# design 1

**Design 1: drive-strength map**

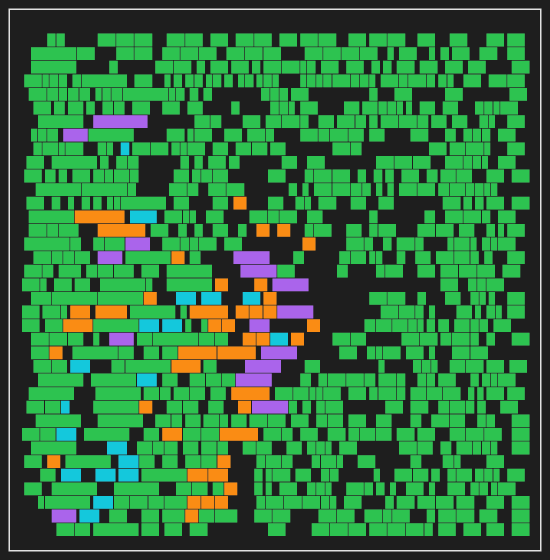

**src/rtl/forward_track_unit_pkg.sv**
```systemverilog
// Shared types and encodings for the EX-stage forwarding / load-use hazard unit.
// Tag dst is stored at a fixed width; REG_W must not exceed TAG_REG_W.
package forward_track_unit_pkg;

  localparam int TAG_REG_W = 8;
  localparam int FWD_NONE  = 0;

  typedef logic [TAG_REG_W-1:0] tag_reg_t;

  typedef struct packed {
    logic     valid;
    tag_reg_t dst;
    logic     we;
    logic     is_load;
  } tag_t;

  function automatic int sel_w(input int depth);
    return (depth + 1 > 1) ? $clog2(depth + 1) : 1;
  endfunction

  // Stage k of the post-EX pipeline is reported as code k+1.
  function automatic int stage_code(input int k);
    return k + 1;
  endfunction

endpackage

```
**src/rtl/forward_track_unit_select_lane.sv**
```systemverilog
// One operand lane: priority match over the tracked tags (youngest wins) and data mux.
module forward_select_lane
  import forward_track_unit_pkg::*;
#(
  parameter int DATA_W           = 32,
  parameter int REG_W            = 5,
  parameter int DEPTH            = 3,
  parameter int LOAD_READY_STAGE = 1,
  localparam int SEL_W           = sel_w(DEPTH)
) (
  input  logic [REG_W-1:0]        src_reg,
  input  logic [DATA_W-1:0]       src_data,
  input  tag_t [DEPTH-1:0]        tags,
  input  logic [DEPTH*DATA_W-1:0] stage_data,
  output logic [SEL_W-1:0]        fwd_sel,
  output logic [DATA_W-1:0]       fwd_data,
  output logic                    not_ready
);

  always_comb begin
    fwd_sel   = SEL_W'(FWD_NONE);
    fwd_data  = src_data;
    not_ready = 1'b0;
    // Walk oldest to youngest so the lowest matching stage is the final assignment.
    for (int k = DEPTH - 1; k >= 0; k--) begin
      if (tags[k].valid && tags[k].we && (src_reg != '0) &&
          (tags[k].dst == tag_reg_t'(src_reg))) begin
        fwd_sel   = SEL_W'(stage_code(k));
        fwd_data  = stage_data[k*DATA_W +: DATA_W];
        not_ready = tags[k].is_load && (k < LOAD_READY_STAGE);
      end
    end
  end

endmodule

```
**src/rtl/forward_track_unit.sv**
```systemverilog
// EX-stage forwarding and load-use hazard unit: tracks destination tags of
// in-flight instructions, selects forwarded operands and counts stall cycles.
module forward_track_unit
  import forward_track_unit_pkg::*;
#(
  parameter int DATA_W           = 32,
  parameter int REG_W            = 5,
  parameter int NUM_SRC          = 2,
  parameter int DEPTH            = 3,
  parameter int LOAD_READY_STAGE = 1,
  parameter int COUNT_W          = 16,
  localparam int SEL_W           = sel_w(DEPTH)
) (
  input  logic                      clk,
  input  logic                      rst,
  input  logic                      exValid,
  input  logic [NUM_SRC*REG_W-1:0]  exSrcReg,
  input  logic [NUM_SRC*DATA_W-1:0] exSrcData,
  input  logic [REG_W-1:0]          exDstReg,
  input  logic                      exWrEnable,
  input  logic                      exIsLoad,
  input  logic [DEPTH*DATA_W-1:0]   stageData,
  input  logic                      flush,
  input  logic                      stallExt,
  input  logic                      counterClear,
  output logic [NUM_SRC*DATA_W-1:0] fwdData,
  output logic [NUM_SRC*SEL_W-1:0]  fwdSel,
  output logic                      hazardStall,
  output logic [COUNT_W-1:0]        stallCount
);

  tag_t [DEPTH-1:0]   tag_q, tag_d;
  logic [COUNT_W-1:0] count_q, count_d;
  logic [NUM_SRC-1:0] not_ready;
  logic               ex_issue;

  for (genvar i = 0; i < NUM_SRC; i++) begin : g_lane
    forward_select_lane #(
      .DATA_W           (DATA_W),
      .REG_W            (REG_W),
      .DEPTH            (DEPTH),
      .LOAD_READY_STAGE (LOAD_READY_STAGE)
    ) u_lane (
      .src_reg    (exSrcReg[i*REG_W +: REG_W]),
      .src_data   (exSrcData[i*DATA_W +: DATA_W]),
      .tags       (tag_q),
      .stage_data (stageData),
      .fwd_sel    (fwdSel[i*SEL_W +: SEL_W]),
      .fwd_data   (fwdData[i*DATA_W +: DATA_W]),
      .not_ready  (not_ready[i])
    );
  end

  assign hazardStall = (|not_ready) && exValid && !flush;
  assign ex_issue    = exValid && !flush && !hazardStall;
  assign stallCount  = count_q;

  always_comb begin
    tag_d = tag_q;
    if (!stallExt) begin
      for (int k = 1; k < DEPTH; k++) begin
        tag_d[k] = tag_q[k-1];
      end
      // A stalled or killed EX slot becomes a bubble in stage 0.
      tag_d[0] = '0;
      if (ex_issue) begin
        tag_d[0].valid   = 1'b1;
        tag_d[0].dst     = tag_reg_t'(exDstReg);
        tag_d[0].we      = exWrEnable;
        tag_d[0].is_load = exIsLoad;
      end
    end
  end

  always_comb begin
    count_d = count_q;
    if (counterClear) begin
      count_d = '0;
    end else if (hazardStall && !stallExt && (count_q != '1)) begin
      count_d = count_q + 1'b1;
    end
  end

  always_ff @(posedge clk or posedge rst) begin
    if (rst) begin
      tag_q   <= '0;
      count_q <= '0;
    end else begin
      tag_q   <= tag_d;
      count_q <= count_d;
    end
  end

endmodule

```
**config.mk**
```make
export PLATFORM = sky130hd
export DESIGN_NAME = forward_track_unit
export DESIGN_NICKNAME = d
export VERILOG_FILES = /design/src/rtl/forward_track_unit_pkg.sv /design/src/rtl/forward_track_unit_select_lane.sv /design/src/rtl/forward_track_unit.sv
export SDC_FILE = /design/constraint.sdc
export NUM_CORES = 1
export LEC_CHECK = 0
export CORE_AREA = 2 2 104 106
export DETAILED_ROUTE_END_ITERATION = 6
export DIE_AREA = 0 0 106 108
export HOLD_SLACK_MARGIN = 0.12
export PLACE_DENSITY_LB_ADDON = 0.05
export SYNTH_ARGS = -nofsm -noshare
export SYNTH_HDL_FRONTEND = slang
export SYNTH_SLANG_ARGS = --single-unit
```
**constraint.sdc**
```tcl
create_clock -name clk -period 4.6 [get_ports clk]
set_input_delay 0.92 -clock clk [delete_from_list [all_inputs] [get_ports clk]]
set_output_delay 0.92 -clock clk [all_outputs]
set_load 0.005 [all_outputs]
```
# design 2

--- config.mk ---
export PLATFORM = sky130hd
export DESIGN_NAME = ws2812_frame_ctrl
export DESIGN_NICKNAME = d
export VERILOG_FILES = /design/src/rtl/ws2812_frame_ctrl.sv
export SDC_FILE = /design/constraint.sdc
export NUM_CORES = 1
export LEC_CHECK = 0
export ABC_AREA = 0
export ABC_CLOCK_PERIOD_IN_PS = 3700
export CAP_MARGIN = 10
export CORE_MARGIN = 5
export CORE_UTILIZATION = 30
export CTS_CLUSTER_DIAMETER = 150
export CTS_CLUSTER_SIZE = 20
export DETAILED_ROUTE_END_ITERATION = 6
export GPL_ROUTABILITY_DRIVEN = 0
export PLACE_DENSITY = 0.55
export SYNTH_ARGS = -nofsm -noshare
export SYNTH_HDL_FRONTEND = slang
export SYNTH_SLANG_ARGS = --single-unit
--- constraint.sdc ---
create_clock -name clk -period 3.7 [get_ports clk]
set_input_delay 0.37 -clock clk [delete_from_list [all_inputs] [get_ports clk]]
set_output_delay 0.37 -clock clk [all_outputs]
set_load 0.01 [all_outputs]
--- src/rtl/ws2812_frame_ctrl.sv ---
// WS2812 frame sequencer: fetches GRB words from pixel RAM,
// feeds the RZ encoder one word at a time, then holds the latch gap.
module ws2812_frame_ctrl #(
  parameter int LED_NUM      = 64,
  parameter int ADDR_W       = 6,
  parameter int RESET_CYCLES = 3000
) (
  input  logic              clk,
  input  logic              rst_n,
  input  logic              start,
  input  logic              abort,
  output logic              busy,
  output logic              frame_done,
  output logic [ADDR_W-1:0] rd_addr,
  output logic              rd_en,
  input  logic [23:0]       rd_data,
  output logic [23:0]       pix_rgb,
  output logic              tx_en,
  input  logic              tx_done
);

  typedef enum logic [2:0] {
    IDLE,
    FETCH0,
    LOAD0,
    SEND,
    LATCH
  } state_e;

  localparam logic [ADDR_W:0] NUM  = (ADDR_W+1)'(LED_NUM);
  localparam logic [ADDR_W:0] LAST = (ADDR_W+1)'(LED_NUM - 1);
  localparam logic [15:0]     CEND = 16'(RESET_CYCLES - 1);

  state_e              state_q, state_d;
  logic [ADDR_W-1:0]   idx_q, idx_d;
  logic [15:0]         cnt_q, cnt_d;
  logic [23:0]         nxt_q, nxt_d;
  logic                nxt_vld_q, nxt_vld_d;
  logic                pf_pend_q, pf_pend_d;
  logic [ADDR_W-1:0]   rd_addr_q, rd_addr_d;
  logic                rd_en_q, rd_en_d;
  logic [23:0]         pix_q, pix_d;
  logic                tx_en_q, tx_en_d;
  logic                done_q, done_d;
  logic [ADDR_W:0]     idx_ext;
  logic [ADDR_W:0]     idx_p2;

  assign idx_ext = {1'b0, idx_q};
  assign idx_p2  = idx_ext + (ADDR_W+1)'(2);

  // Next-state and output decode; abort overrides everything mid-frame
  always_comb begin
    state_d   = state_q;
    idx_d     = idx_q;
    cnt_d     = cnt_q;
    nxt_d     = nxt_q;
    nxt_vld_d = nxt_vld_q;
    rd_addr_d = rd_addr_q;
    rd_en_d   = 1'b0;
    pix_d     = pix_q;
    tx_en_d   = tx_en_q;
    done_d    = 1'b0;
    pf_pend_d = rd_en_q && (state_q == SEND);
    unique case (state_q)
      IDLE: begin
        if (start && !abort) begin
          rd_addr_d = '0;
          rd_en_d   = 1'b1;
          state_d   = FETCH0;
        end
      end
      FETCH0: begin
        state_d = LOAD0;
      end
      LOAD0: begin
        pix_d     = rd_data;
        tx_en_d   = 1'b1;
        idx_d     = '0;
        nxt_vld_d = 1'b0;
        if (NUM > (ADDR_W+1)'(1)) begin
          rd_addr_d = ADDR_W'(1);
          rd_en_d   = 1'b1;
        end
        state_d = SEND;
      end
      SEND: begin
        if (pf_pend_q) begin
          nxt_d     = rd_data;
          nxt_vld_d = 1'b1;
        end
        if (tx_done) begin
          if (idx_ext != LAST) begin
            pix_d     = nxt_q;
            idx_d     = idx_q + ADDR_W'(1);
            nxt_vld_d = 1'b0;
            if (idx_p2 < NUM) begin
              rd_addr_d = idx_p2[ADDR_W-1:0];
              rd_en_d   = 1'b1;
            end
          end else begin
            tx_en_d = 1'b0;
            cnt_d   = '0;
            state_d = LATCH;
          end
        end
      end
      LATCH: begin
        tx_en_d = 1'b0;
        cnt_d   = cnt_q + 16'd1;
        if (cnt_q == CEND) begin
          done_d  = 1'b1;
          state_d = IDLE;
        end
      end
      default: begin
        state_d = IDLE;
      end
    endcase
    if (abort && (state_q == FETCH0 ||
                  state_q == LOAD0 ||
                  state_q == SEND)) begin
      tx_en_d   = 1'b0;
      rd_en_d   = 1'b0;
      rd_addr_d = rd_addr_q;
      nxt_vld_d = 1'b0;
      pf_pend_d = 1'b0;
      idx_d     = idx_q;
      pix_d     = pix_q;
      cnt_d     = '0;
      state_d   = LATCH;
    end
  end

  // State and datapath registers
  always_ff @(posedge clk or negedge rst_n) begin
    if (!rst_n) begin
      state_q   <= IDLE;
      idx_q     <= '0;
      cnt_q     <= '0;
      nxt_q     <= '0;
      nxt_vld_q <= 1'b0;
      pf_pend_q <= 1'b0;
      rd_addr_q <= '0;
      rd_en_q   <= 1'b0;
      pix_q     <= '0;
      tx_en_q   <= 1'b0;
      done_q    <= 1'b0;
    end else begin
      state_q   <= state_d;
      idx_q     <= idx_d;
      cnt_q     <= cnt_d;
      nxt_q     <= nxt_d;
      nxt_vld_q <= nxt_vld_d;
      pf_pend_q <= pf_pend_d;
      rd_addr_q <= rd_addr_d;
      rd_en_q   <= rd_en_d;
      pix_q     <= pix_d;
      tx_en_q   <= tx_en_d;
      done_q    <= done_d;
    end
  end

  assign busy       = (state_q != IDLE);
  assign frame_done = done_q;
  assign rd_addr    = rd_addr_q;
  assign rd_en      = rd_en_q;
  assign pix_rgb    = pix_q;
  assign tx_en      = tx_en_q;

  // Encoder must never finish a non-final word before the prefetch lands
  a_nxt_ready: assert property (
    @(posedge clk) disable iff (!rst_n)
    (state_q == SEND && tx_done && !abort && idx_ext != LAST)
      |-> nxt_vld_q
  );

endmodule


==> notes/layouts.md <==
Pictures saved along the way, in no particular order.

Cells colored by class.
(a)
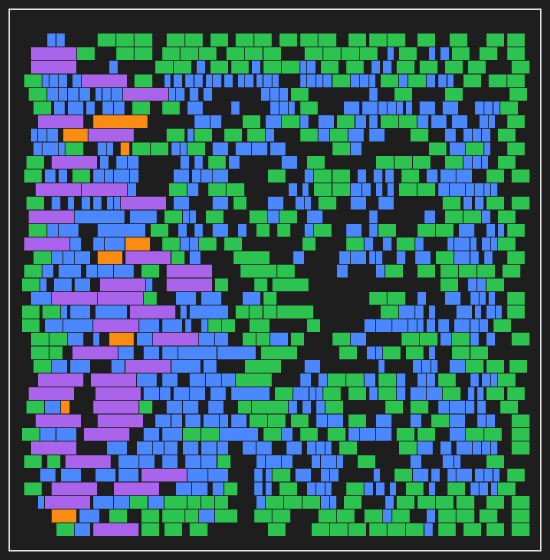
(b)
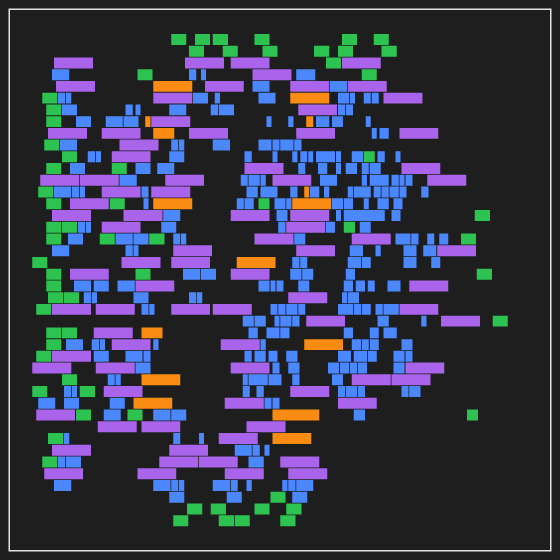
| picture | from |
|---|---|
| (a) | design 1 |
| (b) | design 2 |
The one with the highest utilization is (a).

**Design 1: wire density map**

Scale bar: 20 um. 21 x 22 tiles, from dark blue (low) to red (high), scaled to the fullest tile. Values are wire area over tile area, all layers added.
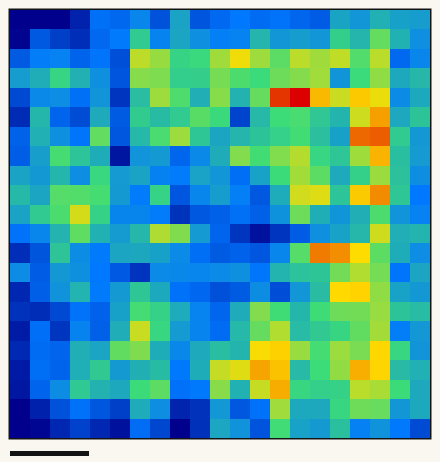
1.7% of the tiles are nearly empty. The mean over all tiles is 0.29. The fullest tile reaches 0.76. 25% of the tiles are over half the peak.

**Design 1: local utilization**

Scale bar: 20 um. 11 x 11 tiles, from dark blue (low) to red (high), 0 to 100% covered.
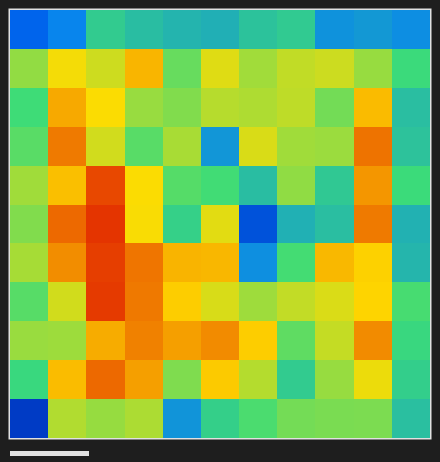
The densest ninth of the die: left middle. The mean over all tiles is 62%. 26% of the tiles are over 75% full. The fullest tile reaches 94%.

## Picture notes: 'drive-strength map' of design 1
Key: drive 2 = cyan [cells 19]; drive 6 and up = purple [cells 15]; drive 1 or less = green [cells 715]; drive 3 to 4 = orange [cells 42]

==> impl_results.rst, design 1 <==
Flow metrics
------------

.. list-table::
   :header-rows: 1

   * - Metric
     - Value
   * - Outcome
     - completed
   * - Post-synthesis cell count from yosys
     - 531
   * - Sum of net half-perimeters after detailed placement
     - 14.9 mm
   * - Number of global-route vias before repair
     - 5390
   * - Leakage power summed over all cells
     - 2.82 nW
   * - Total Neg Setup Slack
     - 0 ns
   * - Largest register FFs
     - 22
   * - Most common library cells after synthesis
     - o21ai_0, nand2_1, a221oi_1
   * - Routability Congestion
     - 0.975
   * - Top cell type's share of synthesized area
     - 23.4%
   * - Most frequently placed logic cells in the final layout
     - clkdlybuf4s50_1, o21ai_0, nand2_1
   * - Total internal power
     - 0.769 mW
   * - Leading cell category by total area
     - buffers
   * - Final worst path period need
     - 4.47 ns
   * - Number of warning messages in the logs
     - 26
   * - Fraction of met1 tracks used by global routing
     - 40.6%
   * - GRT Resource Usage Total
     - 33.5%
   * - Transition time at the pin with the least slew margin
     - 0.665 ns
==> design 1: critical path, cell delays in order <==
cell             delay (ns)
clkdlybuf4s50_1        0.46
or4_4                  0.56
nor2_4                 0.13
buf_4                  0.17
nor4_4                 0.05
buf_4                  0.15
buf_4                  0.18
a221oi_1               0.31
o21ai_0                0.15
clkdlybuf4s50_1        0.46
==> design 1: repair_timing <==
| action | 4_1_cts | 5_1_grt |
|---|---|---|
| resized | 0 | 7 |
| hold buffers | 0 | 0 |
| setup buffers | 4 | 3 |
| setup endpoints to repair | 29 | 25 |
| pin swaps | 2 | 3 |
| endpoints found under the hold margin | 0 | 0 |
**Design 2: local utilization**

Scale bar: 50 um. 13 x 13 tiles, from dark blue (low) to red (high), 0 to 100% covered.
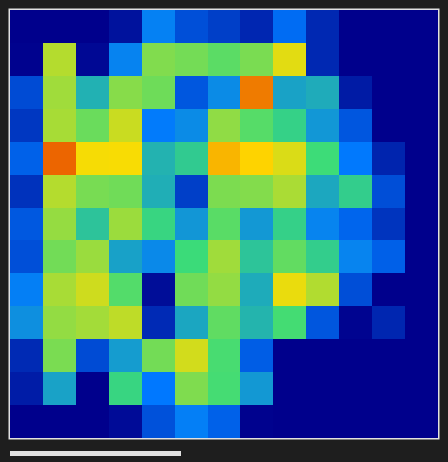
The mean over all tiles is 31%. 25% of the tiles are nearly empty. The emptiest ninth of the die: bottom right. The fullest tile reaches 89%. 2.4% of the tiles are over 75% full.

**Design 2: drive-strength map**

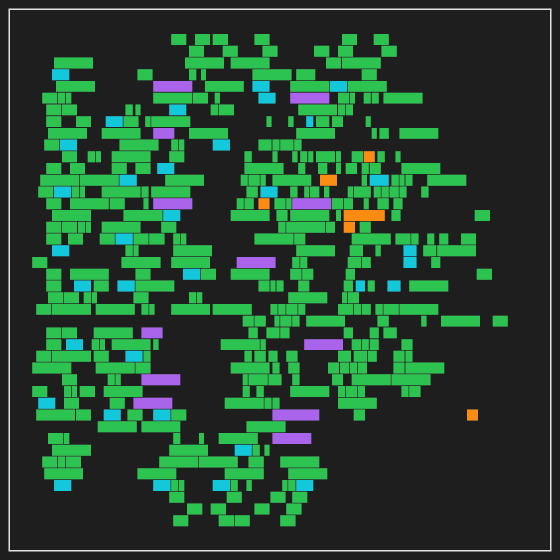
Key: drive 1 or less = green [cells 367]; drive 2 = cyan [cells 34]; drive 6 and up = purple [cells 12]; drive 3 to 4 = orange [cells 6]

==> impl_results.rst, design 2 <==
Flow metrics
------------

.. list-table::
   :header-rows: 1

   * - Metric
     - Value
   * - Worst Path Arrival
     - 2.57 ns
   * - Number of vias per cell
     - 4.96
   * - Maximum number of pins on one net before global-route repair
     - 84
   * - Cell taking the most area after synthesis
     - dfrtp_1
   * - Initial core utilization
     - 30.3%
   * - Most frequent logic cell in the layout
     - dfrtp_1
   * - Average wire per standard cell
     - 14.9 um
   * - Total Power
     - 2.91 mW
   * - Max IR drop VDD
     - 0.286 mV
   * - Outcome
     - completed
   * - Sum of net half-perimeters after detailed placement
     - 5.76 mm
   * - Most frequently placed logic cells in the final layout
     - dfrtp_1, clkdlybuf4s50_1, o21ai_0
   * - Yosys stat chip area
     - 3980 um^2
   * - Mux contribution to synthesized area
     - 14.5%
   * - Total power divided by cell area
     - 582 nW/um^2
   * - Grt ovf
     - 0
## design 2: synth_stat cells, types with 3 or more instances
cell       n
nor4_1     4
nand3_1   13
and3_1     3
and4_1     3
nor2_1    10
o31ai_1   16
nor3_1     3
nor3b_1    3
o21ai_0   39
or3_1      3
a21oi_1   15
ha_1       3
mux2_2    28
inv_1      4
nand4_1    8
or4_1     10
dfrtp_1   83
nand2b_1   3
buf_2     11
nand2_1   36
mux2i_1   26
and2_1     3
clkbuf_1  10

# design 3

**Design 3: wire density map**

Scale bar: 20 um. 16 x 16 tiles, from dark blue (low) to red (high), scaled to the fullest tile. Values are wire area over tile area, all layers added.
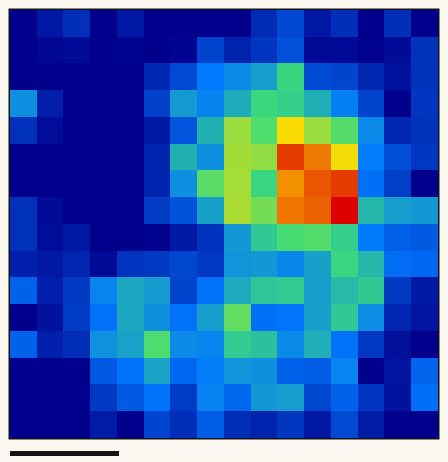

$ cat src/rtl/fifo_pkg.sv
// ---------------------------------------------------------------------------
// fifo_pkg
// Shared types and constants for the async-FIFO read-side drain engine.
//   DEFAULT_DATA_WIDTH : default word width shared by the FIFO and the drain.
//   rd_state_e         : drain FSM states (IDLE / RUN / STOP).
//   stream_beat_t      : one output beat {data, last} at the default width.
// ---------------------------------------------------------------------------
package fifo_pkg;

  localparam int DEFAULT_DATA_WIDTH = 8;

  typedef enum logic [1:0] {
    IDLE = 2'd0,
    RUN  = 2'd1,
    STOP = 2'd2
  } rd_state_e;

  typedef struct packed {
    logic [DEFAULT_DATA_WIDTH-1:0] data;
    logic                          last;
  } stream_beat_t;

endpackage

$ cat src/rtl/fifo_rd_stream_if.sv
// ---------------------------------------------------------------------------
// fifo_rd_stream_if
// Bundles the FIFO read port and the outgoing valid/ready stream.
//   fifo_empty / fifo_rd_data : show-ahead FIFO read side (into the drain)
//   fifo_rd_en                : FIFO pop strobe (from the drain)
//   m_valid / m_data / m_last : output stream (from the drain)
//   m_ready                   : downstream accept (into the drain)
// Modports: master = the drain engine, slave = FIFO + downstream side.
// ---------------------------------------------------------------------------
interface fifo_rd_stream_if #(
  parameter int DATA_WIDTH = fifo_pkg::DEFAULT_DATA_WIDTH
);

  logic                  fifo_empty;
  logic [DATA_WIDTH-1:0] fifo_rd_data;
  logic                  fifo_rd_en;
  logic                  m_valid;
  logic [DATA_WIDTH-1:0] m_data;
  logic                  m_last;
  logic                  m_ready;

  modport master (
    input  fifo_empty, fifo_rd_data, m_ready,
    output fifo_rd_en, m_valid, m_data, m_last
  );

  modport slave (
    output fifo_empty, fifo_rd_data, m_ready,
    input  fifo_rd_en, m_valid, m_data, m_last
  );

endinterface

$ cat src/rtl/fifo_skid_buf.sv
// ---------------------------------------------------------------------------
// fifo_skid_buf
// Two-entry valid/ready register slice. The head entry drives the registered
// outputs; the spare entry absorbs one word when the head stalls, so the
// upstream may push in the same cycle the head is blocked.
//   clk, rst            : clock, asynchronous active-high reset
//   in_valid/in_data/in_last, in_ready : upstream side (in_ready combinational
//                                        from out_ready only)
//   out_valid/out_data/out_last, out_ready : downstream side (registered)
//   occupied            : at least one entry holds a word
// ---------------------------------------------------------------------------
module fifo_skid_buf #(
  parameter int WIDTH = 8
) (
  input  logic             clk,
  input  logic             rst,
  input  logic             in_valid,
  input  logic [WIDTH-1:0] in_data,
  input  logic             in_last,
  output logic             in_ready,
  output logic             out_valid,
  output logic [WIDTH-1:0] out_data,
  output logic             out_last,
  input  logic             out_ready,
  output logic             occupied
);

  logic             head_valid_q, head_valid_d;
  logic [WIDTH-1:0] head_data_q, head_data_d;
  logic             head_last_q, head_last_d;
  logic             spare_valid_q, spare_valid_d;
  logic [WIDTH-1:0] spare_data_q, spare_data_d;
  logic             spare_last_q, spare_last_d;
  logic             head_hs_s;

  assign head_hs_s = head_valid_q && out_ready;
  // Room exists unless both entries are full and the head is not retiring.
  assign in_ready  = !spare_valid_q || out_ready;

  // Next-state of the two entries: the head refills from spare first so order is kept
  always_comb begin
    head_valid_d  = head_valid_q;
    head_data_d   = head_data_q;
    head_last_d   = head_last_q;
    spare_valid_d = spare_valid_q;
    spare_data_d  = spare_data_q;
    spare_last_d  = spare_last_q;
    if (!head_valid_q || head_hs_s) begin
      if (spare_valid_q) begin
        head_valid_d  = 1'b1;
        head_data_d   = spare_data_q;
        head_last_d   = spare_last_q;
        spare_valid_d = in_valid;
        spare_data_d  = in_data;
        spare_last_d  = in_last;
      end else begin
        head_valid_d  = in_valid;
        spare_valid_d = 1'b0;
        if (in_valid) begin
          head_data_d = in_data;
          head_last_d = in_last;
        end else begin
          head_data_d = head_data_q;
          head_last_d = head_last_q;
        end
      end
    end else begin
      // Head stalled: it holds, a new word can only go to the spare slot.
      if (in_valid) begin
        spare_valid_d = 1'b1;
        spare_data_d  = in_data;
        spare_last_d  = in_last;
      end else begin
        spare_valid_d = spare_valid_q;
      end
    end
  end

  // Entry registers
  always_ff @(posedge clk or posedge rst) begin
    if (rst) begin
      head_valid_q  <= 1'b0;
      head_data_q   <= {WIDTH{1'b0}};
      head_last_q   <= 1'b0;
      spare_valid_q <= 1'b0;
      spare_data_q  <= {WIDTH{1'b0}};
      spare_last_q  <= 1'b0;
    end else begin
      head_valid_q  <= head_valid_d;
      head_data_q   <= head_data_d;
      head_last_q   <= head_last_d;
      spare_valid_q <= spare_valid_d;
      spare_data_q  <= spare_data_d;
      spare_last_q  <= spare_last_d;
    end
  end

  assign out_valid = head_valid_q;
  assign out_data  = head_data_q;
  assign out_last  = head_last_q;
  assign occupied  = head_valid_q || spare_valid_q;

endmodule

$ cat src/rtl/fifo_rd_stream.sv
// ---------------------------------------------------------------------------
// fifo_rd_stream
// Read-side drain engine for the async FIFO (rd_clk domain). Pops words while
// the skid buffer has room and re-emits them as fixed-length packets on a
// valid/ready stream with m_last on every PKT_LEN-th word.
//   rd_clk, rd_rst : read clock, asynchronous active-high reset
//   en             : level-sensitive drain enable; packets are never cut short
//   bus (master)   : FIFO read port + output stream (see fifo_rd_stream_if)
//   busy           : FSM not IDLE or skid buffer holds a word
//   pkt_count      : packets delivered (saturating)
//   stall_count    : cycles with m_valid && !m_ready (saturating)
// Optional feature macro: FIFO_RD_STREAM_STATS_EN enables the two counters;
// without it both ports read constant zero.
// The FIFO's rd_rst_n must be driven from ~rd_rst so its read pointer
// realigns with the words discarded here on reset.
// ---------------------------------------------------------------------------
module fifo_rd_stream
  import fifo_pkg::*;
#(
  parameter int DATA_WIDTH = DEFAULT_DATA_WIDTH,
  parameter int PKT_LEN    = 4,
  parameter int CNT_WIDTH  = 16
) (
  input  logic                 rd_clk,
  input  logic                 rd_rst,
  input  logic                 en,
  fifo_rd_stream_if.master     bus,
  output logic                 busy,
  output logic [CNT_WIDTH-1:0] pkt_count,
  output logic [CNT_WIDTH-1:0] stall_count
);

  localparam logic [CNT_WIDTH-1:0] LAST_IDX = CNT_WIDTH'(PKT_LEN - 1);

  rd_state_e             state_q, state_d;
  logic [CNT_WIDTH-1:0]  pop_idx_q, pop_idx_d;
  logic                  pop_s;
  logic                  last_s;
  logic                  in_ready_s;
  logic                  out_valid_s;
  logic [DATA_WIDTH-1:0] out_data_s;
  logic                  out_last_s;
  logic                  occupied_s;

  assign last_s = (pop_idx_q == LAST_IDX);
  // m_ready reaches fifo_rd_en through in_ready; no other combinational path.
  assign pop_s  = (state_q != IDLE) && !bus.fifo_empty && in_ready_s;
  assign bus.fifo_rd_en = pop_s;

  // Packet position and drain FSM next-state
  always_comb begin
    state_d   = state_q;
    pop_idx_d = pop_idx_q;
    if (pop_s) begin
      if (last_s) begin
        pop_idx_d = {CNT_WIDTH{1'b0}};
      end else begin
        pop_idx_d = pop_idx_q + CNT_WIDTH'(1);
      end
    end else begin
      pop_idx_d = pop_idx_q;
    end
    case (state_q)
      IDLE: begin
        if (en) state_d = RUN;
        else    state_d = IDLE;
      end
      RUN: begin
        // Judge on the post-pop index: a pop in the cycle en falls opens a
        // packet that must then be finished in STOP.
        if (en)                                  state_d = RUN;
        else if (pop_idx_d != {CNT_WIDTH{1'b0}}) state_d = STOP;
        else                                     state_d = IDLE;
      end
      STOP: begin
        if (en)                   state_d = RUN;
        else if (pop_s && last_s) state_d = IDLE;
        else                      state_d = STOP;
      end
      default: state_d = IDLE;
    endcase
  end

  // FSM state and packet-position registers
  always_ff @(posedge rd_clk or posedge rd_rst) begin
    if (rd_rst) begin
      state_q   <= IDLE;
      pop_idx_q <= {CNT_WIDTH{1'b0}};
    end else begin
      state_q   <= state_d;
      pop_idx_q <= pop_idx_d;
    end
  end

  fifo_skid_buf #(
    .WIDTH (DATA_WIDTH)
  ) u_skid (
    .clk       (rd_clk),
    .rst       (rd_rst),
    .in_valid  (pop_s),
    .in_data   (bus.fifo_rd_data),
    .in_last   (last_s),
    .in_ready  (in_ready_s),
    .out_valid (out_valid_s),
    .out_data  (out_data_s),
    .out_last  (out_last_s),
    .out_ready (bus.m_ready),
    .occupied  (occupied_s)
  );

  assign bus.m_valid = out_valid_s;
  assign bus.m_data  = out_data_s;
  assign bus.m_last  = out_last_s;
  assign busy        = (state_q != IDLE) || occupied_s;

`ifdef FIFO_RD_STREAM_STATS_EN
  logic [CNT_WIDTH-1:0] pkt_count_q, pkt_count_d;
  logic [CNT_WIDTH-1:0] stall_count_q, stall_count_d;

  function automatic logic [CNT_WIDTH-1:0] sat_inc(input logic [CNT_WIDTH-1:0] v);
    if (v == {CNT_WIDTH{1'b1}}) return v;
    else                        return v + CNT_WIDTH'(1);
  endfunction

  // Statistics next-state: completed packets and backpressured cycles
  always_comb begin
    pkt_count_d   = pkt_count_q;
    stall_count_d = stall_count_q;
    if (out_valid_s && bus.m_ready && out_last_s) pkt_count_d = sat_inc(pkt_count_q);
    else                                          pkt_count_d = pkt_count_q;
    if (out_valid_s && !bus.m_ready) stall_count_d = sat_inc(stall_count_q);
    else                             stall_count_d = stall_count_q;
  end

  // Statistics registers, cleared only by reset
  always_ff @(posedge rd_clk or posedge rd_rst) begin
    if (rd_rst) begin
      pkt_count_q   <= {CNT_WIDTH{1'b0}};
      stall_count_q <= {CNT_WIDTH{1'b0}};
    end else begin
      pkt_count_q   <= pkt_count_d;
      stall_count_q <= stall_count_d;
    end
  end

  assign pkt_count   = pkt_count_q;
  assign stall_count = stall_count_q;
`else
  assign pkt_count   = {CNT_WIDTH{1'b0}};
  assign stall_count = {CNT_WIDTH{1'b0}};
`endif

endmodule
$ cat src/flat_wrapper.sv
// flat-port wrapper written by rule: the top's interface ports become plain ports
module fifo_rd_stream_flat import fifo_pkg::*;
#(
  parameter int DATA_WIDTH = DEFAULT_DATA_WIDTH,
  parameter int PKT_LEN    = 4,
  parameter int CNT_WIDTH  = 16
)
  (rd_clk, rd_rst, en, busy, pkt_count, stall_count, bus_fifo_empty, bus_fifo_rd_data, bus_m_ready, bus_fifo_rd_en, bus_m_valid, bus_m_data, bus_m_last);
  fifo_rd_stream_if #(.DATA_WIDTH(DATA_WIDTH)) bus_i ();
  input  logic rd_clk;
  input  logic rd_rst;
  input  logic en;
  output logic busy;
  output logic [CNT_WIDTH-1:0] pkt_count;
  output logic [CNT_WIDTH-1:0] stall_count;
  input wire logic [$bits(bus_i.fifo_empty)-1:0] bus_fifo_empty;
  input wire logic [$bits(bus_i.fifo_rd_data)-1:0] bus_fifo_rd_data;
  input wire logic [$bits(bus_i.m_ready)-1:0] bus_m_ready;
  output wire logic [$bits(bus_i.fifo_rd_en)-1:0] bus_fifo_rd_en;
  output wire logic [$bits(bus_i.m_valid)-1:0] bus_m_valid;
  output wire logic [$bits(bus_i.m_data)-1:0] bus_m_data;
  output wire logic [$bits(bus_i.m_last)-1:0] bus_m_last;
  assign bus_i.fifo_empty = bus_fifo_empty;
  assign bus_i.fifo_rd_data = bus_fifo_rd_data;
  assign bus_i.m_ready = bus_m_ready;
  assign bus_fifo_rd_en = bus_i.fifo_rd_en;
  assign bus_m_valid = bus_i.m_valid;
  assign bus_m_data = bus_i.m_data;
  assign bus_m_last = bus_i.m_last;
  fifo_rd_stream #(.DATA_WIDTH(DATA_WIDTH), .PKT_LEN(PKT_LEN), .CNT_WIDTH(CNT_WIDTH)) u_core (.rd_clk(rd_clk), .rd_rst(rd_rst), .en(en), .bus(bus_i), .busy(busy), .pkt_count(pkt_count), .stall_count(stall_count));
endmodule
$ cat config.mk
export PLATFORM = sky130hd
export DESIGN_NAME = fifo_rd_stream_flat
export DESIGN_NICKNAME = d
export VERILOG_FILES = /design/src/rtl/fifo_pkg.sv /design/src/rtl/fifo_rd_stream_if.sv /design/src/rtl/fifo_skid_buf.sv /design/src/rtl/fifo_rd_stream.sv /design/src/flat_wrapper.sv
export SDC_FILE = /design/constraint.sdc
export NUM_CORES = 1
export LEC_CHECK = 0
export CORE_MARGIN = 4
export CORE_UTILIZATION = 44
export CTS_BUF_LIST = sky130_fd_sc_hd__clkbuf_4 sky130_fd_sc_hd__clkbuf_8 sky130_fd_sc_hd__clkbuf_16
export DETAILED_ROUTE_END_ITERATION = 16
export PLACE_DENSITY = 0.85
export SLEW_MARGIN = 20
export SYNTH_ARGS = -nofsm -noshare
export SYNTH_HDL_FRONTEND = slang
export SYNTH_SLANG_ARGS = --single-unit
export TNS_END_PERCENT = 5
$ cat constraint.sdc
create_clock -name rd_clk -period 1.8 [get_ports rd_clk]
set_input_delay 0.18 -clock rd_clk [delete_from_list [all_inputs] [get_ports rd_clk]]
set_output_delay 0.18 -clock rd_clk [all_outputs]
set_load 0.05 [all_outputs]
# design 4

**config.mk**
```make
export PLATFORM = sky130hd
export DESIGN_NAME = fifo_rd_packer
export DESIGN_NICKNAME = d
export VERILOG_FILES = /design/src/rtl/fifo_rd_packer.sv
export SDC_FILE = /design/constraint.sdc
export NUM_CORES = 1
export LEC_CHECK = 0
export CORE_ASPECT_RATIO = 0.75
export CORE_UTILIZATION = 55
export CTS_BUF_LIST = sky130_fd_sc_hd__clkbuf_4 sky130_fd_sc_hd__clkbuf_8
export CTS_CLUSTER_SIZE = 25
export DETAILED_ROUTE_END_ITERATION = 12
export GPL_ROUTABILITY_DRIVEN = 0
export HOLD_SLACK_MARGIN = 0.05
export PLACE_DENSITY = 0.82
export SYNTH_ARGS = -nofsm -noshare
export SYNTH_HDL_FRONTEND = slang
export SYNTH_SLANG_ARGS = --single-unit
```
**constraint.sdc**
```tcl
create_clock -name r_clk -period 2.9 [get_ports r_clk]
set_input_delay 0.725 -clock r_clk [delete_from_list [all_inputs] [get_ports r_clk]]
set_output_delay 0.725 -clock r_clk [all_outputs]
set_load 0.01 [all_outputs]
```
**src/rtl/fifo_rd_packer.sv**
```systemverilog
// Read-domain consumer of the async FIFO: pops bytes and packs LANES of them into one
// wide word on a valid/ready output, with a flush that emits any partial word.
module fifo_rd_packer #(
   parameter int RAM_WIDTH = 8,
   parameter int LANES     = 4
) (
   input  logic                       r_clk,
   input  logic                       r_rst,
   input  logic                       r_empty,
   input  logic [RAM_WIDTH-1:0]       r_data,
   output logic                       r_req,
   input  logic                       flush,
   output logic [RAM_WIDTH*LANES-1:0] out_data,
   output logic [LANES-1:0]           out_keep,
   output logic                       out_valid,
   input  logic                       out_ready,
   output logic                       idle
);

   localparam int CW = $clog2(LANES + 1);

   logic [RAM_WIDTH-1:0]       asm_q [LANES];
   logic [CW-1:0]              cnt;
   logic                       pend;
   logic                       flush_pend;
   logic [CW:0]                fill;
   logic                       full;
   logic                       xfer;
   logic                       flush_done;
   logic [RAM_WIDTH*LANES-1:0] word_nxt;
   logic [LANES-1:0]           keep_nxt;

   // Bytes already held plus the one in flight must leave room in the word before popping.
   always_comb begin
      fill       = {1'b0, cnt} + {{CW{1'b0}}, pend};
      r_req      = !r_empty && !flush_pend && (fill < (CW+1)'(LANES)) && !r_rst;
      full       = (cnt == CW'(LANES));
      xfer       = (full || (flush_pend && !pend && (cnt != '0))) && (!out_valid || out_ready);
      flush_done = flush_pend && !pend && (cnt == '0);
      idle       = (cnt == '0) && !pend && !flush_pend && !out_valid;
   end

   // Lanes at or above cnt are unused: zero data and clear keep.
   always_comb begin
      word_nxt = '0;
      keep_nxt = '0;
      for (int i = 0; i < LANES; i++) begin
         keep_nxt[i] = (CW'(i) < cnt);
         word_nxt[i*RAM_WIDTH +: RAM_WIDTH] = keep_nxt[i] ? asm_q[i] : '0;
      end
   end

   always_ff @(posedge r_clk) begin
      if (r_rst) begin
         for (int i = 0; i < LANES; i++) asm_q[i] <= '0;
         cnt        <= '0;
         pend       <= 1'b0;
         flush_pend <= 1'b0;
         out_data   <= '0;
         out_keep   <= '0;
         out_valid  <= 1'b0;
      end else begin
         pend <= r_req;

         // Transfer only fires with pend low, so it never collides with a capture.
         if (xfer) begin
            cnt <= '0;
         end else if (pend) begin
            for (int i = 0; i < LANES; i++)
               if (CW'(i) == cnt) asm_q[i] <= r_data;
            cnt <= cnt + CW'(1);
         end

         if (!flush_pend)
            flush_pend <= flush;
         else if (xfer || flush_done)
            flush_pend <= 1'b0;

         if (xfer) begin
            out_data  <= word_nxt;
            out_keep  <= keep_nxt;
            out_valid <= 1'b1;
         end else if (out_ready) begin
            out_valid <= 1'b0;
         end
      end
   end

endmodule

```
# design 5

## src/rtl/mips_pkg.sv

```systemverilog
// Shared MIPS pipeline definitions: datapath widths, register-index constants and common typedefs.
package mips_pkg;

  localparam int DATA_W = 32;
  localparam int ADDR_W = 5;

  localparam logic [ADDR_W-1:0] REG_ZERO = 5'd0;

  typedef logic [ADDR_W-1:0] reg_idx_t;
  typedef logic [DATA_W-1:0] word_t;

endpackage

```

## src/rtl/wb_select.sv

```systemverilog
// Write-back source mux: picks the loaded memory word or the ALU result.
module wb_select #(
  parameter int DATA_W = 32
) (
  input  logic              mem_to_reg,
  input  logic [DATA_W-1:0] read_data,
  input  logic [DATA_W-1:0] alu_result,
  output logic [DATA_W-1:0] wb_data
);

  // mem_to_reg chooses between the load result and the ALU result
  always_comb begin
    wb_data = alu_result;
    if (mem_to_reg) begin
      wb_data = read_data;
    end else begin
      wb_data = alu_result;
    end
  end

endmodule

```

## src/rtl/wb_regfile.sv

```systemverilog
// Write-back stage plus 32-entry architectural register file with retired-write counter.
// Optional macro REGFILE_BYPASS_EN: same-cycle write-before-read forwarding on both read ports.
module wb_regfile
  import mips_pkg::*;
#(
  parameter int DATA_W = mips_pkg::DATA_W,
  parameter int ADDR_W = mips_pkg::ADDR_W,
  parameter int CNT_W  = 32
) (
  input  logic              clk,
  input  logic              rst_n,
  input  logic              write_back_in,
  input  logic              mem_to_reg_in,
  input  logic [ADDR_W-1:0] write_reg_in,
  input  logic [DATA_W-1:0] read_data_in,
  input  logic [DATA_W-1:0] address_in,
  input  logic [ADDR_W-1:0] rs_addr,
  input  logic [ADDR_W-1:0] rt_addr,
  output logic [DATA_W-1:0] rs_data,
  output logic [DATA_W-1:0] rt_data,
  output logic [DATA_W-1:0] wb_data,
  output logic              wb_commit,
  output logic [CNT_W-1:0]  retire_cnt
);

  localparam int NREGS = 2 ** ADDR_W;
  localparam logic [ADDR_W-1:0] ZERO_IDX = ADDR_W'(REG_ZERO);

  logic [DATA_W-1:0] regs_r [NREGS];
  logic [CNT_W-1:0]  retire_cnt_r;
  logic [DATA_W-1:0] wb_data_s;
  logic              wb_commit_s;
  logic [DATA_W-1:0] rs_data_s;
  logic [DATA_W-1:0] rt_data_s;

  wb_select #(
    .DATA_W (DATA_W)
  ) u_wb_select (
    .mem_to_reg (mem_to_reg_in),
    .read_data  (read_data_in),
    .alu_result (address_in),
    .wb_data    (wb_data_s)
  );

  // Writes to register 0 never commit and are never counted
  always_comb begin
    wb_commit_s = 1'b0;
    if (write_back_in && (write_reg_in != ZERO_IDX)) begin
      wb_commit_s = 1'b1;
    end else begin
      wb_commit_s = 1'b0;
    end
  end

  // Register array write port; reset clears every entry
  always_ff @(posedge clk or negedge rst_n) begin
    if (!rst_n) begin
      for (int i = 0; i < NREGS; i++) begin
        regs_r[i] <= {DATA_W{1'b0}};
      end
    end else if (wb_commit_s) begin
      regs_r[write_reg_in] <= wb_data_s;
    end
  end

  // Retired-write counter, wraps silently
  always_ff @(posedge clk or negedge rst_n) begin
    if (!rst_n) begin
      retire_cnt_r <= {CNT_W{1'b0}};
    end else if (wb_commit_s) begin
      retire_cnt_r <= retire_cnt_r + {{(CNT_W-1){1'b0}}, 1'b1};
    end
  end

  // Read port A: register 0 hardwired to zero, optional same-cycle forwarding
  always_comb begin
    rs_data_s = {DATA_W{1'b0}};
    if (rs_addr == ZERO_IDX) begin
      rs_data_s = {DATA_W{1'b0}};
`ifdef REGFILE_BYPASS_EN
    end else if (wb_commit_s && (rs_addr == write_reg_in)) begin
      rs_data_s = wb_data_s;
`endif
    end else begin
      rs_data_s = regs_r[rs_addr];
    end
  end

  // Read port B: same rules as port A
  always_comb begin
    rt_data_s = {DATA_W{1'b0}};
    if (rt_addr == ZERO_IDX) begin
      rt_data_s = {DATA_W{1'b0}};
`ifdef REGFILE_BYPASS_EN
    end else if (wb_commit_s && (rt_addr == write_reg_in)) begin
      rt_data_s = wb_data_s;
`endif
    end else begin
      rt_data_s = regs_r[rt_addr];
    end
  end

  assign rs_data    = rs_data_s;
  assign rt_data    = rt_data_s;
  assign wb_data    = wb_data_s;
  assign wb_commit  = wb_commit_s;
  assign retire_cnt = retire_cnt_r;

endmodule

```

## config.mk

```make
export PLATFORM = sky130hd
export DESIGN_NAME = wb_regfile
export DESIGN_NICKNAME = d
export VERILOG_FILES = /design/src/rtl/mips_pkg.sv /design/src/rtl/wb_select.sv /design/src/rtl/wb_regfile.sv
export SDC_FILE = /design/constraint.sdc
export NUM_CORES = 2
export LEC_CHECK = 0
export ABC_AREA = 0
export CAP_MARGIN = 15
export CORE_MARGIN = 2
export CORE_UTILIZATION = 50
export CTS_BUF_LIST = sky130_fd_sc_hd__clkbuf_4
export DETAILED_ROUTE_END_ITERATION = 8
export PLACE_DENSITY = 0.78
export SLEW_MARGIN = 10
export SYNTH_ARGS = -nofsm -noshare
export SYNTH_HDL_FRONTEND = slang
export SYNTH_SLANG_ARGS = --single-unit
```

## constraint.sdc

```tcl
create_clock -name clk -period 2.9 [get_ports clk]
set_input_delay 0.58 -clock clk [delete_from_list [all_inputs] [get_ports clk]]
set_output_delay 0.58 -clock clk [all_outputs]
set_load 0.01 [all_outputs]
```

# design 6

### src/rtl/multiplier_datapath_taint_track_pkg.sv
// Shared definitions for the taint-tracking multiplier datapath.
// Holds the running-sum operation encoding and the per-bit taint merge.
package multiplier_datapath_taint_track_pkg;

  localparam int DEFAULT_WIDTH = 4;

  typedef enum logic [1:0] {
    RS_HOLD  = 2'd0,
    RS_SHR   = 2'd1,
    RS_LOAD  = 2'd2,
    RS_CLEAR = 2'd3
  } rs_op_e;

  // A tainted enable could have picked either the old or the new value,
  // so any bit where the two differ becomes tainted as well.
  function automatic logic taint_mux(input logic chosen, input logic chosen_t,
                                     input logic old, input logic old_t,
                                     input logic en_t);
    return chosen_t | (en_t & (old_t | (chosen ^ old)));
  endfunction

endpackage

### src/rtl/taint_adder.sv
// N-bit wrapping adder with carry-fill taint.
// A tainted operand bit can disturb every sum bit at or above it through the carry chain.
module taint_adder
  import multiplier_datapath_taint_track_pkg::*;
#(
  parameter int N = 5
) (
  input  logic [N-1:0] a,
  input  logic [N-1:0] a_t,
  input  logic [N-1:0] b,
  input  logic [N-1:0] b_t,
  output logic [N-1:0] sum,
  output logic [N-1:0] sum_t
);

  logic [N-1:0] t;

  always_comb begin
    sum      = a + b;
    t        = a_t | b_t;
    sum_t    = '0;
    sum_t[0] = t[0];
    for (int k = 1; k < N; k++) begin
      sum_t[k] = sum_t[k-1] | t[k];
    end
  end

endmodule

### src/rtl/multiplier_datapath_taint_track.sv
// Shift-add datapath of the sequential multiplier with a bitwise taint shadow
// for the multiplicand, multiplier and running-sum registers.
module multiplier_datapath_taint_track
  import multiplier_datapath_taint_track_pkg::*;
#(
  parameter int WIDTH = DEFAULT_WIDTH
) (
  input  logic               clk,
  input  logic               rst,
  input  logic [WIDTH-1:0]   multiplicand,
  input  logic [WIDTH-1:0]   multiplicand_t,
  input  logic [WIDTH-1:0]   multiplier,
  input  logic [WIDTH-1:0]   multiplier_t,
  input  logic               rsload,
  input  logic               rsload_t,
  input  logic               rsclear,
  input  logic               rsclear_t,
  input  logic               rsshr,
  input  logic               rsshr_t,
  input  logic               mrld,
  input  logic               mrld_t,
  input  logic               mdld,
  input  logic               mdld_t,
  output logic [WIDTH-1:0]   multiplierReg,
  output logic [WIDTH-1:0]   multiplierReg_t,
  output logic [2*WIDTH-1:0] product,
  output logic [2*WIDTH-1:0] product_t
);

  localparam int RS_W = 2*WIDTH + 1;

  logic [WIDTH-1:0] md, md_t, mr, mr_t;
  logic [RS_W-1:0]  rs, rs_t;

  logic [WIDTH-1:0] md_nxt, md_nxt_t, mr_nxt, mr_nxt_t;
  logic [RS_W-1:0]  rs_chosen, rs_chosen_t, rs_nxt_t;
  logic [WIDTH:0]   add_sum, add_sum_t;
  logic             rs_en_t;
  rs_op_e           rs_op;

  // The carry bit rs[2W] joins the upper half so intermediate sums never lose their MSB.
  taint_adder #(.N(WIDTH + 1)) u_adder (
    .a     (rs[RS_W-1:WIDTH]),
    .a_t   (rs_t[RS_W-1:WIDTH]),
    .b     ({1'b0, md}),
    .b_t   ({1'b0, md_t}),
    .sum   (add_sum),
    .sum_t (add_sum_t)
  );

  always_comb begin
    md_nxt   = mdld ? multiplicand : md;
    mr_nxt   = mrld ? multiplier : mr;
    md_nxt_t = '0;
    mr_nxt_t = '0;
    for (int k = 0; k < WIDTH; k++) begin
      md_nxt_t[k] = taint_mux(md_nxt[k], mdld ? multiplicand_t[k] : md_t[k],
                              md[k], md_t[k], mdld_t);
      mr_nxt_t[k] = taint_mux(mr_nxt[k], mrld ? multiplier_t[k] : mr_t[k],
                              mr[k], mr_t[k], mrld_t);
    end
  end

  // Clear wins over load, load over shift; the control FSM never overlaps them anyway.
  always_comb begin
    if (rsclear)     rs_op = RS_CLEAR;
    else if (rsload) rs_op = RS_LOAD;
    else if (rsshr)  rs_op = RS_SHR;
    else             rs_op = RS_HOLD;

    rs_chosen   = rs;
    rs_chosen_t = rs_t;
    case (rs_op)
      RS_CLEAR: begin
        rs_chosen   = '0;
        rs_chosen_t = '0;
      end
      RS_LOAD: begin
        rs_chosen   = {add_sum, rs[WIDTH-1:0]};
        rs_chosen_t = {add_sum_t, rs_t[WIDTH-1:0]};
      end
      RS_SHR: begin
        rs_chosen   = {1'b0, rs[RS_W-1:1]};
        rs_chosen_t = {1'b0, rs_t[RS_W-1:1]};
      end
      default: ;
    endcase

    rs_en_t  = rsclear_t | rsload_t | rsshr_t;
    rs_nxt_t = '0;
    for (int k = 0; k < RS_W; k++) begin
      rs_nxt_t[k] = taint_mux(rs_chosen[k], rs_chosen_t[k], rs[k], rs_t[k], rs_en_t);
    end
  end

  always_ff @(posedge clk or posedge rst) begin
    if (rst) begin
      md   <= '0;
      md_t <= '0;
      mr   <= '0;
      mr_t <= '0;
      rs   <= '0;
      rs_t <= '0;
    end else begin
      md   <= md_nxt;
      md_t <= md_nxt_t;
      mr   <= mr_nxt;
      mr_t <= mr_nxt_t;
      rs   <= rs_chosen;
      rs_t <= rs_nxt_t;
    end
  end

  assign multiplierReg   = mr;
  assign multiplierReg_t = mr_t;
  assign product         = rs[2*WIDTH-1:0];
  assign product_t       = rs_t[2*WIDTH-1:0];

endmodule

### config.mk
export PLATFORM = sky130hd
export DESIGN_NAME = multiplier_datapath_taint_track
export DESIGN_NICKNAME = d
export VERILOG_FILES = /design/src/rtl/multiplier_datapath_taint_track_pkg.sv /design/src/rtl/taint_adder.sv /design/src/rtl/multiplier_datapath_taint_track.sv
export SDC_FILE = /design/constraint.sdc
export NUM_CORES = 1
export LEC_CHECK = 0
export CORE_AREA = 2 2 75 70
export CTS_BUF_LIST = sky130_fd_sc_hd__clkbuf_16
export CTS_CLUSTER_SIZE = 10
export DETAILED_ROUTE_END_ITERATION = 7
export DIE_AREA = 0 0 77 72
export PLACE_DENSITY = 0.79
export SLEW_MARGIN = 25
export SYNTH_ARGS = -nofsm -noshare
export SYNTH_HDL_FRONTEND = slang
export SYNTH_SLANG_ARGS = --single-unit
### constraint.sdc
create_clock -name clk -period 2.6 [get_ports clk]
set_clock_uncertainty 0.2 [all_clocks]
set_input_delay 0.52 -clock clk [delete_from_list [all_inputs] [get_ports clk]]
set_output_delay 0.52 -clock clk [all_outputs]
set_load 0.005 [all_outputs]
**Design 5: wire density map**

Scale bar: 100 um. 33 x 33 tiles, from dark blue (low) to red (high), scaled to the fullest tile. Values are wire area over tile area, all layers added.
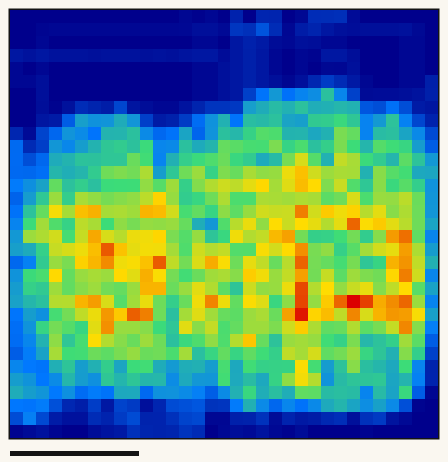
The emptiest ninth of the die: top left. 16% of the tiles are nearly empty. 39% of the tiles are over half the peak. The mean over all tiles is 0.34.

==> impl_results.rst, design 5 <==
Flow metrics
------------

.. list-table::
   :header-rows: 1

   * - Metric
     - Value
   * - Terminus of the critical flop-to-flop path
     - retire_cnt[29]$_DFFE_PN0P_
   * - Post-synthesis cell count from yosys
     - 4865
   * - Number of clock sinks
     - 1056
   * - Cell area after technology mapping
     - 53700 um^2
   * - Total Neg Setup Slack
     - -34.45 ns
   * - Count of endpoints failing setup in the final report
     - 64
   * - Failing checks
     - setup timing
   * - Share of power burned in registers
     - 44.4%
   * - Die X
     - 332 um
   * - Mean area per synthesized cell
     - 11.0 um^2
   * - Global-route wire length before repair
     - 296 mm
   * - Top Consumer
     - registers
   * - Max IR drop VDD
     - 0.619 mV
   * - Setup slack of the critical path after layout
     - -0.727 ns
   * - Outcome
     - finished, violations left
## design 5: critical path, delay by kind of cell (launching register included)
family	cells	cell delay, ns
AND-OR/OR-AND	2	0.56
buffers and inverters	1	0.16
flip-flops	1	0.41
multiplexers	1	0.59
AND/OR/NAND/NOR	1	0.11
## design 5: registers in the layout, indices dropped and copies added (netlist names)
signal / flops
retire_cnt: 32
regs_r: 1024
## design 5: per-layer routing
metal	routed length, um	share of wire, %	GRT usage, %
met1	63700	32	41.5
met2	88000	44	53.4
met3	26800	13	12.2
met4	20400	10	31.1
met5	69	0.035	0
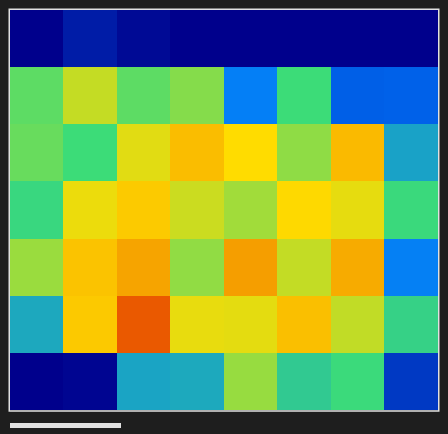
**Above:** design 6 (local utilization).
Scale bar: 20 um. 8 x 7 tiles, from dark blue (low) to red (high), 0 to 100% covered.
14% of the tiles are nearly empty. The mean over all tiles is 49%. 21% of the tiles are over 75% full. The emptiest ninth of the die: top right. The densest ninth of the die: middle. The fullest tile reaches 90%.

==> impl_results.rst, design 6 <==
Flow metrics
------------

.. list-table::
   :header-rows: 1

   * - Metric
     - Value
   * - Yosys xor share
     - 4.72%
   * - Unique cell types
     - 35
   * - Net Sw Frac
     - 25.5%
   * - Part of the total power dissipated in the clock network
     - 39.2%
   * - Outcome
     - completed
   * - Multi-input logic area
     - 1010 um^2
   * - Total power divided by cell area
     - 608 nW/um^2
   * - Final-layout fill cell count
     - 440
   * - Critical path capture point
     - rs_t[6]$_DFF_PP0_
   * - Flip-flops with a built-in enable
     - 0
   * - Average wire per standard cell
     - 14.0 um
   * - Non-filler instance count after layout
     - 328
   * - Level count of the clock H-tree
     - 2
   * - Cell taking the most area after synthesis
     - dfrtp_1
   * - Mean area per synthesized cell
     - 9.54 um^2
   * - Most numerous cell in the Yosys netlist
     - dfrtp_1
   * - Seq power
     - 0.642 mW
   * - Buffer and inverter count on the worst path
     - 1
   * - Total number of multi-input combinational cells
     - 145
==> design 6: layer usage <==
metal | track usage, % | share of wire (%) | vias up
met5 | 0 | 0 | -
li1 | - | - | 854
met2 | 31.2 | 49 | 60
met3 | 3.73 | 4.5 | 5
met1 | 23.6 | 45 | 822
met4 | 4.76 | 0.74 | 0
==> design 6: metrics by stage <==
stage                     worst slack [ns]  hold WS, ns
final                                0.139        0.327
after global routing                0.0667        0.356
after CTS                           0.0659        0.333
after detailed placement            0.0648        0.317
after global placement               0.198        0.293
after floorplan                      0.191        0.274
**Design 3: routing congestion**

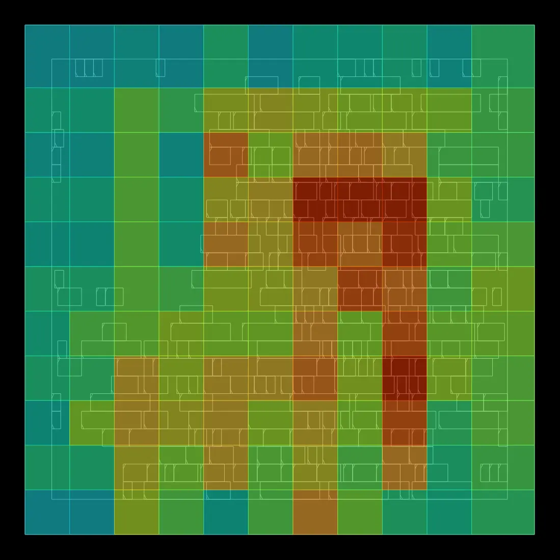
GR Util met3: 2.15%
GRT Resource Usage Total: 15.3%
fraction of met1 tracks used by global routing: 18.0%

About 'wire density map' of design 3:
The fullest tile reaches 0.56. 24% of the tiles are nearly empty. The densest ninth of the die: right middle. 9.4% of the tiles are over half the peak. The mean over all tiles is 0.12.

==> impl_results.rst, design 3 <==
Flow metrics
------------

.. list-table::
   :header-rows: 1

   * - Metric
     - Value
   * - Cell area after technology mapping
     - 2200 um^2
   * - Initial core utilization
     - 46.0%
   * - Setup slack of the critical path after layout
     - -0.0678 ns
   * - Slowest-stage cell, CP
     - or4_1
   * - Leading cell category by total area
     - multi-input combinational cells
   * - Class of the tightest hold or removal check
     - input port to asynchronous set/reset pin
   * - Worst Path Arrival
     - 2.04 ns
   * - Fraction of registers with async set or reset after synthesis
     - 100%
   * - Top Family by Delay on Critical Path
     - simple AND/OR/NAND/NOR gates
   * - Outcome
     - finished, violations left
   * - Data required, critical path
     - 1.97 ns
   * - Vertical extent of the die
     - 78.7 um
   * - Element type at the critical path start
     - flop
   * - Non-Clock Buffer Count
     - 55
   * - Part of the total power dissipated in the clock network
     - 16.8%
   * - Routability Congestion
     - 0.939
   * - Cell taking the most area after synthesis
     - dfrtp_1
   * - Failing checks
     - setup timing
   * - Buffers from clock root to sink, at most
     - 2
   * - Critical path capture point
     - u_core.state_q[1]$_DFF_PP0_
   * - Clock network area share
     - 3.48%
   * - Yosys xor share
     - 5.57%
   * - Count of endpoints failing setup in the final report
     - 10
[design 3: per-stage QoR]
step	cells	hold WS, ns	area (um^2)	setup slack (ns)
after global routing	340	0.348	2740	-0.161
after detailed placement	332	0.469	2610	-0.306
after CTS	340	0.312	2720	-0.0610
after floorplan	248	0.313	2330	-0.0253
final	340	0.295	2740	-0.0678
after global placement	332	0.462	2610	-0.237
[design 3: timing repair]
action | in CTS | in global routing
setup endpoints to repair | 11 | 13
pin swaps | 1 | 1
resized | 3 | 5
**Design 4: local utilization**

Scale bar: 20 um. 9 x 7 tiles, from dark blue (low) to red (high), 0 to 100% covered.
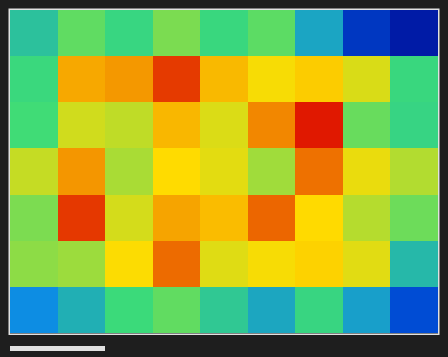
The fullest tile reaches 97%. The mean over all tiles is 62%. 29% of the tiles are over 75% full.

==> impl_results.rst, design 4 <==
Flow metrics
------------

.. list-table::
   :header-rows: 1

   * - Metric
     - Value
   * - Outcome
     - completed
   * - Leading cell category by total area
     - registers
   * - Top comb family, area
     - simple AND/OR/NAND/NOR gates
   * - Critical R2R Launch
     - cnt[1]$_SDFFE_PP0P_
   * - Via count
     - 2071
   * - Number of hold violations in the final report
     - 0
   * - Portion of the layout cell area used by non-clock buffers
     - 14.1%
   * - Synth Area in Compound Gates
     - 1.80%
   * - Element type at the critical path start
     - input port
   * - Longest individual stage delay on the worst path
     - 0.60 ns
   * - Number of warning messages in the logs
     - 28
   * - Grt ovf
     - 0
   * - Met1 wire length
     - 2.87 mm
   * - Die X
     - 90.1 um
   * - Multi-input logic area
     - 1270 um^2
   * - Yosys xor share
     - 0.548%
   * - Number of clock sinks
     - 74
   * - Number of global-route vias before repair
     - 1940
   * - Terminus of the critical flop-to-flop path
     - out_keep[3]$_SDFFE_PP0P_
   * - Total Neg Setup Slack
     - 0 ns
   * - Top cell type's share of synthesized area
     - 30.0%
   * - GR Util met3
     - 6.11%
   * - Unique cell types
     - 34
   * - Antenna violations before repair
     - 0
   * - Core outline area
     - 5470 um^2
   * - Cell taking the most area after synthesis
     - edfxtp_1
   * - Class of the tightest hold or removal check
     - flop to flop
   * - Average wire per standard cell
     - 14.2 um
## design 4: metrics by stage
step	utilization, %	hold slack, ns	cell area (um^2)	worst slack, ns	cells
after detailed placement	68.1	0.461	3720	0.131	392
after global routing	71.5	0.497	3910	0.0190	408
after CTS	71.5	0.474	3910	0.111	408
after floorplan	-	0.476	3200	0.448	279
after global placement	68.1	0.459	3720	0.235	392
final	71.5	0.471	3910	0.115	408
## design 4: state kept, by name (all words and copies together), names as in the netlist
register    flops
asm_q          32
cnt             3
flush_pend      1
out_data       32
out_keep        4
out_valid       1
pend            1

## Gallery

Cells colored by class.
panel A
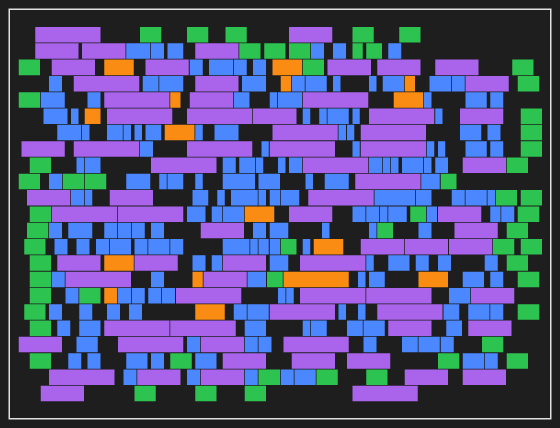
panel B
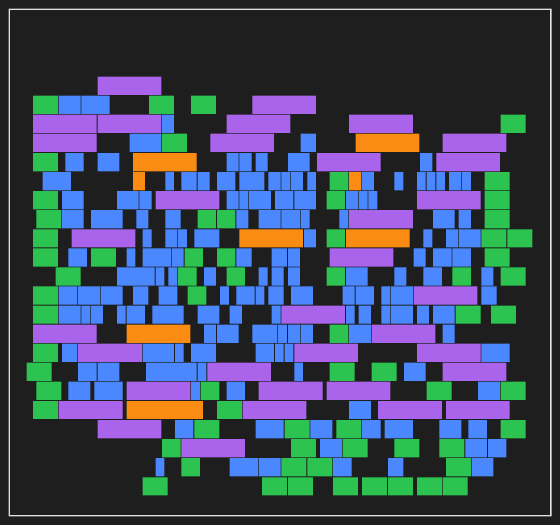
panel C
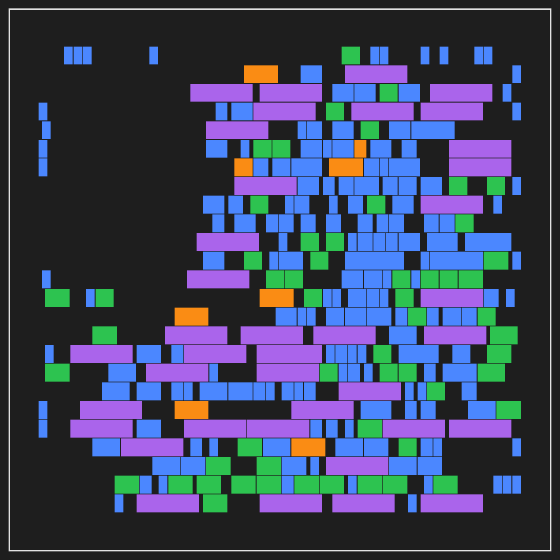
panel D
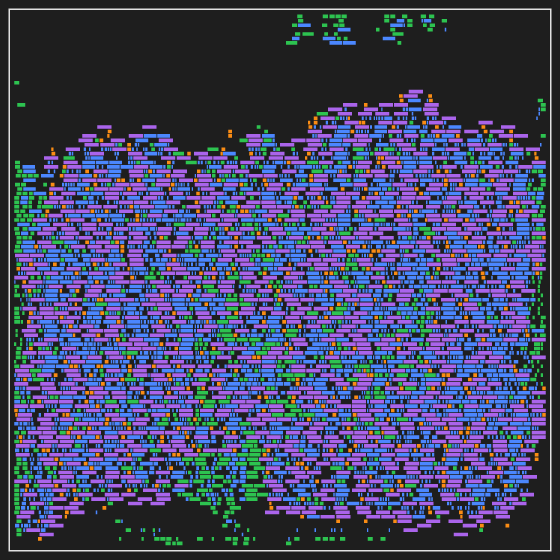
The one with the most sequential cells is panel D.
The one with the most cells is panel D.
design 6 -> panel B
design 4 -> panel A
design 3 -> panel C
design 5 -> panel D

Key to panel A:
Key: clock drivers and dummy loads = orange [cells 16, share of their area 4.9%]; other buffers and delay cells = green [cells 57, share of their area 14%]; all other logic = blue [cells 186, share of their area 33%]; flip-flops = purple [cells 74, share of their area 47%]



==> screenshots <==
Routing congestion.
Plate I
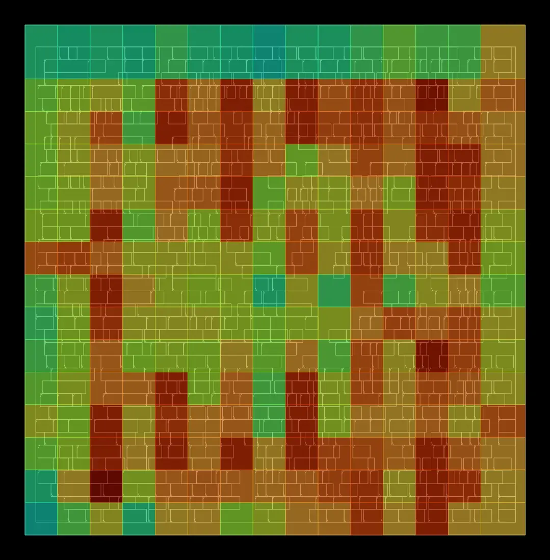
Plate II
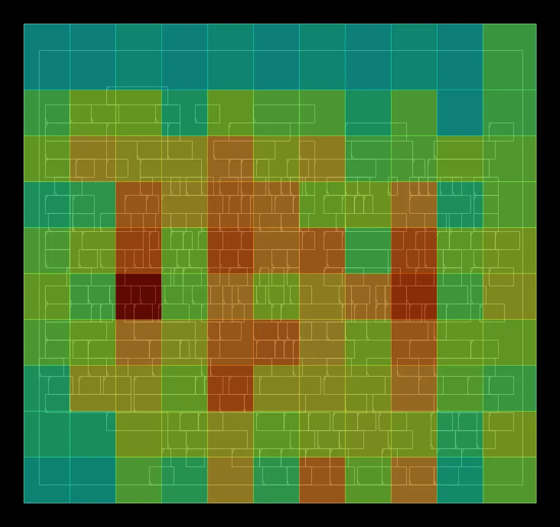
Plate III
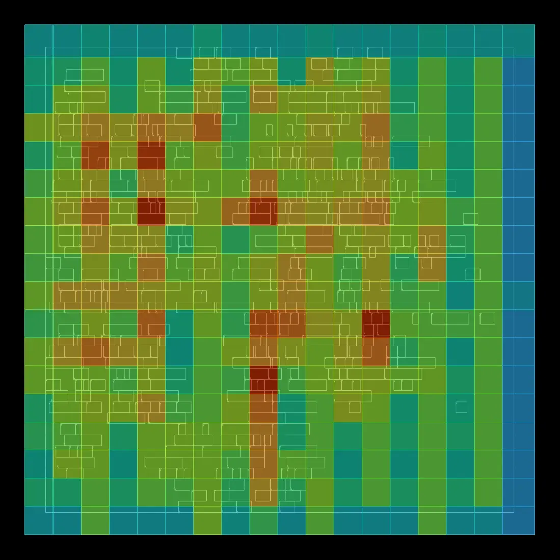
Plate IV
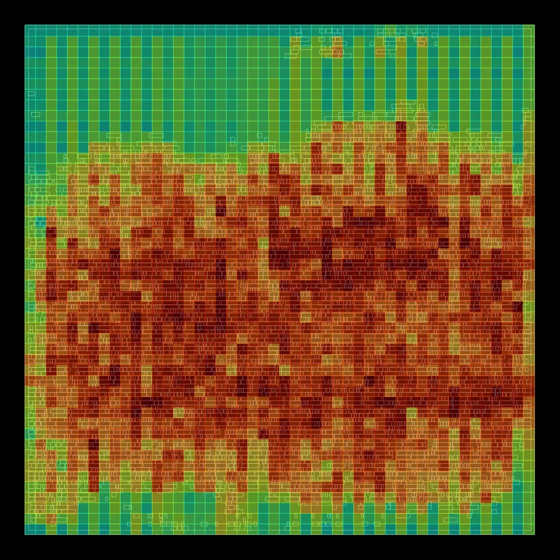
Plate V
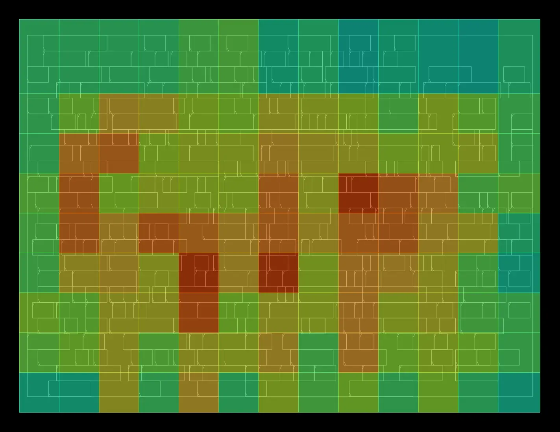
For design 2, see Plate III.
For design 4, see Plate V.
For design 6, see Plate II.
For design 1, see Plate I.
For design 5, see Plate IV.
The one with the lowest utilization is Plate III.


==> layout pictures side by side <==
Wire density map.
shot_01.png
Scale bar: 20 um. 15 x 14 tiles, from dark blue (low) to red (high), scaled to the fullest tile. Values are wire area over tile area, all layers added.
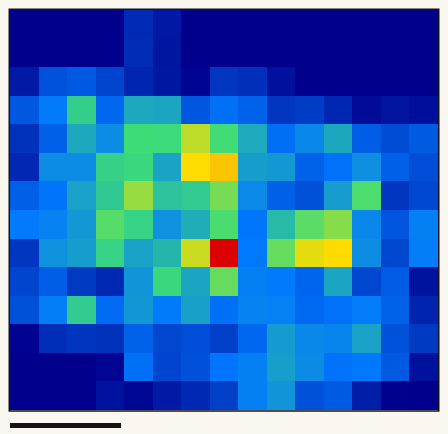
shot_02.png
Scale bar: 20 um. 18 x 14 tiles, from dark blue (low) to red (high), scaled to the fullest tile. Values are wire area over tile area, all layers added.
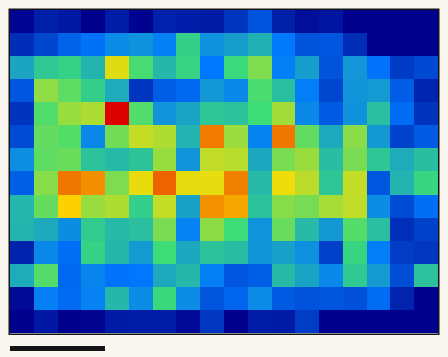
shot_03.png
Scale bar: 50 um. 25 x 25 tiles, from dark blue (low) to red (high), scaled to the fullest tile. Values are wire area over tile area, all layers added.
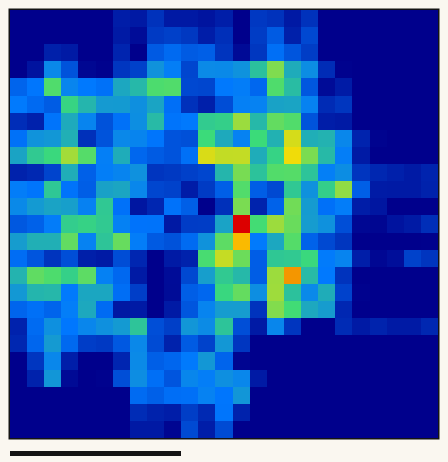
The one with the largest die is shot_03.png.
- shot_02.png = design 4
- shot_03.png = design 2
- shot_01.png = design 6

Key to shot_01.png:
The densest ninth of the die: middle. The emptiest ninth of the die: top right. The fullest tile reaches 0.59. 8.6% of the tiles are over half the peak. The mean over all tiles is 0.13. 21% of the tiles are nearly empty.

No activity file was given, so power comes from the tool's default toggle rates.
